######## bus_rr_arbiter ########
==> bus_rr_arbiter/congestion_map.png <==
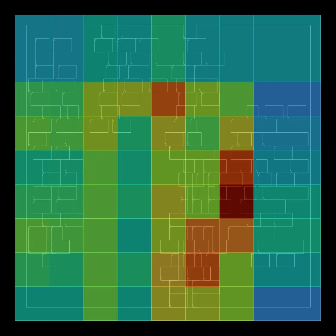

**src/rtl/bus_rr_arbiter.sv**
```systemverilog
// -----------------------------------------------------------------------------
// bus_rr_arbiter
//
// Round-robin arbiter in front of the shared 8-bit bus register pipeline
// (A -> B -> C). At most one requester is granted per cycle, and its word is
// driven onto pipeline input A. A valid/tag shadow pipeline runs alongside the
// two external data register stages, so each word that comes out of stage C
// is presented together with the index of the requester that owns it.
//
// Optional feature (compile-time macro BUS_ARB_LOCK_EN):
//   When defined, a requester that wins while asserting lock[k] keeps the bus
//   for up to MAXBURST consecutive grants (ARB/BURST state machine). When
//   undefined, the lock port does not exist and grants rotate strictly.
//
// Ports
//   ck         in   clock, rising edge
//   rst        in   asynchronous active-low reset
//   req        in   [NREQ]     per-requester request, held until granted
//   req_data   in   [NREQ*DW]  requester i word in bits [i*DW +: DW]
//   gnt        out  [NREQ]     one-hot grant (combinational)
//   bus_a      out  [DW]       word to pipeline input A (zeros when idle)
//   bus_c      in   [DW]       word from pipeline output C
//   out_valid  out             bus_c carries a granted word this cycle
//   out_tag    out  [TW]       owner index of the word on bus_c
//   out_data   out  [DW]       bus_c passthrough
//   lock       in   [NREQ]     burst-lock request (BUS_ARB_LOCK_EN only)
// -----------------------------------------------------------------------------
//
// state | meaning (BUS_ARB_LOCK_EN only)
// ------+-----------------------------------------------------------
// ARB   | normal round-robin search starting at ptr
// BURST | grants held on owner while req[owner] & lock[owner] and
//       | bcnt < MAXBURST; the exit cycle arbitrates from owner+1
// -----------------------------------------------------------------------------

module bus_rr_arbiter #(
  parameter int NREQ     = 4,
  parameter int DW       = 8,
  parameter int TW       = $clog2(NREQ),
  parameter int MAXBURST = 4
) (
  input  logic               ck,
  input  logic               rst,
  input  logic [NREQ-1:0]    req,
  input  logic [NREQ*DW-1:0] req_data,
  output logic [NREQ-1:0]    gnt,
  output logic [DW-1:0]      bus_a,
  input  logic [DW-1:0]      bus_c,
  output logic               out_valid,
  output logic [TW-1:0]      out_tag,
  output logic [DW-1:0]      out_data
`ifdef BUS_ARB_LOCK_EN
  ,
  input  logic [NREQ-1:0]    lock
`endif
);

  if (NREQ < 2 || NREQ > 8 || MAXBURST < 1) begin : g_bad_param
    $error("bus_rr_arbiter: NREQ must be 2..8 and MAXBURST >= 1");
  end

  localparam logic [TW-1:0] LAST_IDX = TW'(NREQ - 1);

  function automatic logic [TW-1:0] wrap_inc(input logic [TW-1:0] idx);
    return (idx == LAST_IDX) ? '0 : idx + TW'(1);
  endfunction

  logic [TW-1:0] ptr;
  logic [TW-1:0] ptr_nxt;
  logic [TW-1:0] base;
  logic          win_found;
  logic [TW-1:0] win_idx;
  logic          sel_vld;
  logic [TW-1:0] sel_idx;

  logic          v1;
  logic          v2;
  logic [TW-1:0] tag1;
  logic [TW-1:0] tag2;

  // Round-robin search: first set request at or after base, wrapping.
  // csum is one bit wider than an index so base+offset never overflows
  // before the modulo correction.
  logic [TW:0]   csum;
  logic [TW-1:0] cidx;

  always_comb begin
    win_found = 1'b0;
    win_idx   = '0;
    csum      = '0;
    cidx      = '0;
    for (int off = 0; off < NREQ; off++) begin
      csum = {1'b0, base} + (TW+1)'(off);
      if (csum >= (TW+1)'(NREQ)) begin
        csum = csum - (TW+1)'(NREQ);
      end
      cidx = csum[TW-1:0];
      if (!win_found && req[cidx]) begin
        win_found = 1'b1;
        win_idx   = cidx;
      end
    end
  end

`ifdef BUS_ARB_LOCK_EN

  localparam int BCW = $clog2(MAXBURST + 1);

  typedef enum logic {
    ARB   = 1'b0,
    BURST = 1'b1
  } state_t;

  state_t         state;
  state_t         state_nxt;
  logic [TW-1:0]  owner;
  logic [TW-1:0]  owner_nxt;
  logic [BCW-1:0] bcnt;
  logic [BCW-1:0] bcnt_nxt;
  logic           hold;

  // Owner keeps the bus only while it still asks for it and has budget left.
  assign hold = (state == BURST) && req[owner] && lock[owner] &&
                (bcnt != BCW'(MAXBURST));

  // Leaving BURST arbitrates from the slot after the owner so the others
  // get their turn first; otherwise search from ptr.
  assign base = (state == BURST) ? wrap_inc(owner) : ptr;

  // State register
  always_ff @(posedge ck or negedge rst) begin
    if (!rst) begin
      state <= ARB;
      owner <= '0;
      bcnt  <= '0;
      ptr   <= '0;
    end else begin
      state <= state_nxt;
      owner <= owner_nxt;
      bcnt  <= bcnt_nxt;
      ptr   <= ptr_nxt;
    end
  end

  // Next-state and grant decision
  always_comb begin
    state_nxt = state;
    owner_nxt = owner;
    bcnt_nxt  = bcnt;
    ptr_nxt   = ptr;
    sel_vld   = 1'b0;
    sel_idx   = '0;
    if (hold) begin
      sel_vld  = 1'b1;
      sel_idx  = owner;
      bcnt_nxt = bcnt + BCW'(1);
    end else begin
      sel_vld   = win_found;
      sel_idx   = win_idx;
      state_nxt = ARB;
      bcnt_nxt  = '0;
      if (state == BURST) begin
        ptr_nxt = wrap_inc(owner);
      end
      if (win_found) begin
        if (lock[win_idx]) begin
          // Pointer stays put on burst entry; it moves past the owner on exit.
          state_nxt = BURST;
          owner_nxt = win_idx;
          bcnt_nxt  = BCW'(1);
        end else begin
          ptr_nxt = wrap_inc(win_idx);
        end
      end
    end
  end

`else

  assign base = ptr;

  always_ff @(posedge ck or negedge rst) begin
    if (!rst) begin
      ptr <= '0;
    end else begin
      ptr <= ptr_nxt;
    end
  end

  always_comb begin
    sel_vld = win_found;
    sel_idx = win_idx;
    ptr_nxt = win_found ? wrap_inc(win_idx) : ptr;
  end

`endif

  // Output decode: one-hot grant and the winner's word. Held at zero during
  // reset so nothing enters the pipeline while the arbiter is cleared.
  always_comb begin
    gnt   = '0;
    bus_a = '0;
    if (rst && sel_vld) begin
      gnt[sel_idx] = 1'b1;
      bus_a        = req_data[int'(sel_idx)*DW +: DW];
    end
  end

  // Shadow pipeline, one stage per external data register (B, C).
  always_ff @(posedge ck or negedge rst) begin
    if (!rst) begin
      v1   <= 1'b0;
      v2   <= 1'b0;
      tag1 <= '0;
      tag2 <= '0;
    end else begin
      v1   <= sel_vld;
      tag1 <= sel_idx;
      v2   <= v1;
      tag2 <= tag1;
    end
  end

  assign out_valid = v2;
  assign out_tag   = tag2;
  assign out_data  = bus_c;

endmodule

```
**config.mk**
```make
export PLATFORM = sky130hd
export DESIGN_NAME = bus_rr_arbiter
export DESIGN_NICKNAME = d
export VERILOG_FILES = /design/src/rtl/bus_rr_arbiter.sv
export SDC_FILE = /design/constraint.sdc
export NUM_CORES = 1
export LEC_CHECK = 0
export CAP_MARGIN = 15
export CELL_PAD_IN_SITES_DETAIL_PLACEMENT = 1
export CELL_PAD_IN_SITES_GLOBAL_PLACEMENT = 1
export CORE_MARGIN = 2
export CORE_UTILIZATION = 21
export DETAILED_ROUTE_END_ITERATION = 10
export HOLD_SLACK_MARGIN = 0.08
export PLACE_DENSITY = 0.95
export SYNTH_ARGS = -nofsm -noshare
export SYNTH_HDL_FRONTEND = slang
export SYNTH_SLANG_ARGS = --single-unit
```
**constraint.sdc**
```tcl
create_clock -name ck -period 5.1 [get_ports ck]
set_input_delay 1.275 -clock ck [delete_from_list [all_inputs] [get_ports ck]]
set_output_delay 1.275 -clock ck [all_outputs]
set_load 0.05 [all_outputs]
```
######## fifo_canal_flat ########
===== config.mk =====
export PLATFORM = sky130hd
export DESIGN_NAME = fifo_canal_flat
export DESIGN_NICKNAME = d
export VERILOG_FILES = /design/src/rtl/fifo_canal_if.sv /design/src/rtl/fifo_canal.sv /design/src/flat_wrapper.sv
export SDC_FILE = /design/constraint.sdc
export NUM_CORES = 1
export LEC_CHECK = 0
export ABC_CLOCK_PERIOD_IN_PS = 3600
export CAP_MARGIN = 20
export CORE_MARGIN = 2
export CORE_UTILIZATION = 45
export DETAILED_ROUTE_END_ITERATION = 16
export GPL_ROUTABILITY_DRIVEN = 0
export HOLD_SLACK_MARGIN = 0.06
export PLACE_DENSITY = 0.63
export SLEW_MARGIN = 20
export SYNTH_ARGS = -nofsm -noshare
export SYNTH_HDL_FRONTEND = slang
export SYNTH_SLANG_ARGS = --single-unit
export TNS_END_PERCENT = 10

===== constraint.sdc =====
create_clock -name clk -period 3.6 [get_ports clk]
set_input_delay 0.54 -clock clk [delete_from_list [all_inputs] [get_ports clk]]
set_output_delay 0.54 -clock clk [all_outputs]
set_load 0.02 [all_outputs]

===== src/rtl/fifo_canal_if.sv =====
// Purpose : handshake/data bundle between a channel FIFO and its producer/arbiter.
// Latency : n/a (wires only).
// Backpres: producer watches full/almost_full; consumer pops only on !empty.
// Ports   : push/data_in/pop driven by master; data_out, valid_out, count,
//           empty, full, almost_full, almost_empty, error driven by slave (FIFO).
interface fifo_canal_if #(
    parameter int DATA_WIDTH = 6,
    parameter int ADDR_WIDTH = 3
);
    logic                  push;
    logic [DATA_WIDTH-1:0] data_in;
    logic                  pop;
    logic [DATA_WIDTH-1:0] data_out;
    logic                  valid_out;
    logic [ADDR_WIDTH:0]   count;
    logic                  empty;
    logic                  full;
    logic                  almost_full;
    logic                  almost_empty;
    logic                  error;

    modport master (
        output push, data_in, pop,
        input  data_out, valid_out, count, empty, full,
               almost_full, almost_empty, error
    );

    modport slave (
        input  push, data_in, pop,
        output data_out, valid_out, count, empty, full,
               almost_full, almost_empty, error
    );
endinterface


===== src/rtl/fifo_canal.sv =====
// Purpose : per-channel synchronous FIFO ahead of the WRR arbiter, with
//           programmable almost-full/almost-empty flags and sticky error.
// Latency : push visible (poppable) next cycle; read data 1 cycle after pop,
//           or 0 cycles with FIFO_FWFT_EN defined (first-word-fall-through).
// Backpres: push on full without a simultaneous pop is dropped and flags error;
//           pop on empty is ignored and flags error.
// Ports   : clk, reset (async, active-high), bus (fifo_canal_if.slave).
// Macro   : FIFO_FWFT_EN selects the fall-through read port.
module fifo_canal #(
    parameter int DATA_WIDTH = 6,
    parameter int ADDR_WIDTH = 3,
    parameter int AF_THRESH  = 6,
    parameter int AE_THRESH  = 1
) (
    input  logic         clk,
    input  logic         reset,
    fifo_canal_if.slave  bus
);
    localparam int DEPTH = 1 << ADDR_WIDTH;
    localparam logic [ADDR_WIDTH:0] DEPTH_C = (ADDR_WIDTH+1)'(DEPTH);
    localparam logic [ADDR_WIDTH:0] AF_C    = (ADDR_WIDTH+1)'(AF_THRESH);
    localparam logic [ADDR_WIDTH:0] AE_C    = (ADDR_WIDTH+1)'(AE_THRESH);

    logic [DATA_WIDTH-1:0] mem [DEPTH];
    logic [ADDR_WIDTH-1:0] wr_ptr;
    logic [ADDR_WIDTH-1:0] rd_ptr;
    logic [ADDR_WIDTH:0]   count_q;
    logic                  error_q;

    logic empty;
    logic full;
    logic pop_ok;
    logic push_ok;
    logic overflow;
    logic underflow;

    // Flags come only from the registered count: no path from push/pop.
    assign empty = (count_q == '0);
    assign full  = (count_q == DEPTH_C);

    assign pop_ok   = bus.pop & ~empty;
    // A pop in the same cycle frees a slot, so a full FIFO can still accept.
    assign push_ok  = bus.push & (~full | pop_ok);
    assign overflow = bus.push & full & ~pop_ok;
`ifdef FIFO_FWFT_EN
    // Push+pop on empty: the word is only being written, nothing to consume
    // yet, so the pop is a no-op rather than an underflow.
    assign underflow = bus.pop & empty & ~bus.push;
`else
    assign underflow = bus.pop & empty;
`endif

    // Storage has no reset; contents are don't-care until written.
    always_ff @(posedge clk) begin
        if (push_ok) begin
            mem[wr_ptr] <= bus.data_in;
        end
    end

    always_ff @(posedge clk or posedge reset) begin
        if (reset) begin
            wr_ptr  <= '0;
            rd_ptr  <= '0;
            count_q <= '0;
            error_q <= 1'b0;
        end else begin
            if (push_ok) begin
                wr_ptr <= wr_ptr + 1'b1;
            end
            if (pop_ok) begin
                rd_ptr <= rd_ptr + 1'b1;
            end
            case ({push_ok, pop_ok})
                2'b10:   count_q <= count_q + 1'b1;
                2'b01:   count_q <= count_q - 1'b1;
                default: count_q <= count_q;
            endcase
            if (overflow | underflow) begin
                error_q <= 1'b1;
            end
        end
    end

`ifdef FIFO_FWFT_EN
    // Head word is always on display; pop just advances past it.
    assign bus.data_out  = mem[rd_ptr];
    assign bus.valid_out = ~empty;
`else
    logic [DATA_WIDTH-1:0] data_q;
    logic                  valid_q;

    // data_out holds the last popped word when no pop is accepted.
    always_ff @(posedge clk or posedge reset) begin
        if (reset) begin
            data_q  <= '0;
            valid_q <= 1'b0;
        end else begin
            valid_q <= pop_ok;
            if (pop_ok) begin
                data_q <= mem[rd_ptr];
            end
        end
    end

    assign bus.data_out  = data_q;
    assign bus.valid_out = valid_q;
`endif

    assign bus.count        = count_q;
    assign bus.empty        = empty;
    assign bus.full         = full;
    assign bus.almost_full  = (count_q >= AF_C);
    assign bus.almost_empty = (count_q <= AE_C);
    assign bus.error        = error_q;
endmodule


===== src/flat_wrapper.sv =====
// flat-port wrapper written by rule: the top's interface ports become plain ports
module fifo_canal_flat 
#(
    parameter int DATA_WIDTH = 6,
    parameter int ADDR_WIDTH = 3,
    parameter int AF_THRESH  = 6,
    parameter int AE_THRESH  = 1
)
  (clk, reset, bus_push, bus_data_in, bus_pop, bus_data_out, bus_valid_out, bus_count, bus_empty, bus_full, bus_almost_full, bus_almost_empty, bus_error);
  fifo_canal_if #(.DATA_WIDTH(DATA_WIDTH), .ADDR_WIDTH(ADDR_WIDTH)) bus_i ();
  input  logic clk;
  input  logic reset;
  input wire logic [$bits(bus_i.push)-1:0] bus_push;
  input wire logic [$bits(bus_i.data_in)-1:0] bus_data_in;
  input wire logic [$bits(bus_i.pop)-1:0] bus_pop;
  output wire logic [$bits(bus_i.data_out)-1:0] bus_data_out;
  output wire logic [$bits(bus_i.valid_out)-1:0] bus_valid_out;
  output wire logic [$bits(bus_i.count)-1:0] bus_count;
  output wire logic [$bits(bus_i.empty)-1:0] bus_empty;
  output wire logic [$bits(bus_i.full)-1:0] bus_full;
  output wire logic [$bits(bus_i.almost_full)-1:0] bus_almost_full;
  output wire logic [$bits(bus_i.almost_empty)-1:0] bus_almost_empty;
  output wire logic [$bits(bus_i.error)-1:0] bus_error;
  assign bus_i.push = bus_push;
  assign bus_i.data_in = bus_data_in;
  assign bus_i.pop = bus_pop;
  assign bus_data_out = bus_i.data_out;
  assign bus_valid_out = bus_i.valid_out;
  assign bus_count = bus_i.count;
  assign bus_empty = bus_i.empty;
  assign bus_full = bus_i.full;
  assign bus_almost_full = bus_i.almost_full;
  assign bus_almost_empty = bus_i.almost_empty;
  assign bus_error = bus_i.error;
  fifo_canal #(.DATA_WIDTH(DATA_WIDTH), .ADDR_WIDTH(ADDR_WIDTH), .AF_THRESH(AF_THRESH), .AE_THRESH(AE_THRESH)) u_core (.clk(clk), .reset(reset), .bus(bus_i));
endmodule

######## iir_biquad_cascade ########
===== src/rtl/iir_biquad_cascade.sv =====
// Cascade of Direct-Form-I biquad sections sharing a single multiplier.
// One sample is accepted in IDLE. Each section then takes five MAC cycles
// and one write-back cycle. Results are rounded half-up and saturated to DATA_W.
module iir_biquad_cascade #(
   parameter int IN_W       = 10,
   parameter int DATA_W     = 12,
   parameter int COEF_W     = 16,
   parameter int FRAC       = 14,
   parameter int SECTIONS   = 2,
   parameter int ADDR_W     = 4,
   parameter int OFFSET_BIN = 1
) (
   input  logic                     sys_clk,
   input  logic                     sys_rst_n,
   input  logic                     in_valid,
   output logic                     in_ready,
   input  logic [IN_W-1:0]          in_data,
   input  logic                     coef_we,
   input  logic [ADDR_W-1:0]        coef_addr,
   input  logic [COEF_W-1:0]        coef_wdata,
   input  logic                     state_clr,
   output logic                     out_valid,
   output logic signed [DATA_W-1:0] out_data,
   output logic                     sat_flag,
   output logic                     drop_flag
);

   localparam int PROD_W = DATA_W + COEF_W;
   localparam int ACC_W  = DATA_W + COEF_W + 4;
   localparam int SEC_W  = (SECTIONS > 1) ? $clog2(SECTIONS) : 1;

   localparam logic signed [COEF_W-1:0] COEF_ONE   = COEF_W'(2 ** FRAC);
   localparam logic signed [ACC_W-1:0]  ROUND_HALF = ACC_W'(2 ** (FRAC - 1));
   localparam logic signed [ACC_W-1:0]  Y_MAX      = ACC_W'(2 ** (DATA_W - 1) - 1);
   localparam logic signed [ACC_W-1:0]  Y_MIN      = ~Y_MAX;
   localparam logic [SEC_W-1:0]         LAST_SEC   = SEC_W'(SECTIONS - 1);

   typedef enum logic [1:0] {S_IDLE, S_MAC, S_WB} state_t;

   state_t                    state;
   logic [SEC_W-1:0]          sec;
   logic [2:0]                tap;
   logic signed [ACC_W-1:0]   acc;
   logic signed [DATA_W-1:0]  cur;

   // Coefficients are indexed as [section][tap], with taps ordered b0, b1, b2, a1, a2.
   logic signed [COEF_W-1:0]  coef [SECTIONS][5];
   logic signed [DATA_W-1:0]  x1 [SECTIONS];
   logic signed [DATA_W-1:0]  x2 [SECTIONS];
   logic signed [DATA_W-1:0]  y1 [SECTIONS];
   logic signed [DATA_W-1:0]  y2 [SECTIONS];

   logic [IN_W-1:0]           in_fix;
   logic signed [DATA_W-1:0]  in_sample;
   logic signed [COEF_W-1:0]  tap_coef;
   logic signed [DATA_W-1:0]  tap_data;
   logic                      tap_sub;
   logic signed [PROD_W-1:0]  product;
   logic signed [ACC_W-1:0]   acc_next;
   logic signed [ACC_W-1:0]   rounded;
   logic signed [DATA_W-1:0]  y_sat;
   logic                      wb_sat;

   // Offset-binary ADC codes become two's complement by flipping the MSB.
   assign in_fix    = in_data ^ {(OFFSET_BIN != 0), {(IN_W-1){1'b0}}};
   assign in_sample = DATA_W'($signed(in_fix));
   assign in_ready  = (state == S_IDLE);

   // Select this tap's coefficient and operand, then multiply and accumulate.
   always_comb begin
      // NOTE: every output of this block gets a default first, so no path can infer a latch.
      tap_coef = '0;
      tap_data = '0;
      tap_sub  = 1'b0;
      case (tap)
         3'd0: begin tap_coef = coef[sec][0]; tap_data = cur;     end
         3'd1: begin tap_coef = coef[sec][1]; tap_data = x1[sec]; end
         3'd2: begin tap_coef = coef[sec][2]; tap_data = x2[sec]; end
         3'd3: begin tap_coef = coef[sec][3]; tap_data = y1[sec]; tap_sub = 1'b1; end
         3'd4: begin tap_coef = coef[sec][4]; tap_data = y2[sec]; tap_sub = 1'b1; end
         default: ;
      endcase
      product  = PROD_W'(tap_coef) * PROD_W'(tap_data);
      acc_next = tap_sub ? (acc - ACC_W'(product)) : (acc + ACC_W'(product));
   end

   // Round the accumulator half-up, drop the fraction bits, and clamp to the output range.
   always_comb begin
      rounded = (acc + ROUND_HALF) >>> FRAC;
      wb_sat  = 1'b0;
      y_sat   = rounded[DATA_W-1:0];
      if (rounded > Y_MAX) begin
         y_sat  = Y_MAX[DATA_W-1:0];
         wb_sat = 1'b1;
      end else if (rounded < Y_MIN) begin
         y_sat  = Y_MIN[DATA_W-1:0];
         wb_sat = 1'b1;
      end
   end

   // Sequencer: accept a sample, run MAC/WB for each section, then emit the result.
   always_ff @(posedge sys_clk) begin
      if (!sys_rst_n) begin
         state     <= S_IDLE;
         sec       <= '0;
         tap       <= '0;
         acc       <= '0;
         cur       <= '0;
         out_valid <= 1'b0;
         out_data  <= '0;
         sat_flag  <= 1'b0;
         drop_flag <= 1'b0;
      end else begin
         // NOTE: non-blocking assignments let every register see pre-edge values of the others.
         out_valid <= 1'b0;
         if (in_valid && state != S_IDLE) drop_flag <= 1'b1;
         case (state)
            S_IDLE: begin
               if (in_valid) begin
                  cur   <= in_sample;
                  sec   <= '0;
                  tap   <= '0;
                  acc   <= '0;
                  state <= S_MAC;
               end
            end
            S_MAC: begin
               acc <= acc_next;
               if (tap == 3'd4) state <= S_WB;
               else             tap   <= tap + 3'd1;
            end
            S_WB: begin
               if (wb_sat) sat_flag <= 1'b1;
               cur <= y_sat;
               if (sec == LAST_SEC) begin
                  out_data  <= y_sat;
                  out_valid <= 1'b1;
                  state     <= S_IDLE;
               end else begin
                  sec   <= sec + 1'b1;
                  tap   <= '0;
                  acc   <= '0;
                  state <= S_MAC;
               end
            end
            default: state <= S_IDLE;
         endcase
      end
   end

   // Coefficient table: passthrough after reset, writable only while idle.
   always_ff @(posedge sys_clk) begin
      if (!sys_rst_n) begin
         // NOTE: this array is reset explicitly because passthrough coefficients must exist before any write.
         for (int s = 0; s < SECTIONS; s++)
            for (int t = 0; t < 5; t++)
               coef[s][t] <= (t == 0) ? COEF_ONE : '0;
      end else if (state == S_IDLE && coef_we) begin
         for (int s = 0; s < SECTIONS; s++)
            for (int t = 0; t < 5; t++)
               if (coef_addr == ADDR_W'(s * 5 + t)) coef[s][t] <= coef_wdata;
      end
   end

   // Delay lines: cleared on reset or state_clr in IDLE, and shifted at each section's write-back.
   always_ff @(posedge sys_clk) begin
      if (!sys_rst_n || (state == S_IDLE && state_clr)) begin
         for (int s = 0; s < SECTIONS; s++) begin
            x1[s] <= '0;
            x2[s] <= '0;
            y1[s] <= '0;
            y2[s] <= '0;
         end
      end else if (state == S_WB) begin
         x2[sec] <= x1[sec];
         x1[sec] <= cur;
         y2[sec] <= y1[sec];
         y1[sec] <= y_sat;
      end
   end

endmodule

===== config.mk =====
export PLATFORM = sky130hd
export DESIGN_NAME = iir_biquad_cascade
export DESIGN_NICKNAME = d
export VERILOG_FILES = /design/src/rtl/iir_biquad_cascade.sv
export SDC_FILE = /design/constraint.sdc
export NUM_CORES = 1
export LEC_CHECK = 0
export CORE_MARGIN = 3
export CORE_UTILIZATION = 35
export DETAILED_ROUTE_END_ITERATION = 10
export MAX_ROUTING_LAYER = met4
export PLACE_DENSITY = 0.57
export SYNTH_ARGS = -nofsm -noshare
export SYNTH_HDL_FRONTEND = slang
export SYNTH_SLANG_ARGS = --single-unit

===== constraint.sdc =====
create_clock -name sys_clk -period 24.9 [get_ports sys_clk]
set_input_delay 4.98 -clock sys_clk [delete_from_list [all_inputs] [get_ports sys_clk]]
set_output_delay 4.98 -clock sys_clk [all_outputs]
set_load 0.05 [all_outputs]

==> iir_biquad_cascade/m1.png <==
Supply wires on this layer in grey.
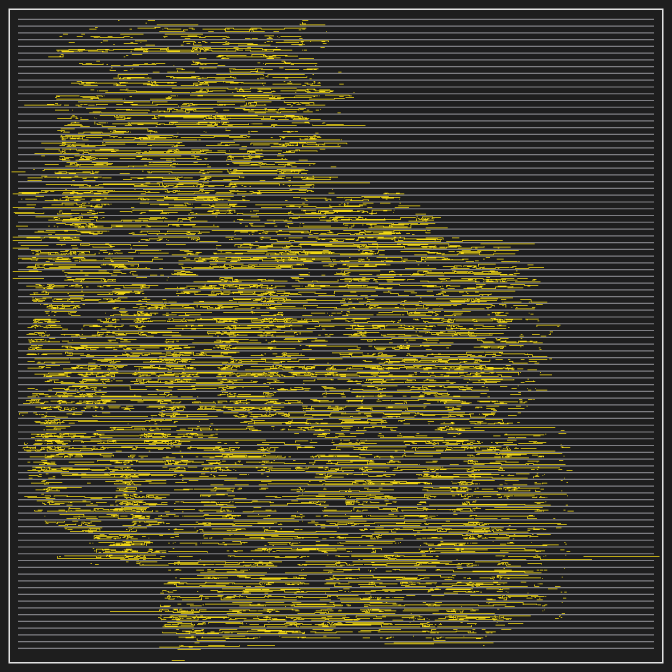
main direction = horizontal
nets with wire on the layer = 2443
wire length on this layer = 28.1 mm
share of all routed wire = 45%
Post-Route WL: 62.92 mm
Vias: 16330
Global Route met1 Usage: 25.31%

==> iir_biquad_cascade/congestion_map.png <==
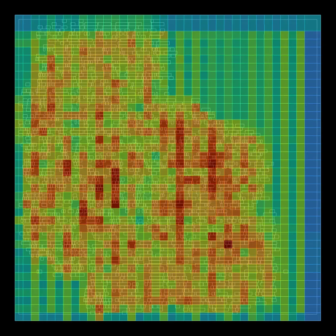
met2 usage: 30.97%
Global Route met3 Usage: 2.833%
GR peak layer: met2

==> results_dict.tcl, iir_biquad_cascade <==
# yosys + openroad results
set metrics [dict create \
    fin_nets 2551 \
    overflow 0 \
    num_tap_cells 855 \
    chip_area_um2 68720 \
    drive_gt1_share_pct 6.664 \
    seq_power_w 0.000660 \
    ys_sh_xor_pct 3.318 \
    rsz0062_at_grt "false" \
    crit_cells 36 \
    cts-root-buf "clkbuf_16" \
    outcome "finished clean" \
    nClkBuffers 39 \
    portBuffers 50 \
    grt_usage_pct 19.09 \
    mi_logic_area_um2 12680 \
    crit_fanout 30 \
    worstSetupEndpoint "acc[31]$_SDFFE_PN0P_" \
    ys_sh_simple_pct 14.48 \
    setup_tns_ns 0 \
    edf_count 256 \
    synth.area.mux_share_pct 4.048 \
    hold_end "out_data[10]$_SDFFE_PN0P_" \
    ys_sh_aoi_pct 12.11 \
    crit-reg2reg-launch "tap[0]$_SDFFE_PN0P_" \
]
[iir_biquad_cascade: state kept, by name, summed over array words and instances, names as in the netlist, named ones only]
signal / flops
acc: 32
coef: 160
cur: 12
drop_flag: 1
out_data: 12
out_valid: 1
sat_flag: 1
sec: 1
state: 2
tap: 3
x1: 24
x2: 24
y1: 24
y2: 24
[iir_biquad_cascade: metal layers]
layer | GRT usage (%) | wire length (µm) | vias to the layer above
met4 | 4.518 | 1213 | 0
met3 | 2.833 | 3419 | 75
met1 | 25.31 | 28100 | 8161
met5 | - | 0 | -
met2 | 30.97 | 30190 | 438
li1 | - | - | 7660
==> bus_rr_arbiter/m1.png <==
Supply wires on this layer in grey.
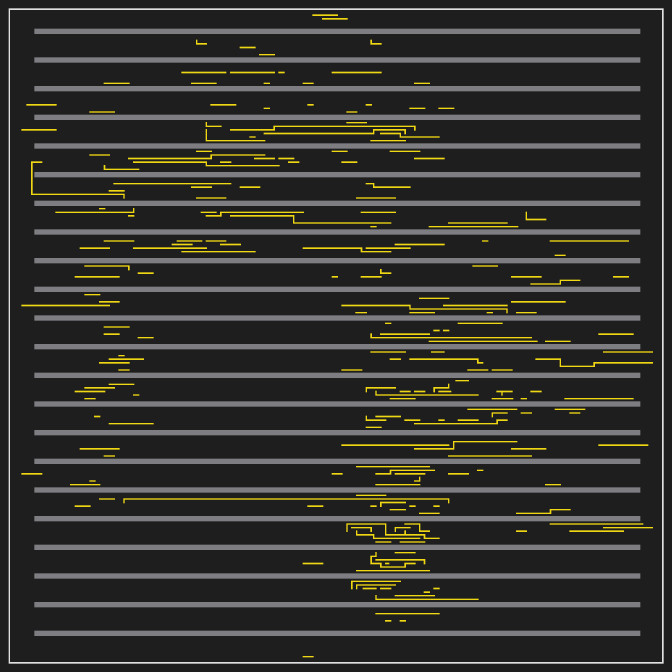
longest straight run = 30.8 µm
wire length on this layer = 757 µm
nets with wire on the layer = 130
main direction = horizontal
share of all routed wire = 34%
Post-Route WL: 2.235 mm
Global Route met1 Usage: 10.19%

Notes on bus_rr_arbiter/congestion_map.png above:
Final Util: 36.53%
met2 usage: 24.66%
GR peak layer: met2
Global Route met3 Usage: 1.035%
GRT Total Usage: 11.35%

==> results_dict.tcl, bus_rr_arbiter <==
# yosys + openroad results
set metrics [dict create \
    cts_resized 0 \
    ys_types 21 \
    path_cells "clkdlybuf4s50_1, nor2b_1, o21ai_0, o211a_2, inv_1, ha_1, and3_1, clkdlybuf4s50_1" \
    leakagePower_nw 0.5545 \
    cpMaxStageDelayCell "clkdlybuf4s50_1" \
    n_fill_cell 400 \
    hp-class "flop to flop" \
    worstSetupEndpoint "gnt[0]" \
    drv_cap 0 \
    ir_drop_v 0.0001229 \
    min_from "tag1[1]$_DFF_PN0_" \
    path_common_cell "clkdlybuf4s50_1" \
    synthFlopType "dfrtp_1" \
    wl_met2_mm 1.325 \
    setup_tns_ns 0 \
    grt_max_degree 17 \
    grt_pass1_wl_mm 3.222 \
    switching_share_pct 50.25 \
    outcome "finished clean" \
    drtIter0Drc 25 \
    period_minus_slack_ns 4.852 \
    clock_sinks 8 \
    antenna_cells 0 \
    path_class "primary input to output port" \
    final_cell_mix "clkdlybuf4s50_1 (44), mux2i_1 (16), buf_4 (9)" \
    ys_seq_share_pct 28.47 \
    reg2regPathDepth 6 \
    crit_required_ns 3.83 \
    cts_tree "built" \
    p_int_w 0.0002456 \
    seqPwrFrac_pct 19.5 \
    seq_power_w 0.0000962 \
    cp.arrival_ns 3.58 \
    clk_pin_slew_ns 0.05 \
    htreeDepth 1 \
    clk_latency_ns 0.25 \
    gp_congestion 0.7001 \
    cts_setup_buffers 0 \
    cp_num_buf_inv 3 \
    area_delta_synth_final_pct 70.64 \
    slew_viol_final 0 \
]
## bus_rr_arbiter: cell type report
type | count | area (µm²) | share of cell area (%)
clock buffers | 3 | 22.52 | 1.877
flip-flops and latches | 8 | 200.2 | 16.68
multi-input cells | 53 | 400.4 | 33.37
well taps | 46 | 57.56 | 4.797
repair buffers | 53 | 508.0 | 42.34
inverters | 3 | 11.26 | 0.9385
## bus_rr_arbiter: cells by family after synthesis
group           after synthesis  synth area share [%]
flops                         8                 28.47
fa+ha+maj                     4                 7.118
simple gates                 19                 12.81
mux                          16                 22.78
buf+inv                      13                 14.59
compound gates               14                 14.24
==> fifo_canal_flat/m1.png <==
Supply wires on this layer in grey.
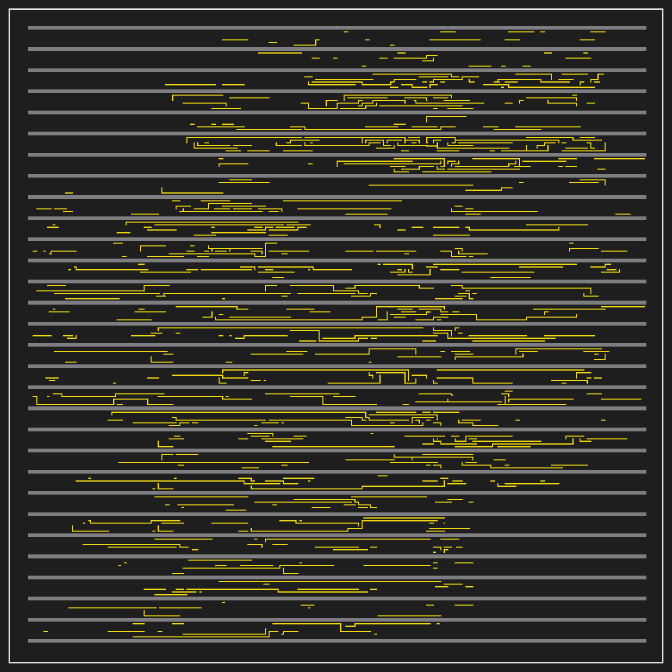
main direction = horizontal
wire length on this layer = 2560 µm

==> fifo_canal_flat/congestion_map.png <==
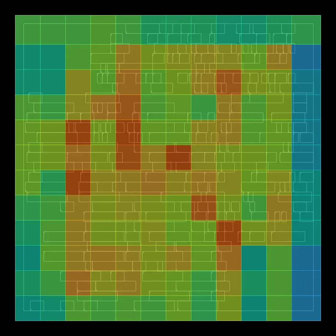
Avg WL per Cell: 15.81 µm
met2 usage: 20.44%
GR peak layer: met1

==> results_dict.tcl, fifo_canal_flat <==
# yosys + openroad results
set metrics [dict create \
    outcome "finished clean" \
    startpoint_type "flop" \
    fp.dieW_um 83.90 \
    num_tap_cells 77 \
    grt_max_degree 27 \
    regToRegSetupSlack_ns 0.94 \
    synth_flops 66 \
    clk_latency_ns 0.34 \
    num_io_pins 26 \
    area_leaders "edfxtp_1 (50%), dfrtp_1 (16%), mux2i_1 (9.1%)" \
    r2r_end "u_core.mem[1][4]$_DFFE_PP_" \
    path_delay_family "buffers and inverters" \
    antenna_cells 0 \
    ir_drop_v 0.0005056 \
    crit_required_ns 3.06 \
    clk_share_pct 5.056 \
    syn_avg_cell_area_um2 13.55 \
    nClkBuffers 9 \
    logic_gates 132 \
]
fifo_canal_flat: metrics by stage:
stage	utilization [%]	total power (W)
finish	53.22	0.002654
global placement	50.53	0.002132
global route	53.22	0.002812
CTS	53.22	0.002677
detailed placement	50.53	0.002143
floorplan	-	0.001836
fifo_canal_flat: routing by layer:
layer,global-route usage [%],vias to the layer above,part of all wire [%]
li1,-,832,-
met1,24.20,788,50
met2,20.44,38,44
met3,4.748,2,5.0
met4,7.918,0,0.57
met5,0,-,0

######## wordline_decoder_ctrl ########
==> wordline_decoder_ctrl/port_trees.png <==
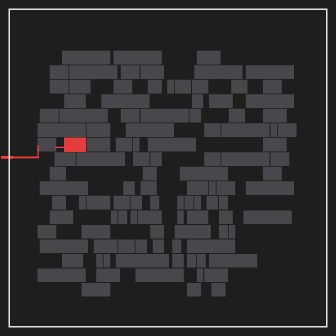

$ cat src/rtl/wordline_decoder_ctrl.sv
// wordline_decoder_ctrl
//   N-to-2^N word-line decoder with a sequenced access controller for the
//   NAND-latch bitcell array. One request is accepted from IDLE; its address
//   and direction are latched. The controller then steps through SETUP
//   (address settle, no word line), PULSE (one word line plus read or write
//   strobe for PULSE_CYC cycles) and RECOVER (all lines low for RECOV_CYC
//   cycles, with done in the last one) before returning to IDLE.
//
// Parameters
//   ADDR_W     address width; word-line count is 2**ADDR_W
//   PULSE_CYC  cycles the selected word line stays high (1..15)
//   RECOV_CYC  cycles all word lines stay low after the pulse (1..15)
//
// Ports
//   clk   in   rising-edge clock
//   rst   in   asynchronous reset, active-high
//   req   in   access request, sampled only in IDLE
//   adr   in   row address, latched with req
//   rw    in   1 = write, 0 = read, latched with req
//   busy  out  high from the cycle after acceptance until the return to IDLE
//   wl    out  one-hot word-line bus, bit i selects row i
//   we    out  write strobe, high only in PULSE with latched rw = 1
//   re    out  read strobe, high only in PULSE with latched rw = 0
//   done  out  one-cycle pulse in the final RECOVER cycle
//   ovr   out  sticky overrun flag: req seen while busy, cleared only by rst
//
// Every output is a flop, so all outputs change only on a clk edge or on rst.

module wordline_decoder_ctrl #(
  parameter int ADDR_W    = 3,
  parameter int PULSE_CYC = 2,
  parameter int RECOV_CYC = 1
) (
  input  logic                     clk,
  input  logic                     rst,
  input  logic                     req,
  input  logic [ADDR_W-1:0]        adr,
  input  logic                     rw,
  output logic                     busy,
  output logic [(2**ADDR_W)-1:0]   wl,
  output logic                     we,
  output logic                     re,
  output logic                     done,
  output logic                     ovr
);

  localparam int WL_N = 2**ADDR_W;

  // ---------------------------------------------------------------------
  // Elaboration-time parameter range checks
  // ---------------------------------------------------------------------
  if (ADDR_W < 1) begin : g_bad_addr_w
    $error("wordline_decoder_ctrl: ADDR_W must be at least 1");
  end
  if (PULSE_CYC < 1 || PULSE_CYC > 15) begin : g_bad_pulse_cyc
    $error("wordline_decoder_ctrl: PULSE_CYC must be in 1..15");
  end
  if (RECOV_CYC < 1 || RECOV_CYC > 15) begin : g_bad_recov_cyc
    $error("wordline_decoder_ctrl: RECOV_CYC must be in 1..15");
  end

  // Counter load values: the counter runs down to zero in the last cycle
  // of a phase, so it is loaded with the phase length minus one.
  localparam logic [3:0] PULSE_LAST = 4'(PULSE_CYC - 1);
  localparam logic [3:0] RECOV_LAST = 4'(RECOV_CYC - 1);

  typedef enum logic [1:0] {
    IDLE,
    SETUP,
    PULSE,
    RECOVER
  } state_e;

  state_e              state_q;
  logic [ADDR_W-1:0]   adr_q;
  logic                rw_q;
  logic [3:0]          cnt_q;
  logic                busy_q;
  logic [WL_N-1:0]     wl_q;
  logic                we_q;
  logic                re_q;
  logic                done_q;
  logic                ovr_q;

  // Decoded row pattern for the latched address; loaded into wl_q when
  // SETUP hands over to PULSE.
  logic [WL_N-1:0]     wl_d;

  always_comb begin
    wl_d        = '0;
    wl_d[adr_q] = 1'b1;
  end

  // ---------------------------------------------------------------------
  // Sequencer with registered outputs
  // ---------------------------------------------------------------------
  always_ff @(posedge clk or posedge rst) begin
    if (rst) begin
      state_q <= IDLE;
      adr_q   <= '0;
      rw_q    <= 1'b0;
      cnt_q   <= '0;
      busy_q  <= 1'b0;
      wl_q    <= '0;
      we_q    <= 1'b0;
      re_q    <= 1'b0;
      done_q  <= 1'b0;
      ovr_q   <= 1'b0;
    end else begin
      done_q <= 1'b0;

      // A request arriving while the controller is busy is dropped; only
      // the sticky flag records it.
      if (req && busy_q) begin
        ovr_q <= 1'b1;
      end

      unique case (state_q)
        IDLE: begin
          if (req) begin
            adr_q   <= adr;
            rw_q    <= rw;
            busy_q  <= 1'b1;
            state_q <= SETUP;
          end
        end

        SETUP: begin
          wl_q    <= wl_d;
          we_q    <= rw_q;
          re_q    <= ~rw_q;
          cnt_q   <= PULSE_LAST;
          state_q <= PULSE;
        end

        PULSE: begin
          if (cnt_q == '0) begin
            wl_q    <= '0;
            we_q    <= 1'b0;
            re_q    <= 1'b0;
            cnt_q   <= RECOV_LAST;
            // With a one-cycle recovery the first RECOVER cycle is also
            // the last, so done is raised on entry.
            done_q  <= (RECOV_CYC == 1);
            state_q <= RECOVER;
          end else begin
            cnt_q <= cnt_q - 4'd1;
          end
        end

        RECOVER: begin
          if (cnt_q == '0) begin
            busy_q  <= 1'b0;
            state_q <= IDLE;
          end else begin
            cnt_q  <= cnt_q - 4'd1;
            // Counter reaches zero in the next cycle, which is the last
            // RECOVER cycle.
            done_q <= (cnt_q == 4'd1);
          end
        end

        default: begin
          state_q <= IDLE;
        end
      endcase
    end
  end

  assign busy = busy_q;
  assign wl   = wl_q;
  assign we   = we_q;
  assign re   = re_q;
  assign done = done_q;
  assign ovr  = ovr_q;

  // ---------------------------------------------------------------------
  // Structural invariants
  // ---------------------------------------------------------------------
  a_wl_onehot0 : assert property (@(posedge clk) disable iff (rst) $onehot0(wl_q));
  a_strobe_excl : assert property (@(posedge clk) disable iff (rst) !(we_q && re_q));
  a_wl_pulse_only : assert property (@(posedge clk) disable iff (rst)
                                     (wl_q != '0) |-> (state_q == PULSE));

endmodule

$ cat config.mk
export PLATFORM = sky130hd
export DESIGN_NAME = wordline_decoder_ctrl
export DESIGN_NICKNAME = d
export VERILOG_FILES = /design/src/rtl/wordline_decoder_ctrl.sv
export SDC_FILE = /design/constraint.sdc
export NUM_CORES = 1
export LEC_CHECK = 0
export CAP_MARGIN = 20
export CORE_MARGIN = 5
export CORE_UTILIZATION = 45
export DETAILED_ROUTE_END_ITERATION = 16
export GPL_ROUTABILITY_DRIVEN = 1
export GPL_TIMING_DRIVEN = 0
export PLACE_DENSITY_LB_ADDON = 0.05
export REMOVE_ABC_BUFFERS = 1
export SLEW_MARGIN = 25
export SYNTH_ARGS = -nofsm -noshare
export SYNTH_HDL_FRONTEND = slang
export SYNTH_SLANG_ARGS = --single-unit
$ cat constraint.sdc
create_clock -name clk -period 1.8 [get_ports clk]
set_clock_uncertainty 0.1 [all_clocks]
set_input_delay 0.36 -clock clk [delete_from_list [all_inputs] [get_ports clk]]
set_output_delay 0.36 -clock clk [all_outputs]
set_load 0.02 [all_outputs]
######## alu_instr_sequencer ########
### config.mk
export PLATFORM = sky130hd
export DESIGN_NAME = alu_instr_sequencer
export DESIGN_NICKNAME = d
export VERILOG_FILES = /design/src/rtl/alu_instr_sequencer_pkg.sv /design/src/rtl/alu_instr_sequencer_op_decode.sv /design/src/rtl/alu_instr_sequencer.sv
export SDC_FILE = /design/constraint.sdc
export NUM_CORES = 1
export LEC_CHECK = 0
export ABC_AREA = 0
export CORE_MARGIN = 1.5
export CORE_UTILIZATION = 37
export CTS_BUF_LIST = sky130_fd_sc_hd__clkbuf_8
export CTS_CLUSTER_SIZE = 14
export DETAILED_ROUTE_END_ITERATION = 10
export PLACE_DENSITY = 0.82
export SLEW_MARGIN = 20
export SYNTH_ARGS = -nofsm -noshare
export SYNTH_HDL_FRONTEND = slang
export SYNTH_SLANG_ARGS = --single-unit
### constraint.sdc
create_clock -name Clock -period 2.8 [get_ports Clock]
set_input_delay 0.56 -clock Clock [delete_from_list [all_inputs] [get_ports Clock]]
set_output_delay 0.56 -clock Clock [all_outputs]
set_load 0.05 [all_outputs]
### src/rtl/alu_instr_sequencer_pkg.sv
// Shared constants for the phase-1 hardwired control sequencer.
//  - 4-bit state encodings for the fetch/execute sequence
//  - instruction opcode values and the matching ALU operation selects
//  - bit positions of the IR fields
//  - decoded-opcode bundle produced by the opcode decoder
package alu_instr_sequencer_pkg;

  localparam int STATE_W = 4;

  localparam logic [3:0] ST_IDLE = 4'd0;
  localparam logic [3:0] ST_T0   = 4'd1;
  localparam logic [3:0] ST_T1   = 4'd2;
  localparam logic [3:0] ST_T2   = 4'd3;
  localparam logic [3:0] ST_T3   = 4'd4;
  localparam logic [3:0] ST_T4   = 4'd5;
  localparam logic [3:0] ST_T4W  = 4'd6;
  localparam logic [3:0] ST_T5   = 4'd7;
  localparam logic [3:0] ST_T6   = 4'd8;

  localparam logic [4:0] OP_ADD = 5'b00011;
  localparam logic [4:0] OP_SUB = 5'b00100;
  localparam logic [4:0] OP_AND = 5'b00101;
  localparam logic [4:0] OP_OR  = 5'b00110;
  localparam logic [4:0] OP_SHR = 5'b00111;
  localparam logic [4:0] OP_SHL = 5'b01000;
  localparam logic [4:0] OP_ROR = 5'b01001;
  localparam logic [4:0] OP_ROL = 5'b01010;
  localparam logic [4:0] OP_MUL = 5'b01111;
  localparam logic [4:0] OP_DIV = 5'b10000;
  localparam logic [4:0] OP_NEG = 5'b10001;
  localparam logic [4:0] OP_NOT = 5'b10010;

  localparam logic [5:0] ALU_ADD = 6'd0;
  localparam logic [5:0] ALU_SUB = 6'd1;
  localparam logic [5:0] ALU_AND = 6'd2;
  localparam logic [5:0] ALU_OR  = 6'd3;
  localparam logic [5:0] ALU_SHR = 6'd4;
  localparam logic [5:0] ALU_SHL = 6'd5;
  localparam logic [5:0] ALU_ROR = 6'd6;
  localparam logic [5:0] ALU_ROL = 6'd7;
  localparam logic [5:0] ALU_MUL = 6'd8;
  localparam logic [5:0] ALU_DIV = 6'd9;
  localparam logic [5:0] ALU_NEG = 6'd10;
  localparam logic [5:0] ALU_NOT = 6'd11;

  localparam int IR_OP_HI = 31;
  localparam int IR_OP_LO = 27;
  localparam int IR_RA_HI = 26;
  localparam int IR_RA_LO = 23;
  localparam int IR_RB_HI = 22;
  localparam int IR_RB_LO = 19;
  localparam int IR_RC_HI = 18;
  localparam int IR_RC_LO = 15;

  // is_hilo marks MUL/DIV, whose 64-bit result is written to LO then HI.
  typedef struct packed {
    logic [5:0] op_select;
    logic       is_hilo;
    logic       legal;
  } op_info_t;

endpackage

### src/rtl/alu_instr_sequencer_op_decode.sv
// Combinational opcode decoder.
// Ports:
//   op        in  5  opcode field IR[31:27]
//   op_select out 6  ALU operation code (0 for undecoded opcodes)
//   is_hilo   out 1  opcode produces a HI/LO result pair (MUL, DIV)
//   legal     out 1  opcode is one of the supported ALU instructions
module alu_instr_sequencer_op_decode
  import alu_instr_sequencer_pkg::*;
(
  input  logic [4:0] op,
  output logic [5:0] op_select,
  output logic       is_hilo,
  output logic       legal
);

  op_info_t info;

  always_comb begin
    info = '{op_select: 6'd0, is_hilo: 1'b0, legal: 1'b1};
    case (op)
      OP_ADD:  info.op_select = ALU_ADD;
      OP_SUB:  info.op_select = ALU_SUB;
      OP_AND:  info.op_select = ALU_AND;
      OP_OR:   info.op_select = ALU_OR;
      OP_SHR:  info.op_select = ALU_SHR;
      OP_SHL:  info.op_select = ALU_SHL;
      OP_ROR:  info.op_select = ALU_ROR;
      OP_ROL:  info.op_select = ALU_ROL;
      OP_MUL:  begin info.op_select = ALU_MUL; info.is_hilo = 1'b1; end
      OP_DIV:  begin info.op_select = ALU_DIV; info.is_hilo = 1'b1; end
      OP_NEG:  info.op_select = ALU_NEG;
      OP_NOT:  info.op_select = ALU_NOT;
      default: info.legal = 1'b0;
    endcase
  end

  assign op_select = info.op_select;
  assign is_hilo   = info.is_hilo;
  assign legal     = info.legal;

endmodule

### src/rtl/alu_instr_sequencer.sv
// Hardwired control sequencer for the phase-1 DataPath. Walks each
// register-register ALU instruction through fetch (T0-T2), operand read
// (T3-T4), ALU wait (T4W) and write-back (T5, plus T6 for MUL/DIV).
// Ports:
//   Clock              in   1  system clock, rising edge
//   clear              in   1  asynchronous active-low reset
//   run                in   1  keep sequencing while high; stop at a T0 boundary when low
//   IR                 in  32  instruction register from DataPath
//   finished           in   1  ALU done level, only sampled in T4W
//   *out               out  1  bus drive selects (at most one high)
//   *in                out  1  register load enables
//   IncPC, Read, start out  1  PC increment, memory read, ALU start pulse
//   RFSelect           out  4  register-file index
//   opSelect           out  6  ALU operation code
//   busy               out  1  sequencer not idle
//   illegal            out  1  sticky error: undecoded opcode or ALU timeout
module alu_instr_sequencer
  import alu_instr_sequencer_pkg::*;
#(
  parameter int ALU_TIMEOUT = 64
) (
  input  logic        Clock,
  input  logic        clear,
  input  logic        run,
  input  logic [31:0] IR,
  input  logic        finished,
  output logic        PCout,
  output logic        IRout,
  output logic        RYout,
  output logic        RZLOout,
  output logic        RZHIout,
  output logic        MARout,
  output logic        RHIout,
  output logic        RLOout,
  output logic        RFout,
  output logic        MDRout,
  output logic        PCin,
  output logic        IRin,
  output logic        RYin,
  output logic        RZin,
  output logic        MARin,
  output logic        RHIin,
  output logic        RLOin,
  output logic        RFin,
  output logic        MDRin,
  output logic        IncPC,
  output logic        Read,
  output logic        start,
  output logic [3:0]  RFSelect,
  output logic [5:0]  opSelect,
  output logic        busy,
  output logic        illegal
);

  localparam int CNT_W = $clog2(ALU_TIMEOUT + 1);
  localparam logic [CNT_W-1:0] CNT_LAST = CNT_W'(ALU_TIMEOUT - 1);

  logic [STATE_W-1:0] state_q, state_d;
  logic [CNT_W-1:0]   cnt_q, cnt_d;
  logic               illegal_q, illegal_d;

  logic [4:0] op;
  logic [3:0] ra, rb, rc;
  logic [5:0] dec_op_select;
  logic       dec_is_hilo;
  logic       dec_legal;
  logic       unused_ir_bits;

  assign op = IR[IR_OP_HI:IR_OP_LO];
  assign ra = IR[IR_RA_HI:IR_RA_LO];
  assign rb = IR[IR_RB_HI:IR_RB_LO];
  assign rc = IR[IR_RC_HI:IR_RC_LO];
  assign unused_ir_bits = ^IR[IR_RC_LO-1:0];

  alu_instr_sequencer_op_decode u_op_decode (
    .op        (op),
    .op_select (dec_op_select),
    .is_hilo   (dec_is_hilo),
    .legal     (dec_legal)
  );

  // Next-state logic. Every instruction end (normal, illegal or timeout)
  // goes through the same run check so a dropped run always lands in IDLE
  // only at an instruction boundary.
  always_comb begin
    logic [STATE_W-1:0] end_state;
    end_state = run ? ST_T0 : ST_IDLE;
    state_d   = state_q;
    cnt_d     = cnt_q;
    illegal_d = illegal_q;
    case (state_q)
      ST_IDLE: if (run) state_d = ST_T0;
      ST_T0:   state_d = ST_T1;
      ST_T1:   state_d = ST_T2;
      ST_T2:   state_d = ST_T3;
      ST_T3: begin
        if (!dec_legal) begin
          illegal_d = 1'b1;
          state_d   = end_state;
        end else begin
          cnt_d   = '0;
          state_d = ST_T4;
        end
      end
      // finished is deliberately not looked at here: a stale done level
      // from the previous operation must not complete this one.
      ST_T4: state_d = ST_T4W;
      ST_T4W: begin
        if (finished) begin
          state_d = ST_T5;
        end else if (cnt_q == CNT_LAST) begin
          illegal_d = 1'b1;
          state_d   = end_state;
        end else begin
          cnt_d = cnt_q + 1'b1;
        end
      end
      ST_T5:   state_d = dec_is_hilo ? ST_T6 : end_state;
      ST_T6:   state_d = end_state;
      default: state_d = ST_IDLE;
    endcase
  end

  // State, timeout counter and sticky error flag.
  always_ff @(posedge Clock or negedge clear) begin
    if (!clear) begin
      state_q   <= ST_IDLE;
      cnt_q     <= '0;
      illegal_q <= 1'b0;
    end else begin
      state_q   <= state_d;
      cnt_q     <= cnt_d;
      illegal_q <= illegal_d;
    end
  end

  // Output decode from the registered state and IR only, so the async
  // clear forces every control line low without waiting for an edge.
  always_comb begin
    PCout = 1'b0; IRout = 1'b0; RYout = 1'b0; RZLOout = 1'b0; RZHIout = 1'b0;
    MARout = 1'b0; RHIout = 1'b0; RLOout = 1'b0; RFout = 1'b0; MDRout = 1'b0;
    PCin = 1'b0; IRin = 1'b0; RYin = 1'b0; RZin = 1'b0; MARin = 1'b0;
    RHIin = 1'b0; RLOin = 1'b0; RFin = 1'b0; MDRin = 1'b0;
    IncPC = 1'b0; Read = 1'b0; start = 1'b0;
    RFSelect = 4'd0;
    opSelect = 6'd0;
    case (state_q)
      ST_T0: begin
        PCout = 1'b1; MARin = 1'b1; IncPC = 1'b1; RZin = 1'b1;
      end
      ST_T1: begin
        RZLOout = 1'b1; PCin = 1'b1; Read = 1'b1; MDRin = 1'b1;
      end
      ST_T2: begin
        MDRout = 1'b1; IRin = 1'b1;
      end
      ST_T3: begin
        RFSelect = rb; RFout = 1'b1; RYin = 1'b1;
      end
      ST_T4: begin
        RFSelect = rc; RFout = 1'b1; opSelect = dec_op_select;
        RZin = 1'b1; start = 1'b1;
      end
      ST_T4W: begin
        opSelect = dec_op_select; RZin = 1'b1;
      end
      ST_T5: begin
        RZLOout = 1'b1;
        if (dec_is_hilo) begin
          RLOin = 1'b1;
        end else begin
          RFSelect = ra; RFin = 1'b1;
        end
      end
      ST_T6: begin
        RZHIout = 1'b1; RHIin = 1'b1;
      end
      default: ;
    endcase
  end

  assign busy    = (state_q != ST_IDLE);
  assign illegal = illegal_q;

endmodule
==> alu_instr_sequencer/port_trees.png <==
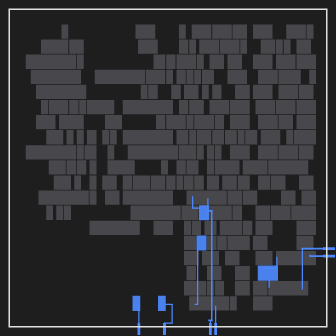
blue -> opSelect  # bits 6, direction output, edge 4 bottom, 2 right, end cells 6, buffers 4, wire 70.7 µm
port bufs: 47
I/O pin total: 70

==> results_dict.tcl, alu_instr_sequencer <==
# yosys + openroad results
set metrics [dict create \
    largestClassByArea "combinational gates" \
    antenna_found_initial 0 \
    clk_pin_slew_ns 0.05 \
    drive_gt1_share_pct 24.49 \
    core_area_um2 2758 \
    outcome "finished clean" \
    dp_worst_setup_slack_ns -0.2683 \
    slew_viol_final 0 \
    relSlewSlack_pct 65.24 \
    min_from "illegal$_DFFE_PN0P_" \
    power.switching_w 0.0009155 \
    fp_util_pct 39.02 \
    warnings 42 \
    hp-class "flop to flop" \
    final.period_utilization_pct 97.67 \
    clk_latency_ns 0.23 \
    antenna_left 0 \
    area_delta_synth_final_pct 57.33 \
]
alu_instr_sequencer: metal layers:
metal,vias up,GRT usage (%),routed length (µm)
met1,579,18.43,1115
met4,0,5.648,28
met5,-,0,0
met2,48,34.48,1562
li1,591,-,-
met3,4,4.378,246
alu_instr_sequencer: per-stage QoR:
stage	instance area [µm²]	instances
after floorplan	1117	150
after global placement	1609	220
after detailed placement	1609	220
after CTS	1664	225
after global routing	1693	227
final	1693	227
alu_instr_sequencer: sequential cells by signal (all words and copies together), names as in the netlist:
signal,count
cnt_q,7
illegal,1
state_q,4
==> wordline_decoder_ctrl/class_map.png <==
Bar = 20 µm. Fill, decap, tap and diode cells in grey.
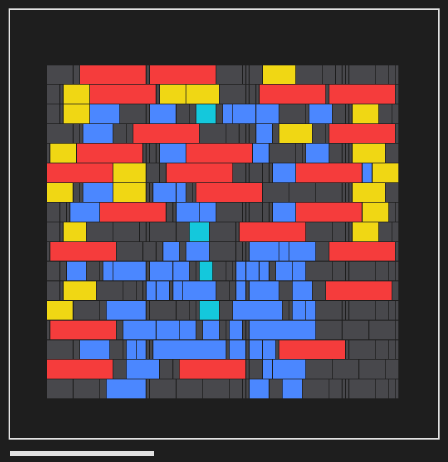
red -> sequential cells  # cells 23, share of their area 42%
blue -> remaining logic cells  # cells 65, share of their area 40%
yellow -> remaining buffers and delay cells  # cells 19, share of their area 15%
cyan -> clock drivers and dummy loads  # cells 4, share of their area 2.0%
# rows: 17
Final Cell Area: 1390 µm²
Core Region: 2255 µm²
Final Util: 61.65%
sequential share of cell area: 41.40%

About wordline_decoder_ctrl/port_trees.png:
red -> rw  # bits 1, direction input, edge left, end cells 1, buffers 1, wire 10.7 µm
I/O pin total: 20
port bufs: 19

==> results_dict.tcl, wordline_decoder_ctrl <==
# yosys + openroad results
set metrics [dict create \
    worstSetupEndpoint "wl[6]" \
    viasPerCell 5.338 \
    path_class "flop to output port" \
    highest_layer "met4" \
    synth_flops 23 \
    setup_tns_ns 0 \
    hp-class "flop to flop" \
    period_minus_slack_ns 1.750 \
    layout.cells.most_common "dfrtp_1" \
    logic_gates 59 \
    comb_share_pct 37.44 \
    edf_count 0 \
    regToRegSetupSlack_ns 0.06 \
    path_cells "clkdlybuf4s50_1" \
    met1_usage_pct 18.51 \
    fp.dieW_um 59.27 \
    ys_seq_share_pct 52.69 \
    drv_cap 0 \
    wl_met2_um 893 \
    warnings 31 \
    antenna_found_initial 0 \
    worst_slack_ns 0.04984 \
    finalNonFillerCells 139 \
    p_comb_w 0.00139 \
    drc 0 \
    hold_buffers 0 \
    top_area_cell "dfrtp_1" \
    top_area_share_pct 52.69 \
    p_int_w 0.001491 \
    power.group.top "combinational logic" \
    dpl.hpwl_mm 1.526 \
    crit-reg2reg-launch "state_q[0]$_DFFE_PP0P_" \
    area_delta_synth_final_pct 27.26 \
    outcome "finished clean" \
    crit_fanout 2 \
    die.size.y_um 59.27 \
    crit_start "wl[6]$_DFFE_PP0P_" \
    tightest_slew_ns 0.8463 \
    largestClassByArea "flip-flops and latches" \
    area_leaders "dfrtp_1 (53%), ha_1 (8.0%), a22o_1 (6.4%)" \
    nClkBuffers 3 \
    pg_clk_w 0.000247 \
]
wordline_decoder_ctrl: cells by family (layout without fill, tap and decap cells):
family | after synthesis | after routing
adder cells (fa/ha/maj) | 7 | 7
AND/OR/NAND/NOR | 21 | 21
buffers and inverters | 6 | 29
AND-OR/OR-AND | 26 | 26
multiplexers | 5 | 5
flip-flops | 23 | 23
wordline_decoder_ctrl: state kept, by name, summed over array words and instances, names as in the netlist:
signal   count
re           1
state_q      2
rw_q         1
cnt_q        4
adr_q        3
we           1
busy         1
ovr          1
done         1
wl           8

######## uart_tx_scheduler ########
==> uart_tx_scheduler/port_trees.png <==
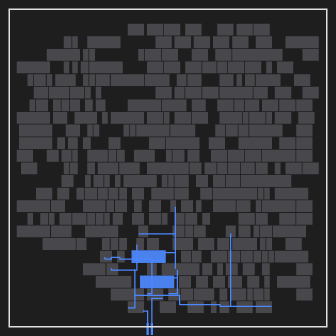

File: config.mk
export PLATFORM = sky130hd
export DESIGN_NAME = uart_tx_scheduler
export DESIGN_NICKNAME = d
export VERILOG_FILES = /design/src/rtl/uart_tx_scheduler.sv
export SDC_FILE = /design/constraint.sdc
export NUM_CORES = 1
export LEC_CHECK = 0
export CORE_MARGIN = 1
export CORE_UTILIZATION = 42
export DETAILED_ROUTE_END_ITERATION = 6
export PLACE_DENSITY = 0.76
export SLEW_MARGIN = 20
export SYNTH_ARGS = -nofsm -noshare
export SYNTH_HDL_FRONTEND = slang
export SYNTH_SLANG_ARGS = --single-unit
export TNS_END_PERCENT = 30
File: constraint.sdc
create_clock -name clk_in -period 2.1 [get_ports clk_in]
set_input_delay 0.21 -clock clk_in [delete_from_list [all_inputs] [get_ports clk_in]]
set_output_delay 0.21 -clock clk_in [all_outputs]
set_load 0.005 [all_outputs]
File: src/rtl/uart_tx_scheduler.sv
// Round-robin scheduler that shares one UART transmitter between NUM_REQ byte
// requesters, with a per-grant burst limit and a tx_busy start timeout.
module uart_tx_scheduler #(
    parameter int NUM_REQ   = 4,
    parameter int DATA_W    = 8,
    parameter int MAX_BURST = 4,
    parameter int START_TO  = 64,
    localparam int IDW      = $clog2(NUM_REQ),
    localparam int BW       = $clog2(MAX_BURST + 1),
    localparam int TOW      = $clog2(START_TO)
) (
    input  logic                      clk_in,
    input  logic                      reset,
    input  logic [NUM_REQ-1:0]        req,
    input  logic [NUM_REQ*DATA_W-1:0] req_data,
    output logic [NUM_REQ-1:0]        ack,
    output logic [DATA_W-1:0]         tx_data,
    output logic                      tx_start,
    input  logic                      tx_busy,
    output logic [IDW-1:0]            grant_id,
    output logic                      grant_valid,
    output logic                      err_timeout
);

    typedef enum logic [1:0] {
        ST_IDLE      = 2'd0,
        ST_LOAD      = 2'd1,
        ST_WAIT_BUSY = 2'd2,
        ST_WAIT_DONE = 2'd3
    } state_t;

    state_t              state_q, state_d;
    logic [NUM_REQ-1:0]  ack_q, ack_d;
    logic [DATA_W-1:0]   tx_data_q, tx_data_d;
    logic                tx_start_q, tx_start_d;
    logic [IDW-1:0]      grant_id_q, grant_id_d;
    logic                grant_valid_q, grant_valid_d;
    logic                err_q, err_d;
    logic [BW-1:0]       burst_q, burst_d;
    logic [TOW-1:0]      to_q, to_d;
    logic [IDW-1:0]      last_q, last_d;

    logic [IDW-1:0]      winner_s;
    logic [IDW-1:0]      load_id_s;
    logic [DATA_W-1:0]   load_data_s;
    logic [TOW-1:0]      to_inc_s;
    logic                enter_load_s;

    // First requester found scanning circularly from the slot after the last owner.
    function automatic logic [IDW-1:0] rr_pick(input logic [NUM_REQ-1:0] r,
                                               input logic [IDW-1:0]     last);
        logic [IDW-1:0] pick;
        logic           found;
        int             idx;
        pick  = last;
        found = 1'b0;
        for (int k = 1; k <= NUM_REQ; k++) begin
            idx = (int'(last) + k) % NUM_REQ;
            if (!found && r[IDW'(idx)]) begin
                pick  = IDW'(idx);
                found = 1'b1;
            end else begin
                found = found;
            end
        end
        return pick;
    endfunction

    assign winner_s    = rr_pick(req, last_q);
    assign load_id_s   = (state_q == ST_IDLE) ? winner_s : grant_id_q;
    assign load_data_s = req_data[int'(load_id_s)*DATA_W +: DATA_W];
    assign to_inc_s    = to_q + {{(TOW-1){1'b0}}, 1'b1};

    // Next-state and next-output computation for the grant sequencer.
    always_comb begin
        state_d       = state_q;
        ack_d         = {NUM_REQ{1'b0}};
        tx_data_d     = tx_data_q;
        tx_start_d    = 1'b0;
        grant_id_d    = grant_id_q;
        grant_valid_d = grant_valid_q;
        err_d         = 1'b0;
        burst_d       = burst_q;
        to_d          = to_q;
        last_d        = last_q;
        enter_load_s  = 1'b0;

        case (state_q)
            ST_IDLE: begin
                if (|req) begin
                    grant_id_d    = winner_s;
                    grant_valid_d = 1'b1;
                    burst_d       = {BW{1'b0}};
                    enter_load_s  = 1'b1;
                    state_d       = ST_LOAD;
                end else begin
                    state_d = ST_IDLE;
                end
            end
            ST_LOAD: begin
                burst_d = burst_q + {{(BW-1){1'b0}}, 1'b1};
                to_d    = {TOW{1'b0}};
                state_d = ST_WAIT_BUSY;
            end
            ST_WAIT_BUSY: begin
                if (tx_busy) begin
                    state_d = ST_WAIT_DONE;
                end else begin
                    to_d = to_inc_s;
                    // The byte is dropped: the transmitter never acknowledged the start.
                    if (to_inc_s == TOW'(START_TO - 1)) begin
                        err_d         = 1'b1;
                        grant_valid_d = 1'b0;
                        last_d        = grant_id_q;
                        state_d       = ST_IDLE;
                    end else begin
                        state_d = ST_WAIT_BUSY;
                    end
                end
            end
            ST_WAIT_DONE: begin
                if (tx_busy) begin
                    state_d = ST_WAIT_DONE;
                end else if (req[grant_id_q] && (burst_q < BW'(MAX_BURST))) begin
                    enter_load_s = 1'b1;
                    state_d      = ST_LOAD;
                end else begin
                    grant_valid_d = 1'b0;
                    last_d        = grant_id_q;
                    state_d       = ST_IDLE;
                end
            end
            default: begin
                grant_valid_d = 1'b0;
                state_d       = ST_IDLE;
            end
        endcase

        // Start pulse, ack and byte capture are registered on the edge into LOAD.
        if (enter_load_s) begin
            tx_start_d = 1'b1;
            ack_d      = {{(NUM_REQ-1){1'b0}}, 1'b1} << load_id_s;
            tx_data_d  = load_data_s;
        end else begin
            tx_start_d = 1'b0;
        end
    end

    // State and registered outputs.
    always_ff @(posedge clk_in) begin
        if (reset) begin
            state_q       <= ST_IDLE;
            ack_q         <= {NUM_REQ{1'b0}};
            tx_data_q     <= {DATA_W{1'b0}};
            tx_start_q    <= 1'b0;
            grant_id_q    <= {IDW{1'b0}};
            grant_valid_q <= 1'b0;
            err_q         <= 1'b0;
            burst_q       <= {BW{1'b0}};
            to_q          <= {TOW{1'b0}};
            last_q        <= IDW'(NUM_REQ - 1);
        end else begin
            state_q       <= state_d;
            ack_q         <= ack_d;
            tx_data_q     <= tx_data_d;
            tx_start_q    <= tx_start_d;
            grant_id_q    <= grant_id_d;
            grant_valid_q <= grant_valid_d;
            err_q         <= err_d;
            burst_q       <= burst_d;
            to_q          <= to_d;
            last_q        <= last_d;
        end
    end

    assign ack         = ack_q;
    assign tx_data     = tx_data_q;
    assign tx_start    = tx_start_q;
    assign grant_id    = grant_id_q;
    assign grant_valid = grant_valid_q;
    assign err_timeout = err_q;

endmodule

######## apb_regfile_slave_flat ########
$ cat config.mk
export PLATFORM = sky130hd
export DESIGN_NAME = apb_regfile_slave_flat
export DESIGN_NICKNAME = d
export VERILOG_FILES = /design/src/rtl/apb_pkg.sv /design/src/rtl/apb_regfile_slave_if.sv /design/src/rtl/apb_regfile_slave.sv /design/src/flat_wrapper.sv
export SDC_FILE = /design/constraint.sdc
export NUM_CORES = 1
export LEC_CHECK = 0
export ABC_AREA = 1
export CORE_MARGIN = 1
export CORE_UTILIZATION = 40
export CTS_BUF_LIST = sky130_fd_sc_hd__clkbuf_8 sky130_fd_sc_hd__clkbuf_16
export CTS_CLUSTER_SIZE = 14
export DETAILED_ROUTE_END_ITERATION = 8
export PLACE_DENSITY = 0.67
export RECOVER_POWER = 100
export SLEW_MARGIN = 10
export SYNTH_ARGS = -nofsm -noshare
export SYNTH_HDL_FRONTEND = slang
export SYNTH_SLANG_ARGS = --single-unit
export TNS_END_PERCENT = 5
$ cat constraint.sdc
create_clock -name pclk -period 2.8 [get_ports pclk]
set_clock_uncertainty 0.15 [all_clocks]
set_input_delay 0.28 -clock pclk [delete_from_list [all_inputs] [get_ports pclk]]
set_output_delay 0.28 -clock pclk [all_outputs]
set_load 0.05 [all_outputs]
$ cat src/rtl/apb_pkg.sv
// Shared APB definitions: slave FSM state encoding, wait-counter sizing and
// helpers that derive strobe width and byte-offset bits from the data width.
package apb_pkg;

  typedef enum logic {
    ST_IDLE   = 1'b0,
    ST_ACCESS = 1'b1
  } apb_slv_state_t;

  // Wait counter covers 0..15 wait states.
  localparam int CNT_W    = 4;
  localparam int MAX_WAIT = 15;

  function automatic int strb_w(input int dw);
    return dw / 8;
  endfunction

  function automatic int off_w(input int dw);
    return (dw <= 8) ? 0 : $clog2(dw / 8);
  endfunction

endpackage

$ cat src/rtl/apb_regfile_slave_if.sv
// APB bus bundle between a master and the register-file slave.
interface apb_regfile_slave_if
  import apb_pkg::*;
#(
  parameter int DW = 32,
  parameter int AW = 8
);
  localparam int SW = strb_w(DW);

  logic [AW-1:0] i_paddr;
  logic          i_psel;
  logic          i_penable;
  logic          i_pwrite;
  logic [DW-1:0] i_pwdata;
  logic [SW-1:0] i_pstrb;
  logic [DW-1:0] o_prdata;
  logic          o_pready;
  logic          o_pslverr;

  modport slave (
    input  i_paddr, i_psel, i_penable, i_pwrite, i_pwdata, i_pstrb,
    output o_prdata, o_pready, o_pslverr
  );

  modport master (
    output i_paddr, i_psel, i_penable, i_pwrite, i_pwdata, i_pstrb,
    input  o_prdata, o_pready, o_pslverr
  );

endinterface

$ cat src/rtl/apb_regfile_slave.sv
// APB register-file slave: NREG byte-enabled registers, register 0 is a
// read-only ID, programmable wait states, error response on bad accesses.
//
// state     | meaning
// ST_IDLE   | no transfer; waiting for a setup phase (psel=1, penable=0)
// ST_ACCESS | access phase; counting wait states, completes when cnt reaches 0
module apb_regfile_slave
  import apb_pkg::*;
#(
  parameter int          DW     = 32,
  parameter int          AW     = 8,
  parameter int          NREG   = 16,
  parameter int          WAIT   = 1,
  parameter logic [31:0] ID_VAL = 32'hA9B0_0001
) (
  input  logic              pclk,
  input  logic              presetn,
  apb_regfile_slave_if.slave bus,
  output logic [NREG*DW-1:0] o_regs,
  output logic [NREG-1:0]    o_wr_pulse
);

  localparam int SW = strb_w(DW);
  localparam int OW = off_w(DW);
  localparam int IW = AW - OW;

  apb_slv_state_t    state_q, state_d;
  logic [CNT_W-1:0]  cnt_q, cnt_d;
  logic [IW-1:0]     idx;
  logic [32:0]       idx_ext;
  logic              misalign;
  logic              err;
  logic              done;
  logic              wr_en;
  logic [NREG-1:0]   hit;
  logic [DW-1:0]     rd_val;
  logic [NREG*DW-1:0] regs_flat;

  assign idx     = bus.i_paddr[AW-1:OW];
  assign idx_ext = 33'(idx);

  if (OW > 0) begin : g_off
    assign misalign = |bus.i_paddr[OW-1:0];
  end else begin : g_nooff
    assign misalign = 1'b0;
  end

  // Register 0 is a constant; only a write to it is an error, reads are fine.
  assign err   = (idx_ext >= 33'(NREG)) || misalign ||
                 (bus.i_pwrite && (idx_ext == 33'd0));
  assign done  = (state_q == ST_ACCESS) && bus.i_psel && bus.i_penable &&
                 (cnt_q == '0);
  assign wr_en = done && bus.i_pwrite && !err;

  // One-hot decode of the register index
  always_comb begin
    hit = '0;
    for (int k = 0; k < NREG; k++) begin
      hit[k] = (idx_ext == 33'(k));
    end
  end

  // Read mux over the flat register image
  always_comb begin
    rd_val = '0;
    for (int k = 0; k < NREG; k++) begin
      if (hit[k]) rd_val = regs_flat[k*DW +: DW];
    end
  end

  assign regs_flat[DW-1:0] = DW'(ID_VAL);

  for (genvar k = 1; k < NREG; k++) begin : g_reg
    for (genvar b = 0; b < SW; b++) begin : g_byte
      logic [7:0] byte_q;

      // Byte flop, loaded only on a good write completion with its strobe set
      always_ff @(posedge pclk or negedge presetn) begin
        if (!presetn) begin
          byte_q <= 8'h00;
        end else if (wr_en && hit[k] && bus.i_pstrb[b]) begin
          byte_q <= bus.i_pwdata[b*8 +: 8];
        end
      end

      assign regs_flat[k*DW + b*8 +: 8] = byte_q;
    end
  end

  assign o_regs = regs_flat;

  // Write pulse follows the update edge, so the new value is visible with it
  always_ff @(posedge pclk or negedge presetn) begin
    if (!presetn) begin
      o_wr_pulse <= '0;
    end else begin
      for (int k = 0; k < NREG; k++) begin
        o_wr_pulse[k] <= wr_en && hit[k];
      end
    end
  end

  // FSM state and wait counter
  always_ff @(posedge pclk or negedge presetn) begin
    if (!presetn) begin
      state_q <= ST_IDLE;
      cnt_q   <= '0;
    end else begin
      state_q <= state_d;
      cnt_q   <= cnt_d;
    end
  end

  // Next state, wait counting and the combinational response
  always_comb begin
    state_d       = state_q;
    cnt_d         = cnt_q;
    bus.o_pready  = done;
    bus.o_pslverr = done && err;
    bus.o_prdata  = (done && !bus.i_pwrite && !err) ? rd_val : '0;
    unique case (state_q)
      ST_IDLE: begin
        if (bus.i_psel && !bus.i_penable) begin
          state_d = ST_ACCESS;
          cnt_d   = CNT_W'(WAIT);
        end
      end
      ST_ACCESS: begin
        if (!bus.i_psel || done) begin
          state_d = ST_IDLE;
        end else if (bus.i_penable) begin
          cnt_d = cnt_q - CNT_W'(1);
        end
      end
      default: state_d = ST_IDLE;
    endcase
  end

endmodule
$ cat src/flat_wrapper.sv
// flat-port wrapper written by rule: the top's interface ports become plain ports
module apb_regfile_slave_flat import apb_pkg::*;
#(
  parameter int          DW     = 32,
  parameter int          AW     = 8,
  parameter int          NREG   = 16,
  parameter int          WAIT   = 1,
  parameter logic [31:0] ID_VAL = 32'hA9B0_0001
)
  (pclk, presetn, o_regs, o_wr_pulse, bus_i_paddr, bus_i_psel, bus_i_penable, bus_i_pwrite, bus_i_pwdata, bus_i_pstrb, bus_o_prdata, bus_o_pready, bus_o_pslverr);
  apb_regfile_slave_if #(.DW(DW), .AW(AW)) bus_i ();
  input  logic pclk;
  input  logic presetn;
  output logic [NREG*DW-1:0] o_regs;
  output logic [NREG-1:0] o_wr_pulse;
  input wire logic [$bits(bus_i.i_paddr)-1:0] bus_i_paddr;
  input wire logic [$bits(bus_i.i_psel)-1:0] bus_i_psel;
  input wire logic [$bits(bus_i.i_penable)-1:0] bus_i_penable;
  input wire logic [$bits(bus_i.i_pwrite)-1:0] bus_i_pwrite;
  input wire logic [$bits(bus_i.i_pwdata)-1:0] bus_i_pwdata;
  input wire logic [$bits(bus_i.i_pstrb)-1:0] bus_i_pstrb;
  output wire logic [$bits(bus_i.o_prdata)-1:0] bus_o_prdata;
  output wire logic [$bits(bus_i.o_pready)-1:0] bus_o_pready;
  output wire logic [$bits(bus_i.o_pslverr)-1:0] bus_o_pslverr;
  assign bus_i.i_paddr = bus_i_paddr;
  assign bus_i.i_psel = bus_i_psel;
  assign bus_i.i_penable = bus_i_penable;
  assign bus_i.i_pwrite = bus_i_pwrite;
  assign bus_i.i_pwdata = bus_i_pwdata;
  assign bus_i.i_pstrb = bus_i_pstrb;
  assign bus_o_prdata = bus_i.o_prdata;
  assign bus_o_pready = bus_i.o_pready;
  assign bus_o_pslverr = bus_i.o_pslverr;
  apb_regfile_slave #(.DW(DW), .AW(AW), .NREG(NREG), .WAIT(WAIT), .ID_VAL(ID_VAL)) u_core (.pclk(pclk), .presetn(presetn), .bus(bus_i), .o_regs(o_regs), .o_wr_pulse(o_wr_pulse));
endmodule
==> uart_tx_scheduler/class_map.png <==
Bar = 20 µm. Fill, decap, tap and diode cells in grey.
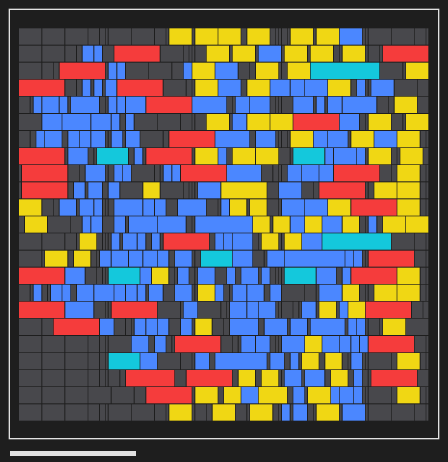
yellow -> remaining buffers and delay cells  # cells 80, share of their area 28%
cyan -> clock drivers and dummy loads  # cells 8, share of their area 5.2%
blue -> remaining logic cells  # cells 176, share of their area 45%
red -> sequential cells  # cells 30, share of their area 22%
sequential share of cell area: 21.65%
Final Cell Area: 2780 µm²
Final Util: 68.03%
# rows: 23
Core Region: 4086 µm²

==> uart_tx_scheduler/congestion_map.png <==
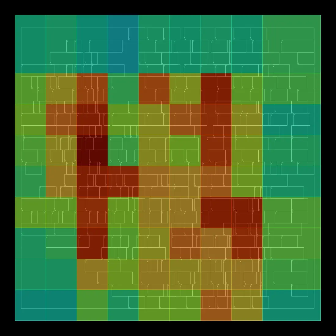
GR peak layer: met2
Global Route met1 Usage: 27.78%
Global Route met3 Usage: 4.333%
GRT Total Usage: 23.29%

## Picture notes: uart_tx_scheduler/port_trees.png
blue -> grant_id  # bits 2, direction output, edge bottom, end cells 2, buffers 3, wire 134 µm
port bufs: 55
I/O pin total: 56

==> results_dict.tcl, uart_tx_scheduler <==
# yosys + openroad results
set metrics [dict create \
    finalNonFillerCells 344 \
    crit-reg2reg-launch "state_q[0]$_SDFF_PP0_" \
    ys_warn_count 0 \
    synth.area.mux_share_pct 5.582 \
    grt_pass1_vias 1834 \
    regToRegSetupSlack_ns 0.11 \
    area_delta_synth_final_pct 51.26 \
    crit_start "req[3]" \
    ys_area_um2 1838 \
    htreeDepth 2 \
    outcome "finished clean" \
    clk_pin_slew_ns 0.07 \
    ys_sh_simple_pct 22.67 \
    ys_sh_adder_pct 5.446 \
    layout.cells.most_common "clkdlybuf4s50_1" \
    netlist_instances 215 \
    top_area_share_pct 32.68 \
    grt.met2_usage_pct 39.58 \
    viasPerCell 5.558 \
    hold_depth 2 \
    clk_share_pct 5.131 \
    crit_fanout 6 \
    cts_resized 1 \
    ir_drop_v 0.0005679 \
    period_minus_slack_ns 2.033 \
    n_fill_cell 340 \
    yosys_cells 215 \
    area_leaders "dfxtp_1 (33%), nor2_1 (5.7%), ha_1 (5.4%)" \
    tightest_slew_ns 0.5487 \
    ys_sh_aoi_pct 27.16 \
    leakagePower_nw 1.096 \
    setup_tns_ns 0 \
    ys_sh_xor_pct 1.430 \
    overflow 0 \
    cp-end-kind "flop" \
    path_class "primary input to flop" \
    synth_nets 262 \
    fmax_mhz 492.0 \
    clock_sinks 30 \
    antenna_cells 0 \
    drt-total-wl_mm 5.106 \
    clock_skew_ns 0.003756 \
    finalPower_w 0.002105 \
    cp.arrival_ns 2.20 \
]
uart_tx_scheduler: power by group:
group	leakage (nW)	internal, W	total, W	switching [W]
clock network	0.0714	0.000506	0.000743	0.000237
registers	0.245	0.000630	0.000665	0.0000352
logic	0.780	0.000376	0.000696	0.000320
uart_tx_scheduler: routing by layer:
layer / up-vias / wire length (µm) / share of wire (%)
li1: 959 / - / -
met4: 0 / 106 / 2.1
met2: 58 / 2469 / 48
met5: - / 0 / 0
met1: 882 / 2241 / 44
met3: 13 / 289 / 5.7
==> apb_regfile_slave_flat/congestion_map.png <==
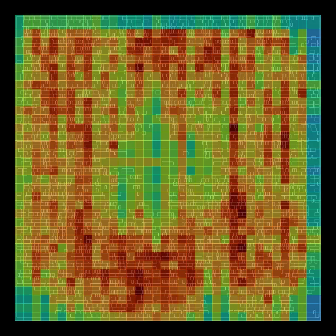
Global Route met1 Usage: 38.48%
GRT Total Usage: 31.63%

==> results_dict.tcl, apb_regfile_slave_flat <==
# yosys + openroad results
set metrics [dict create \
    clk_pin_slew_ns 0.06 \
    finalSetupViolations 14 \
    area_delta_synth_final_pct 41.77 \
    leakagePower_nw 15.26 \
    worst_slack_ns -0.07136 \
    ys_warn_count 0 \
    tightest_slew_ns 1.479 \
    outcome "complete, but fails checks" \
    drive_gt1_share_pct 18.55 \
    cts_made_buffers 55 \
    failed_checks "negative setup slack" \
    worstSetupEndpoint "bus_o_prdata[15]" \
    cts-root-buf "clkbuf_16" \
    biggestRegsByFlops "u_core.g.g_byte.byte_q x480, u_core.o_wr_pulse x16, u_core.cnt_q x4" \
    syn_area_um2 23790 \
    vias 22380 \
    cp-end-kind "output port" \
]
apb_regfile_slave_flat: cell type report:
cell class / count / area, µm² / area share, %
multi-input combinational: 1927 / 9816 / 29.10
timing repair buffer: 757 / 7971 / 23.63
clock buffer: 69 / 1592 / 4.719
sequential: 501 / 12540 / 37.18
inverter: 154 / 594.3 / 1.762
clock inverter: 32 / 249.0 / 0.7382
tap: 773 / 967.2 / 2.868
apb_regfile_slave_flat: report_power, final:
group / switching (W) / internal (W) / total (W)
Clock: 0.00303 / 0.00435 / 0.00737
Combinational: 0.000745 / 0.000280 / 0.00103
Sequential: 0.0000163 / 0.00727 / 0.00728

######## cosine_iter_ctrl ########
==> cosine_iter_ctrl/m1.png <==
Supply wires on this layer in grey.
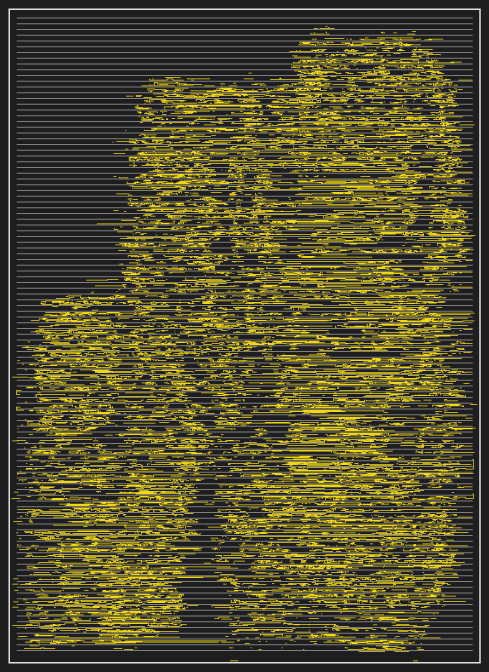

==> config.mk <==
export PLATFORM = sky130hd
export DESIGN_NAME = cosine_iter_ctrl
export DESIGN_NICKNAME = d
export VERILOG_FILES = /design/src/rtl/cosine_iter_ctrl.sv
export SDC_FILE = /design/constraint.sdc
export NUM_CORES = 1
export LEC_CHECK = 0
export ABC_AREA = 1
export CORE_ASPECT_RATIO = 1.4
export CORE_MARGIN = 3
export CORE_UTILIZATION = 35
export DETAILED_ROUTE_END_ITERATION = 10
export GPL_TIMING_DRIVEN = 0
export SETUP_SLACK_MARGIN = 0.4
export SLEW_MARGIN = 15
export SYNTH_ARGS = -nofsm -noshare
export SYNTH_HDL_FRONTEND = slang
export SYNTH_SLANG_ARGS = --single-unit
==> constraint.sdc <==
create_clock -name clk -period 5.82 [get_ports clk]
set_clock_uncertainty 0.15 [all_clocks]
set_input_delay 1.164 -clock clk [delete_from_list [all_inputs] [get_ports clk]]
set_output_delay 1.164 -clock clk [all_outputs]
set_load 0.02 [all_outputs]
==> src/rtl/cosine_iter_ctrl.sv <==
// cosine_iter_ctrl: sequential CORDIC cosine, IEEE-754 single angle in, Q1.31 cosine out
module cosine_iter_ctrl #(
  parameter int N_ITER = 32,
  parameter int IW     = 34
) (
  input  logic        clk,
  input  logic        reset_n,
  input  logic        clk_en,
  input  logic        start,
  input  logic [31:0] dataa,
  output logic        busy,
  output logic        done,
  output logic [31:0] result
);
  typedef enum logic [1:0] {IDLE, CONV, ITER, DONE} state_t;
  localparam logic signed [IW-1:0] K_Q30   = IW'(32'sh26DD3B6A);
  localparam logic signed [IW-1:0] ONE_Q30 = IW'(32'sh40000000);
  // atan(2^-i) in Q2.30, rounded to nearest; the series is summed at 2^-62 so only the final rounding matters.
  // The -1 before rounding pushes exact-half cases down, since the dropped series tail is always negative there.
  function automatic logic [31:0] atan_q30(input int i);
    longint acc;
    int s;
    acc = 0;
    for (int k = 0; k < 32; k++) begin
      s = i * (2 * k + 1);
      if (s <= 62) acc += ((k % 2) != 0 ? -64'sd1 : 64'sd1) * ((64'sd1 <<< (62 - s)) / longint'(2 * k + 1));
    end
    return (i == 0) ? 32'h3243F6A9 : 32'((acc - 64'sd1 + (64'sd1 <<< 31)) >>> 32);
  endfunction
  logic signed [IW-1:0] atan_lut [32];
  for (genvar g = 0; g < 32; g++) begin : g_lut
    assign atan_lut[g] = IW'(atan_q30(g));
  end
  state_t               state_q, state_d;
  logic [31:0]          theta_q, theta_d, result_q, result_d;
  logic signed [IW-1:0] x_q, x_d, y_q, y_d, z_q, z_d;
  logic [4:0]           i_q, i_d;
  logic                 done_q, done_d;
  logic [7:0]           exp_w;
  logic [IW-1:0]        man, mag;
  logic signed [IW-1:0] z_conv, xs, ys;
  logic                 pos;
  logic [31:0]          sat;
  assign exp_w  = theta_q[30:23];
  assign man    = IW'({1'b1, theta_q[22:0]});
  assign mag    = exp_w > 8'd127 ? ONE_Q30 :
                  exp_w < 8'd97  ? '0 :
                  exp_w >= 8'd120 ? man << (exp_w - 8'd120) : man >> (8'd120 - exp_w);
  assign z_conv = theta_q[31] ? -mag : mag;
  assign xs     = x_q >>> i_q;
  assign ys     = y_q >>> i_q;
  assign pos    = ~z_q[IW-1];
  assign sat    = x_q >= ONE_Q30 ? 32'h7FFFFFFF : {x_q[30:0], 1'b0};
  assign busy   = state_q != IDLE;
  assign done   = done_q;
  assign result = result_q;
  // Next-state and datapath: capture, convert, rotate, then publish the saturated x.
  always_comb begin
    state_d  = state_q;
    theta_d  = theta_q;
    x_d      = x_q;
    y_d      = y_q;
    z_d      = z_q;
    i_d      = i_q;
    result_d = result_q;
    done_d   = 1'b0;
    case (state_q)
      IDLE: if (start) begin
        theta_d = dataa;
        state_d = CONV;
      end
      CONV: begin
        x_d     = K_Q30;
        y_d     = '0;
        z_d     = z_conv;
        i_d     = '0;
        state_d = ITER;
      end
      ITER: begin
        x_d     = pos ? x_q - ys : x_q + ys;
        y_d     = pos ? y_q + xs : y_q - xs;
        z_d     = pos ? z_q - atan_lut[i_q] : z_q + atan_lut[i_q];
        i_d     = i_q + 5'd1;
        state_d = i_q == 5'(N_ITER - 1) ? DONE : ITER;
      end
      default: begin
        result_d = sat;
        done_d   = 1'b1;
        state_d  = IDLE;
      end
    endcase
  end
  // State register; every register freezes while clk_en is low, which also stretches done.
  always_ff @(posedge clk or negedge reset_n) begin
    if (!reset_n) begin
      state_q  <= IDLE;
      theta_q  <= '0;
      x_q      <= '0;
      y_q      <= '0;
      z_q      <= '0;
      i_q      <= '0;
      result_q <= '0;
      done_q   <= 1'b0;
    end else if (clk_en) begin
      state_q  <= state_d;
      theta_q  <= theta_d;
      x_q      <= x_d;
      y_q      <= y_d;
      z_q      <= z_d;
      i_q      <= i_d;
      result_q <= result_d;
      done_q   <= done_d;
    end
  end
endmodule

######## fir_stream_sequencer_flat ########
File: src/rtl/fir_stream_sequencer_if.sv
// Stream and filter-handshake bundle for fir_stream_sequencer.
// The master view belongs to the sequencer; the slave view belongs to the surrounding system.
interface fir_stream_sequencer_if #(
    parameter int WIDTH_IN  = 16,
    parameter int WIDTH_OUT = 32
);
    logic [WIDTH_IN-1:0]  s_data;
    logic                 s_valid;
    logic                 s_ready;
    logic                 fir_idle;
    logic                 fir_strobe_dataIn;
    logic [WIDTH_IN-1:0]  fir_dataIn;
    logic                 fir_strobe_dataOut;
    logic [WIDTH_OUT-1:0] fir_dataOut;
    logic [WIDTH_OUT-1:0] m_data;
    logic                 m_valid;
    logic                 m_ready;

    modport master (
        input  s_data, s_valid, fir_idle, fir_strobe_dataOut, fir_dataOut, m_ready,
        output s_ready, fir_strobe_dataIn, fir_dataIn, m_data, m_valid
    );

    modport slave (
        output s_data, s_valid, fir_idle, fir_strobe_dataOut, fir_dataOut, m_ready,
        input  s_ready, fir_strobe_dataIn, fir_dataIn, m_data, m_valid
    );
endinterface

File: src/rtl/fir_stream_sequencer.sv
// Buffers upstream samples, loads them into the shared-multiplier filter at most once per
// three cycles, and captures the filter's unstallable result strobes into an output FIFO.
module fir_stream_sequencer #(
    parameter int WIDTH_IN   = 16,
    parameter int WIDTH_OUT  = 32,
    parameter int IN_DEPTH   = 8,
    parameter int OUT_DEPTH  = 16,
    parameter int OUT_MARGIN = 4,
    parameter int CNT_WIDTH  = 16
) (
    input  logic                      clk_in,
    input  logic                      rst_in,
    fir_stream_sequencer_if.master    bus,
    output logic [CNT_WIDTH-1:0]      in_count,
    output logic [CNT_WIDTH-1:0]      out_count,
    output logic                      out_overflow
);

    localparam int IN_AW  = $clog2(IN_DEPTH);
    localparam int IN_LW  = IN_AW + 1;
    localparam int OUT_AW = $clog2(OUT_DEPTH);
    localparam int OUT_LW = OUT_AW + 1;

    typedef enum logic [1:0] {
        ST_WAIT,
        ST_ISSUE,
        ST_GAP
    } state_t;

    state_t state, state_next;

    // ---------------------------------------------------------------- input FIFO
    logic [WIDTH_IN-1:0] in_mem [IN_DEPTH];
    logic [IN_AW-1:0]    in_wr_ptr, in_rd_ptr;
    logic [IN_LW-1:0]    in_level;
    logic                in_full, in_empty, in_push, in_pop;

    assign in_full     = (in_level == IN_LW'(IN_DEPTH));
    assign in_empty    = (in_level == '0);
    assign bus.s_ready = !in_full && !rst_in;
    assign in_push     = bus.s_valid && bus.s_ready;
    assign in_pop      = (state == ST_ISSUE);

    // NOTE: storage arrays carry no reset; the pointers and level alone say which entries are live.
    always_ff @(posedge clk_in) begin
        if (in_push) in_mem[in_wr_ptr] <= bus.s_data;
    end

    // NOTE: sequential state is always updated with non-blocking assignments.
    always_ff @(posedge clk_in or posedge rst_in) begin
        if (rst_in) begin
            in_wr_ptr <= '0;
            in_rd_ptr <= '0;
            in_level  <= '0;
        end else begin
            if (in_push) in_wr_ptr <= in_wr_ptr + IN_AW'(1);
            if (in_pop)  in_rd_ptr <= in_rd_ptr + IN_AW'(1);
            in_level <= in_level + IN_LW'(in_push) - IN_LW'(in_pop);
        end
    end

    // ---------------------------------------------------------------- output FIFO
    logic [WIDTH_OUT-1:0] out_mem [OUT_DEPTH];
    logic [OUT_AW-1:0]    out_wr_ptr, out_rd_ptr;
    logic [OUT_LW-1:0]    out_level, out_free;
    logic                 out_full, out_push, out_pop, out_drop;

    assign out_full    = (out_level == OUT_LW'(OUT_DEPTH));
    assign out_free    = OUT_LW'(OUT_DEPTH) - out_level;
    assign bus.m_valid = (out_level != '0);
    assign bus.m_data  = out_mem[out_rd_ptr];
    assign out_pop     = bus.m_valid && bus.m_ready;
    // A pop in the same cycle frees the slot the incoming result needs.
    assign out_push    = bus.fir_strobe_dataOut && !rst_in && (!out_full || out_pop);
    assign out_drop    = bus.fir_strobe_dataOut && !rst_in && out_full && !out_pop;

    always_ff @(posedge clk_in) begin
        if (out_push) out_mem[out_wr_ptr] <= bus.fir_dataOut;
    end

    always_ff @(posedge clk_in or posedge rst_in) begin
        if (rst_in) begin
            out_wr_ptr   <= '0;
            out_rd_ptr   <= '0;
            out_level    <= '0;
            out_count    <= '0;
            out_overflow <= 1'b0;
        end else begin
            if (out_push) begin
                out_wr_ptr <= out_wr_ptr + OUT_AW'(1);
                out_count  <= out_count + CNT_WIDTH'(1);
            end
            if (out_pop) out_rd_ptr <= out_rd_ptr + OUT_AW'(1);
            out_level <= out_level + OUT_LW'(out_push) - OUT_LW'(out_pop);
            if (out_drop) out_overflow <= 1'b1;
        end
    end

    // ---------------------------------------------------------------- load FSM
    logic                load_go;
    logic                strobe_q;
    logic [WIDTH_IN-1:0] data_q;

    always_ff @(posedge clk_in or posedge rst_in) begin
        if (rst_in) state <= ST_WAIT;
        else        state <= state_next;
    end

    // NOTE: every combinational output gets a default first so no latch is inferred.
    always_comb begin
        state_next = state;
        load_go    = 1'b0;
        case (state)
            ST_WAIT: begin
                if (bus.fir_idle && !in_empty && (out_free >= OUT_LW'(OUT_MARGIN))) begin
                    state_next = ST_ISSUE;
                    load_go    = 1'b1;
                end
            end
            ST_ISSUE: state_next = ST_GAP;
            // GAP lets fir_idle drop in response to the load before it is sampled again.
            ST_GAP:   state_next = ST_WAIT;
            default:  state_next = ST_WAIT;
        endcase
    end

    // The strobe register is high exactly while the FSM sits in ISSUE.
    always_ff @(posedge clk_in or posedge rst_in) begin
        if (rst_in) begin
            strobe_q <= 1'b0;
            data_q   <= '0;
            in_count <= '0;
        end else begin
            strobe_q <= load_go;
            if (load_go) data_q   <= in_mem[in_rd_ptr];
            if (in_pop)  in_count <= in_count + CNT_WIDTH'(1);
        end
    end

    assign bus.fir_strobe_dataIn = strobe_q;
    assign bus.fir_dataIn        = data_q;

endmodule
File: src/flat_wrapper.sv
// flat-port wrapper written by rule: the top's interface ports become plain ports
module fir_stream_sequencer_flat 
#(
    parameter int WIDTH_IN   = 16,
    parameter int WIDTH_OUT  = 32,
    parameter int IN_DEPTH   = 8,
    parameter int OUT_DEPTH  = 16,
    parameter int OUT_MARGIN = 4,
    parameter int CNT_WIDTH  = 16
)
  (clk_in, rst_in, in_count, out_count, out_overflow, bus_s_data, bus_s_valid, bus_fir_idle, bus_fir_strobe_dataOut, bus_fir_dataOut, bus_m_ready, bus_s_ready, bus_fir_strobe_dataIn, bus_fir_dataIn, bus_m_data, bus_m_valid);
  fir_stream_sequencer_if #(.WIDTH_IN(WIDTH_IN), .WIDTH_OUT(WIDTH_OUT)) bus_i ();
  input  logic clk_in;
  input  logic rst_in;
  output logic [CNT_WIDTH-1:0] in_count;
  output logic [CNT_WIDTH-1:0] out_count;
  output logic out_overflow;
  input wire logic [$bits(bus_i.s_data)-1:0] bus_s_data;
  input wire logic [$bits(bus_i.s_valid)-1:0] bus_s_valid;
  input wire logic [$bits(bus_i.fir_idle)-1:0] bus_fir_idle;
  input wire logic [$bits(bus_i.fir_strobe_dataOut)-1:0] bus_fir_strobe_dataOut;
  input wire logic [$bits(bus_i.fir_dataOut)-1:0] bus_fir_dataOut;
  input wire logic [$bits(bus_i.m_ready)-1:0] bus_m_ready;
  output wire logic [$bits(bus_i.s_ready)-1:0] bus_s_ready;
  output wire logic [$bits(bus_i.fir_strobe_dataIn)-1:0] bus_fir_strobe_dataIn;
  output wire logic [$bits(bus_i.fir_dataIn)-1:0] bus_fir_dataIn;
  output wire logic [$bits(bus_i.m_data)-1:0] bus_m_data;
  output wire logic [$bits(bus_i.m_valid)-1:0] bus_m_valid;
  assign bus_i.s_data = bus_s_data;
  assign bus_i.s_valid = bus_s_valid;
  assign bus_i.fir_idle = bus_fir_idle;
  assign bus_i.fir_strobe_dataOut = bus_fir_strobe_dataOut;
  assign bus_i.fir_dataOut = bus_fir_dataOut;
  assign bus_i.m_ready = bus_m_ready;
  assign bus_s_ready = bus_i.s_ready;
  assign bus_fir_strobe_dataIn = bus_i.fir_strobe_dataIn;
  assign bus_fir_dataIn = bus_i.fir_dataIn;
  assign bus_m_data = bus_i.m_data;
  assign bus_m_valid = bus_i.m_valid;
  fir_stream_sequencer #(.WIDTH_IN(WIDTH_IN), .WIDTH_OUT(WIDTH_OUT), .IN_DEPTH(IN_DEPTH), .OUT_DEPTH(OUT_DEPTH), .OUT_MARGIN(OUT_MARGIN), .CNT_WIDTH(CNT_WIDTH)) u_core (.clk_in(clk_in), .rst_in(rst_in), .bus(bus_i), .in_count(in_count), .out_count(out_count), .out_overflow(out_overflow));
endmodule
File: config.mk
export PLATFORM = sky130hd
export DESIGN_NAME = fir_stream_sequencer_flat
export DESIGN_NICKNAME = d
export VERILOG_FILES = /design/src/rtl/fir_stream_sequencer_if.sv /design/src/rtl/fir_stream_sequencer.sv /design/src/flat_wrapper.sv
export SDC_FILE = /design/constraint.sdc
export NUM_CORES = 1
export LEC_CHECK = 0
export ABC_AREA = 1
export CAP_MARGIN = 20
export CORE_MARGIN = 5
export CORE_UTILIZATION = 55
export DETAILED_ROUTE_END_ITERATION = 6
export GPL_ROUTABILITY_DRIVEN = 0
export PLACE_DENSITY_LB_ADDON = 0.05
export SLEW_MARGIN = 20
export SYNTH_ARGS = -nofsm -noshare
export SYNTH_HDL_FRONTEND = slang
export SYNTH_SLANG_ARGS = --single-unit
File: constraint.sdc
create_clock -name clk_in -period 4.7 [get_ports clk_in]
set_input_delay 0.94 -clock clk_in [delete_from_list [all_inputs] [get_ports clk_in]]
set_output_delay 0.94 -clock clk_in [all_outputs]
set_load 0.05 [all_outputs]
######## smctl_pipe ########
[src/rtl/smctl_pipe.sv]
// smctl_pipe: two-stage pipelined shift/mask unit for byte-field operations.
//
// Stage 1 decodes op/pos/len into a left-rotate amount and the right/left
// mask bounds, and captures the operands. Stage 2 builds the field mask,
// rotates the source word and merges it with the merge word. Both stages
// use a valid/ready handshake, so up to two items can be in flight.
//
// Ports:
//   clk        rising-edge clock
//   reset_n    asynchronous active-low reset
//   in_valid   request valid
//   in_ready   request accepted when in_valid & in_ready
//   in_op      0=ROT, 1=LDB, 2=DPB, 3=SELDEP
//   in_pos     byte position / rotate count
//   in_len     field width minus 1
//   in_a       source word (rotated operand)
//   in_b       merge word (DPB/SELDEP)
//   out_valid  result valid
//   out_ready  consumer accepts when out_valid & out_ready
//   out_data   result word
//   out_mask   field mask used to produce out_data
module smctl_pipe #(
    parameter int W  = 32,
    parameter int LW = $clog2(W)
) (
    input  logic          clk,
    input  logic          reset_n,
    input  logic          in_valid,
    output logic          in_ready,
    input  logic [1:0]    in_op,
    input  logic [LW-1:0] in_pos,
    input  logic [LW-1:0] in_len,
    input  logic [W-1:0]  in_a,
    input  logic [W-1:0]  in_b,
    output logic          out_valid,
    input  logic          out_ready,
    output logic [W-1:0]  out_data,
    output logic [W-1:0]  out_mask
);

    typedef enum logic [1:0] {
        OP_ROT    = 2'd0,
        OP_LDB    = 2'd1,
        OP_DPB    = 2'd2,
        OP_SELDEP = 2'd3
    } op_e;

    // Stage-1 state
    logic          s1_valid;
    op_e           s1_op;
    logic [LW-1:0] s1_rot;
    logic [LW-1:0] s1_mskr;
    logic [LW-1:0] s1_mskl;
    logic [W-1:0]  s1_a;
    logic [W-1:0]  s1_b;

    logic          s1_advance;
    logic          accept;

    // Stage 1 may hand its item on whenever the output register is empty
    // or is being drained this cycle; in_ready never looks at in_valid.
    assign s1_advance = ~out_valid | out_ready;
    assign in_ready   = ~s1_valid | s1_advance;
    assign accept     = in_valid & in_ready;

    // ------------------------------------------------------------------
    // Stage 1 decode
    // ------------------------------------------------------------------
    op_e           dec_op;
    logic [LW-1:0] dec_rot;
    logic [LW-1:0] dec_mskr;
    logic [LW-1:0] dec_mskl;

    assign dec_op = op_e'(in_op);

    // NOTE: every signal written in an always_comb gets a default first, so
    // no path through the block leaves it unassigned and no latch is inferred.
    always_comb begin
        dec_rot  = '0;
        dec_mskr = in_pos;
        case (dec_op)
            OP_ROT, OP_DPB: dec_rot = in_pos;
            // Right rotate by pos == left rotate by (W - pos) mod W; W is 2^LW
            // so the LW-bit negate gives exactly that.
            OP_LDB: begin
                dec_rot  = LW'(0) - in_pos;
                dec_mskr = '0;
            end
            default: dec_rot = '0;
        endcase
        // LW-bit add: the carry is dropped, so the left bound can wrap.
        dec_mskl = dec_mskr + in_len;
    end

    // NOTE: sequential state uses non-blocking assignments so every register
    // samples pre-edge values regardless of statement order.
    always_ff @(posedge clk or negedge reset_n) begin
        if (!reset_n) begin
            s1_valid <= 1'b0;
            s1_op    <= OP_ROT;
            s1_rot   <= '0;
            s1_mskr  <= '0;
            s1_mskl  <= '0;
            s1_a     <= '0;
            s1_b     <= '0;
        end else if (accept) begin
            s1_valid <= 1'b1;
            s1_op    <= dec_op;
            s1_rot   <= dec_rot;
            s1_mskr  <= dec_mskr;
            s1_mskl  <= dec_mskl;
            s1_a     <= in_a;
            s1_b     <= in_b;
        end else if (s1_advance) begin
            s1_valid <= 1'b0;
        end
    end

    // ------------------------------------------------------------------
    // Stage 2 datapath
    // ------------------------------------------------------------------
    logic [2*W-1:0] rot_wide;
    logic [W-1:0]   rot_word;
    logic [W-1:0]   mask;
    logic [W-1:0]   result;

    // The upper half of the doubled word shifted left is a left rotate,
    // and a zero amount falls out naturally.
    assign rot_wide = {s1_a, s1_a} << s1_rot;
    assign rot_word = rot_wide[2*W-1:W];

    always_comb begin
        mask   = '0;
        result = rot_word;
        if (s1_op == OP_ROT) begin
            mask = '1;
        end else if (s1_mskl >= s1_mskr) begin
            // Bits mskr..mskl inclusive; a wrapped range leaves mask at 0.
            mask = ({W{1'b1}} << s1_mskr) & ({W{1'b1}} >> (LW'(W - 1) - s1_mskl));
        end
        case (s1_op)
            OP_ROT:            result = rot_word;
            OP_LDB:            result = rot_word & mask;
            OP_DPB, OP_SELDEP: result = (rot_word & mask) | (s1_b & ~mask);
            default:           result = rot_word;
        endcase
    end

    // The output register holds its contents while the consumer stalls, and
    // only reloads data when a real item arrives.
    always_ff @(posedge clk or negedge reset_n) begin
        if (!reset_n) begin
            out_valid <= 1'b0;
            out_data  <= '0;
            out_mask  <= '0;
        end else if (s1_advance) begin
            out_valid <= s1_valid;
            if (s1_valid) begin
                out_data <= result;
                out_mask <= mask;
            end
        end
    end

endmodule
[config.mk]
export PLATFORM = sky130hd
export DESIGN_NAME = smctl_pipe
export DESIGN_NICKNAME = d
export VERILOG_FILES = /design/src/rtl/smctl_pipe.sv
export SDC_FILE = /design/constraint.sdc
export NUM_CORES = 1
export LEC_CHECK = 0
export CORE_MARGIN = 2
export CORE_UTILIZATION = 65
export CTS_BUF_LIST = sky130_fd_sc_hd__clkbuf_16
export DETAILED_ROUTE_END_ITERATION = 16
export DONT_BUFFER_PORTS = 1
export GPL_TIMING_DRIVEN = 0
export PLACE_DENSITY = 0.81
export REMOVE_ABC_BUFFERS = 1
export SYNTH_ARGS = -nofsm -noshare
export SYNTH_HDL_FRONTEND = slang
export SYNTH_SLANG_ARGS = --single-unit
[constraint.sdc]
create_clock -name clk -period 6.9 [get_ports clk]
set_clock_uncertainty 0.2 [all_clocks]
set_input_delay 1.38 -clock clk [delete_from_list [all_inputs] [get_ports clk]]
set_output_delay 1.38 -clock clk [all_outputs]
set_load 0.02 [all_outputs]
######## enemy_scheduler ########
<file path="src/rtl/enemy_pkg.sv">
// Shared field layout, FSM states and direction codes for the enemy slots.
package enemy_pkg;

    localparam int unsigned STATE_W = 32;
    localparam int unsigned POS_W   = 10;
    localparam int unsigned SPD_W   = 5;
    localparam int unsigned COL_W   = 2;
    localparam int unsigned X_LSB   = 22;
    localparam int unsigned Y_LSB   = 12;
    localparam int unsigned SPD_LSB = 7;
    localparam int unsigned DIR_BIT = 1;

    localparam logic LEFT  = 1'b0;
    localparam logic RIGHT = 1'b1;

    typedef enum logic [1:0] {
        IDLE,
        ISSUE,
        WAIT,
        STEP
    } schedState_t;

endpackage

</file>
<file path="src/rtl/enemy_predict.sv">
// Unpacks one enemy state word and predicts its next x position (wraps mod 1024).
module enemy_predict
    import enemy_pkg::*;
(
    input  logic [STATE_W-1:0] state,
    output logic [POS_W-1:0]   x,
    output logic [POS_W-1:0]   y,
    output logic [SPD_W-1:0]   speed,
    output logic               dir,
    output logic [POS_W-1:0]   nextX
);

    logic unusedBits;

    assign x     = state[X_LSB +: POS_W];
    assign y     = state[Y_LSB +: POS_W];
    assign speed = state[SPD_LSB +: SPD_W];
    assign dir   = state[DIR_BIT];
    assign nextX = (dir == RIGHT) ? x + POS_W'(speed) : x - POS_W'(speed);

    // Reserved bits of the state word carry nothing for prediction.
    assign unusedBits = ^{state[SPD_LSB-1:DIR_BIT+1], state[0]};

endmodule

</file>
<file path="src/rtl/enemy_scheduler.sv">
// Walks enabled enemy slots through one shared collision-query port per tick,
// then strobes enemy_step with the collected collision vectors.
module enemy_scheduler
    import enemy_pkg::*;
#(
    parameter  int unsigned N_ENEMIES = 4,
    parameter  int unsigned TIMEOUT   = 15,
    localparam int unsigned IDX_W     = (N_ENEMIES > 1) ? $clog2(N_ENEMIES) : 1
) (
    input  logic                         sim_clk,
    input  logic                         reset,
    input  logic                         tick,
    input  logic [N_ENEMIES-1:0]         enable,
    input  logic [STATE_W*N_ENEMIES-1:0] enemy_state,
    output logic                         q_valid,
    input  logic                         q_ready,
    output logic [POS_W-1:0]             q_x,
    output logic [POS_W-1:0]             q_y,
    output logic                         q_dir,
    output logic [IDX_W-1:0]             q_slot,
    input  logic                         r_valid,
    input  logic [COL_W-1:0]             r_col,
    output logic [COL_W*N_ENEMIES-1:0]   enemy_col,
    output logic [N_ENEMIES-1:0]         enemy_step,
    output logic                         busy,
    output logic                         done,
    output logic                         overrun,
    output logic                         timeout_err
);

    localparam int unsigned CNT_W = $clog2(TIMEOUT + 1);

    schedState_t                 state;
    logic [IDX_W-1:0]            idx;
    logic [N_ENEMIES-1:0]        enQ;
    logic [COL_W*N_ENEMIES-1:0]  colQ;
    logic [COL_W*N_ENEMIES-1:0]  colNext;
    logic [CNT_W-1:0]            waitCnt;
    logic [STATE_W-1:0]          slotState;
    logic [POS_W-1:0]            predX;
    logic [POS_W-1:0]            predY;
    logic                        predDir;
    logic [POS_W-1:0]            unusedX;
    logic [SPD_W-1:0]            unusedSpeed;
    logic                        slotActive;
    logic                        lastSlot;
    logic                        capture;
    logic                        advance;
    logic [COL_W-1:0]            capVal;

    assign slotState = enemy_state[STATE_W*int'(idx) +: STATE_W];

    enemy_predict uPredict (
        .state (slotState),
        .x     (unusedX),
        .y     (predY),
        .speed (unusedSpeed),
        .dir   (predDir),
        .nextX (predX)
    );

    // Query fields are live only while an enabled slot is being issued.
    assign slotActive = (state == ISSUE) && enQ[idx];
    assign q_valid    = slotActive;
    assign q_x        = slotActive ? predX : '0;
    assign q_y        = slotActive ? predY : '0;
    assign q_dir      = slotActive & predDir;
    assign q_slot     = slotActive ? idx : '0;
    assign lastSlot   = (idx == IDX_W'(N_ENEMIES - 1));

    // A missing response counts as blocked on both sides so the enemy reverses.
    always_comb begin
        capture = (state == WAIT) && (r_valid || (waitCnt == CNT_W'(TIMEOUT - 1)));
        capVal  = r_valid ? r_col : 2'b11;
        advance = ((state == ISSUE) && !enQ[idx]) || capture;
        colNext = colQ;
        if (capture) begin
            colNext[COL_W*int'(idx) +: COL_W] = capVal;
        end
    end

    always_ff @(posedge sim_clk) begin
        if (reset) begin
            state       <= IDLE;
            idx         <= '0;
            enQ         <= '0;
            colQ        <= '0;
            waitCnt     <= '0;
            enemy_col   <= '0;
            enemy_step  <= '0;
            busy        <= 1'b0;
            done        <= 1'b0;
            overrun     <= 1'b0;
            timeout_err <= 1'b0;
        end else begin
            enemy_step <= '0;
            enemy_col  <= '0;
            done       <= 1'b0;
            if (tick && (state != IDLE)) begin
                overrun <= 1'b1;
            end
            case (state)
                IDLE: begin
                    if (tick) begin
                        enQ   <= enable;
                        idx   <= '0;
                        colQ  <= '0;
                        busy  <= 1'b1;
                        state <= ISSUE;
                    end
                end
                ISSUE: begin
                    if (slotActive && q_ready) begin
                        waitCnt <= '0;
                        state   <= WAIT;
                    end
                end
                WAIT: begin
                    waitCnt <= waitCnt + CNT_W'(1);
                    if (capture) begin
                        colQ <= colNext;
                        if (!r_valid) begin
                            timeout_err <= 1'b1;
                        end
                    end
                end
                STEP: begin
                    busy  <= 1'b0;
                    state <= IDLE;
                end
                default: state <= IDLE;
            endcase
            if (advance) begin
                if (lastSlot) begin
                    enemy_step <= enQ;
                    enemy_col  <= colNext;
                    done       <= 1'b1;
                    state      <= STEP;
                end else begin
                    idx   <= idx + IDX_W'(1);
                    state <= ISSUE;
                end
            end
        end
    end

endmodule

</file>
<file path="config.mk">
export PLATFORM = sky130hd
export DESIGN_NAME = enemy_scheduler
export DESIGN_NICKNAME = d
export VERILOG_FILES = /design/src/rtl/enemy_pkg.sv /design/src/rtl/enemy_predict.sv /design/src/rtl/enemy_scheduler.sv
export SDC_FILE = /design/constraint.sdc
export NUM_CORES = 1
export LEC_CHECK = 0
export CAP_MARGIN = 25
export CORE_UTILIZATION = 41
export CTS_CLUSTER_DIAMETER = 100
export DETAILED_ROUTE_END_ITERATION = 8
export GPL_TIMING_DRIVEN = 0
export PLACE_DENSITY = 0.88
export SKIP_LAST_GASP = 1
export SLEW_MARGIN = 15
export SYNTH_ARGS = -nofsm -noshare
export SYNTH_HDL_FRONTEND = slang
export SYNTH_SLANG_ARGS = --single-unit
</file>
<file path="constraint.sdc">
create_clock -name sim_clk -period 19.15 [get_ports sim_clk]
set_input_delay 5.745 -clock sim_clk [delete_from_list [all_inputs] [get_ports sim_clk]]
set_output_delay 5.745 -clock sim_clk [all_outputs]
set_load 0.02 [all_outputs]
</file>
==> cosine_iter_ctrl/congestion_map.png <==
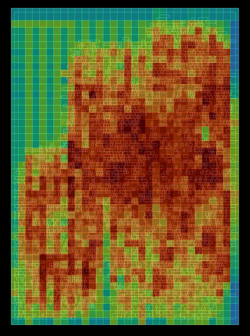
Global Route met3 Usage: 4.236%
met2 usage: 56.49%
Global Route met1 Usage: 30.63%

About cosine_iter_ctrl/m1.png:
wire length on this layer = 38.1 mm
longest straight run = 68.1 µm
Post-Route WL: 108.9 mm
Vias: 27090

==> results_dict.tcl, cosine_iter_ctrl <==
# yosys + openroad results
set metrics [dict create \
    outcome "finished clean" \
    r2r_end "z_q[33]$_DFFE_PN0P_" \
    final.period_utilization_pct 96.31 \
    ff_count 174 \
    area_leaders "dfrtp_1 (19%), nand2_1 (17%), nand3_1 (7.0%)" \
    warnings 40 \
    slew_viol_final 0 \
    antenna_left 0 \
    ys_area_um2 22870 \
    fin_nets 4146 \
    wl_met3_mm 4.805 \
    ys_warn_count 0 \
    top_cell "nand2_1" \
    dpl.hpwl_mm 86.65 \
    largestClassByArea "combinational gates" \
    layout.cells.most_common "nand2_1" \
]
[cosine_iter_ctrl: kinds of logic after synthesis]
kind of cell               Yosys count  synth area share [%]
and+or+nand+nor                   1884                 36.13
adders and majority gates          124                 6.883
AOI/OAI and AO/OA                  852                 21.02
xor gates and xnor gates           116                 4.476
muxes                               40                 1.855
DFF                                174                 19.04
buffers and inverters              591                 10.60
[cosine_iter_ctrl: registers in the layout, indices dropped and copies added (netlist names)]
register	flops
result	32
state_q	2
x_q	34
i_q	5
y_q	34
done	1
z_q	34
theta_q	32
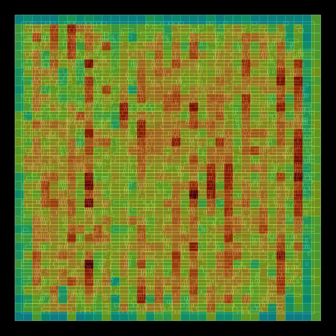
(fir_stream_sequencer_flat/congestion_map.png)
Final Util: 63.81%
Global Route met3 Usage: 3.928%
GRT Total Usage: 23.77%

==> results_dict.tcl, fir_stream_sequencer_flat <==
# yosys + openroad results
set metrics [dict create \
    outcome "finished clean" \
    n_fill_cell 4138 \
    clock_skew_ns 0.02278 \
    crit_cells 9 \
    min_from "u_core.out_overflow$_DFFE_PP0P_" \
    dr.pass1.iters 5 \
    drc 0 \
    grt.met2_usage_pct 41.45 \
    syn_avg_cell_area_um2 11.46 \
    hp-class "flop to flop" \
    max_stage_delay_ns 0.80 \
    period_minus_slack_ns 4.379 \
    path_delay_family "buffers and inverters" \
    top_cell "edfxtp_1" \
    cts_tree "built" \
    hold_viol 0 \
    warnings 36 \
    largest_register "u_core.out_mem" \
    edf_count 640 \
    hold_end "u_core.out_overflow$_DFFE_PP0P_" \
    slew_viol_final 0 \
]
-- fir_stream_sequencer_flat: cells by family after synthesis --
family | count (synthesis) | share of synthesized area, %
buf+inv | 328 | 4.893
xor+xnor | 39 | 1.154
flops | 715 | 71.30
compound gates | 301 | 5.375
fa+ha+maj | 26 | 1.150
simple gates | 1173 | 16.13
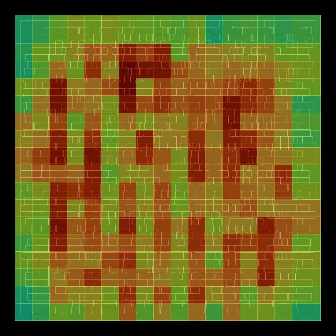
(smctl_pipe/congestion_map.png)
GR peak layer: met2
met2 usage: 56.88%
GRT Total Usage: 34.72%

==> results_dict.tcl, smctl_pipe <==
# yosys + openroad results
set metrics [dict create \
    outcome "finished clean" \
    final_cell_mix "dfrtp_1 (143), mux2_2 (100), nand2_1 (69)" \
    hold_end "s1_b[27]$_DFFE_PN0P_" \
    ys_warn_count 0 \
    path_class "flop to flop" \
    rsz0062_at_grt "false" \
    max_stage_delay_ns 0.68 \
    antenna_found_initial 0 \
    fmax_mhz 299.0 \
    layout.cells.most_common "dfrtp_1" \
    dpl.hpwl_mm 17.53 \
    synthFlopType "dfrtp_1" \
    seq_area_um2 3684 \
    final.period_utilization_pct 48.47 \
    wl_met2_mm 12.43 \
    clock_sinks 147 \
    crit_required_ns 7.06 \
    cts_made_buffers 17 \
    cts_setup_buffers 0 \
    num_tap_cells 180 \
    final_area_um2 9630 \
]
-- smctl_pipe: Yosys cell counts, types with 4 or more instances --
library cell,instances
dfrtp_1,147
mux2_2,100
nand2_1,71
nor2_1,59
mux2i_1,50
a21oi_1,46
o21ai_0,44
clkbuf_1,42
mux4_2,29
a31oi_1,17
inv_1,17
a21o_1,14
and2_1,13
nand3_1,13
a32oi_1,12
nand2b_1,12
nor3_1,11
and3_1,10
ha_1,10
mux4_1,10
a221o_1,9
buf_1,9
o211ai_1,8
o22ai_1,8
buf_2,6
o22a_1,6
o31ai_1,6
buf_4,5
o21a_1,5
o221ai_1,5
or2_2,5
nor2b_1,4
==> enemy_scheduler/m4.png <==
Bar = 20 µm. Supply wires on this layer in grey. Cells faint in the background.
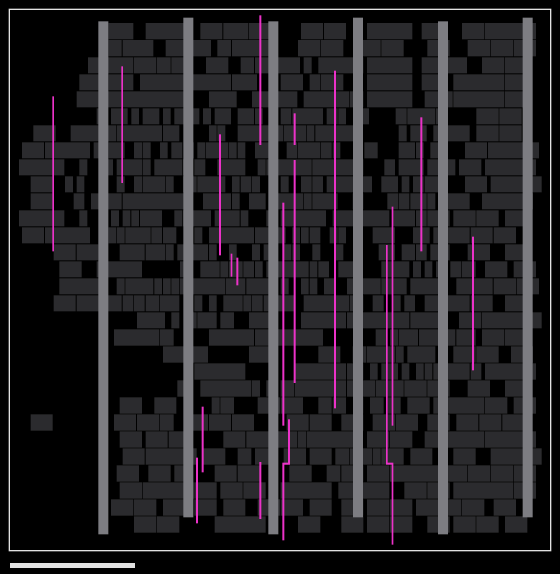
share of all routed wire = 3.9%
wire length on this layer = 394 µm
main direction = vertical

==> enemy_scheduler/m1.png <==
Supply wires on this layer in grey.
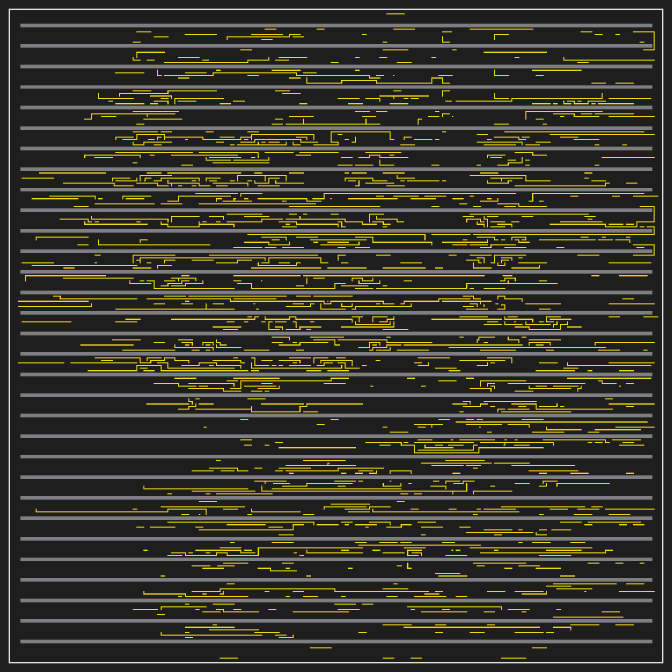
nets with wire on the layer = 532
main direction = horizontal
share of all routed wire = 36%
longest straight run = 27.1 µm

==> results_dict.tcl, enemy_scheduler <==
# yosys + openroad results
set metrics [dict create \
    outcome "finished clean" \
    cts_resized 0 \
    cp-end-kind "output port" \
    ys_warn_count 0 \
    num_tap_cells 96 \
    clock_skew_ns 0.008743 \
    antenna_left 0 \
    clk_latency_ns 0.30 \
    path_class "primary input to output port" \
    fin_nets 632 \
    rows 30 \
    hold_end "enQ[1]$_SDFFE_PP0P_" \
    die.size.y_um 86.36 \
    vias 3079 \
    drt-total-wl_mm 10.09 \
    final.period_utilization_pct 81.12 \
    ff_count 36 \
    overflow 0 \
    crit_fanout 4 \
    ys_sh_xor_pct 2.659 \
    placedCellCount 558 \
]
==> enemy_scheduler: stage by stage <==
step	setup WS, ns	util [%]
final	3.615	69.21
after global placement	3.623	66.89
after global routing	3.375	69.21
after CTS	3.600	69.21
after floorplan	4.652	-
after detailed placement	3.597	66.89
==> enemy_scheduler: per-layer routing <==
metal  part of all wire (%)  up-vias
li1                       -     1444
met1                     36     1454
met2                     52      142
met3                    8.4       39
met4                    3.9        0
met5                      0        -

==> screenshots <==
Local utilization.
shot_01.png
The die is cut into 24 by 24 equal tiles; white is low, dark blue is high, 0 to 100% covered.
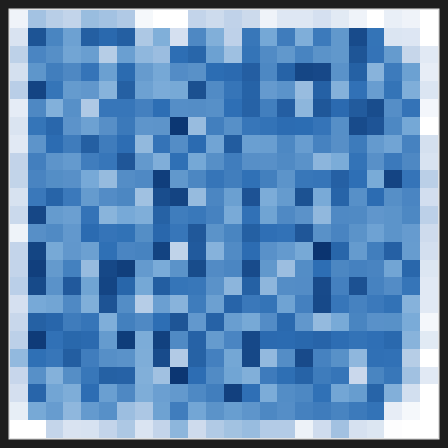
shot_02.png
The die is cut into 22 by 31 equal tiles; white is low, dark blue is high, 0 to 100% covered.
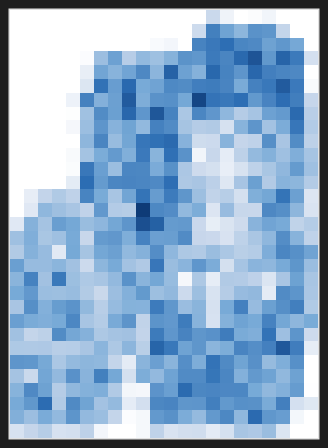
shot_03.png
The die is cut into 9 by 9 equal tiles; white is low, dark blue is high, 0 to 100% covered.
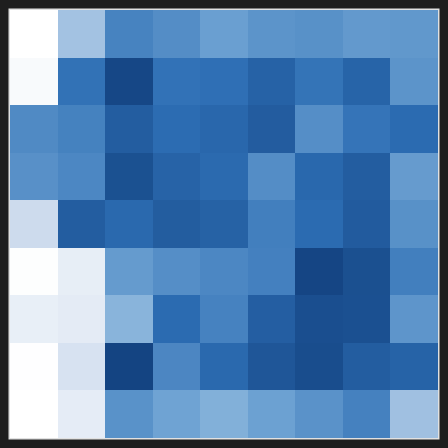
shot_04.png
The die is cut into 12 by 12 equal tiles; white is low, dark blue is high, 0 to 100% covered.
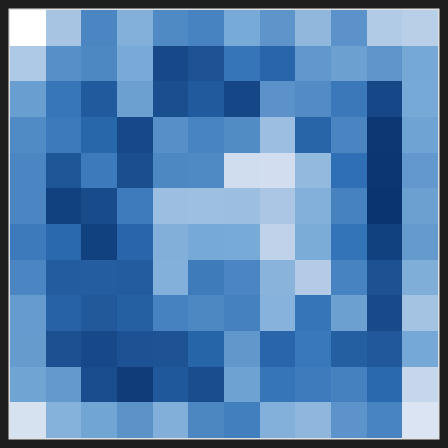
| picture | from |
|---|---|
| shot_02.png | cosine_iter_ctrl |
| shot_01.png | fir_stream_sequencer_flat |
| shot_04.png | smctl_pipe |
| shot_03.png | enemy_scheduler |

Key to shot_03.png:
nearly empty tiles = 4.9%
tiles over 75% full = 38%
emptiest ninth of the die = lower left
fullest tile = 92%



==> layout pictures side by side <==
Cell classes on the final placement.
picture 1
Bar = 20 µm. Fill, decap, tap and diode cells in grey.
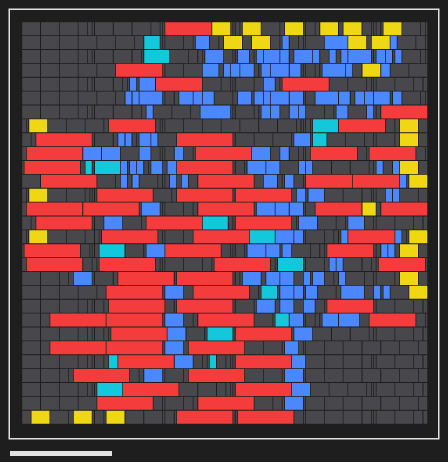
picture 2
Bar = 50 µm. Fill, decap, tap and diode cells in grey.
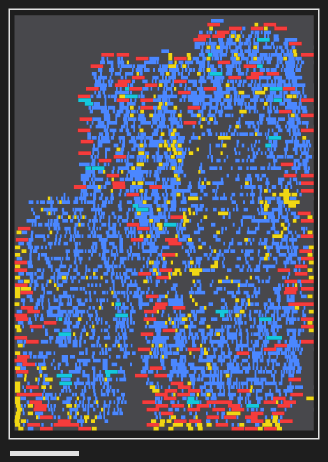
picture 3
Bar = 20 µm. Fill, decap, tap and diode cells in grey.
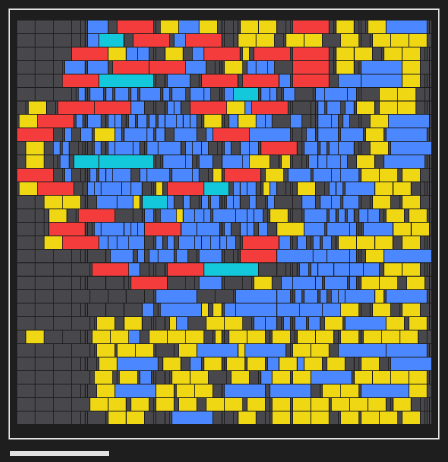
picture 4
Bar = 20 µm. Fill, decap, tap and diode cells in grey.
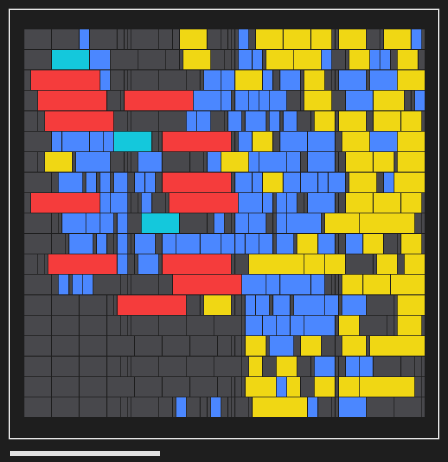
picture 5
Bar = 20 µm. Fill, decap, tap and diode cells in grey.
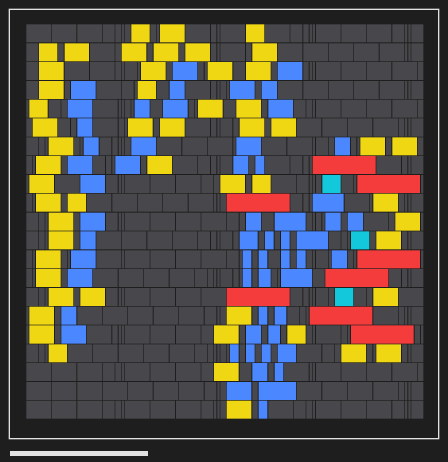
picture 6
Bar = 50 µm. Fill, decap, tap and diode cells in grey.
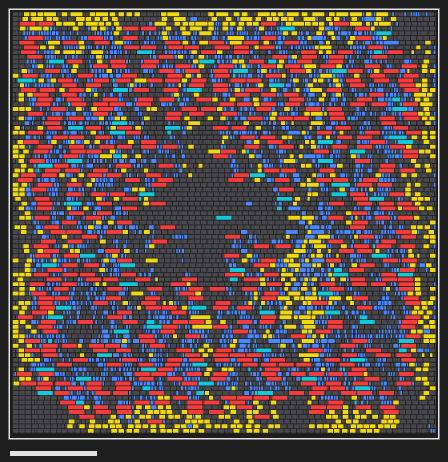
- fewest cells: picture 5
- fewest sequential cells: picture 5
- picture 4 = alu_instr_sequencer
- picture 6 = apb_regfile_slave_flat
- picture 3 = enemy_scheduler
- picture 2 = cosine_iter_ctrl
- picture 5 = bus_rr_arbiter
- picture 1 = fifo_canal_flat

Key to picture 2:
yellow -> remaining buffers and delay cells  # cells 359, share of their area 9.8%
blue -> remaining logic cells  # cells 3434, share of their area 72%
red -> sequential cells  # cells 174, share of their area 16%
cyan -> clock drivers and dummy loads  # cells 32, share of their area 2.4%


==> screenshots <==
Cell classes on the final placement.
panel A
Bar = 100 µm. Fill, decap, tap and diode cells in grey.
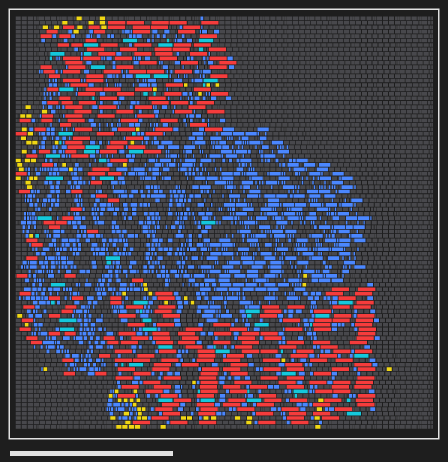
panel B
Bar = 20 µm. Fill, decap, tap and diode cells in grey.
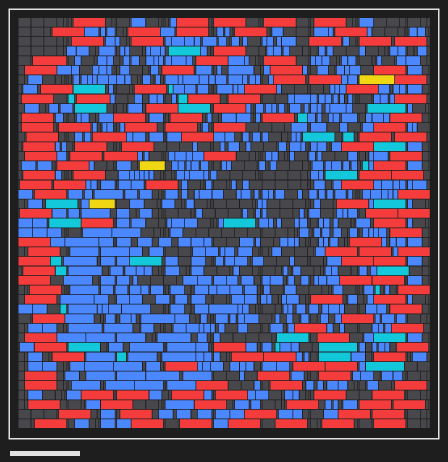
panel C
Bar = 50 µm. Fill, decap, tap and diode cells in grey.
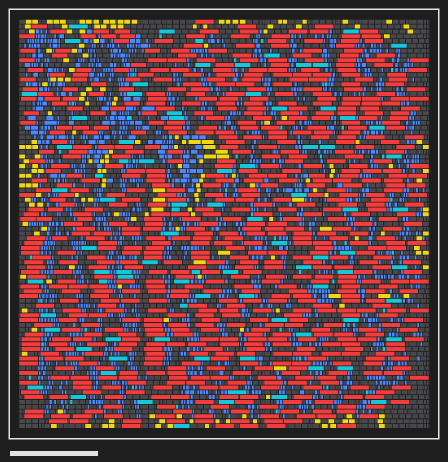
For fir_stream_sequencer_flat, see panel C.
For smctl_pipe, see panel B.
For iir_biquad_cascade, see panel A.

Key to panel A:
red -> sequential cells  # cells 322, share of their area 37%
blue -> remaining logic cells  # cells 1791, share of their area 55%
yellow -> remaining buffers and delay cells  # cells 89, share of their area 3.2%
cyan -> clock drivers and dummy loads  # cells 64, share of their area 4.7%

Power and IR drop assume default switching activity.
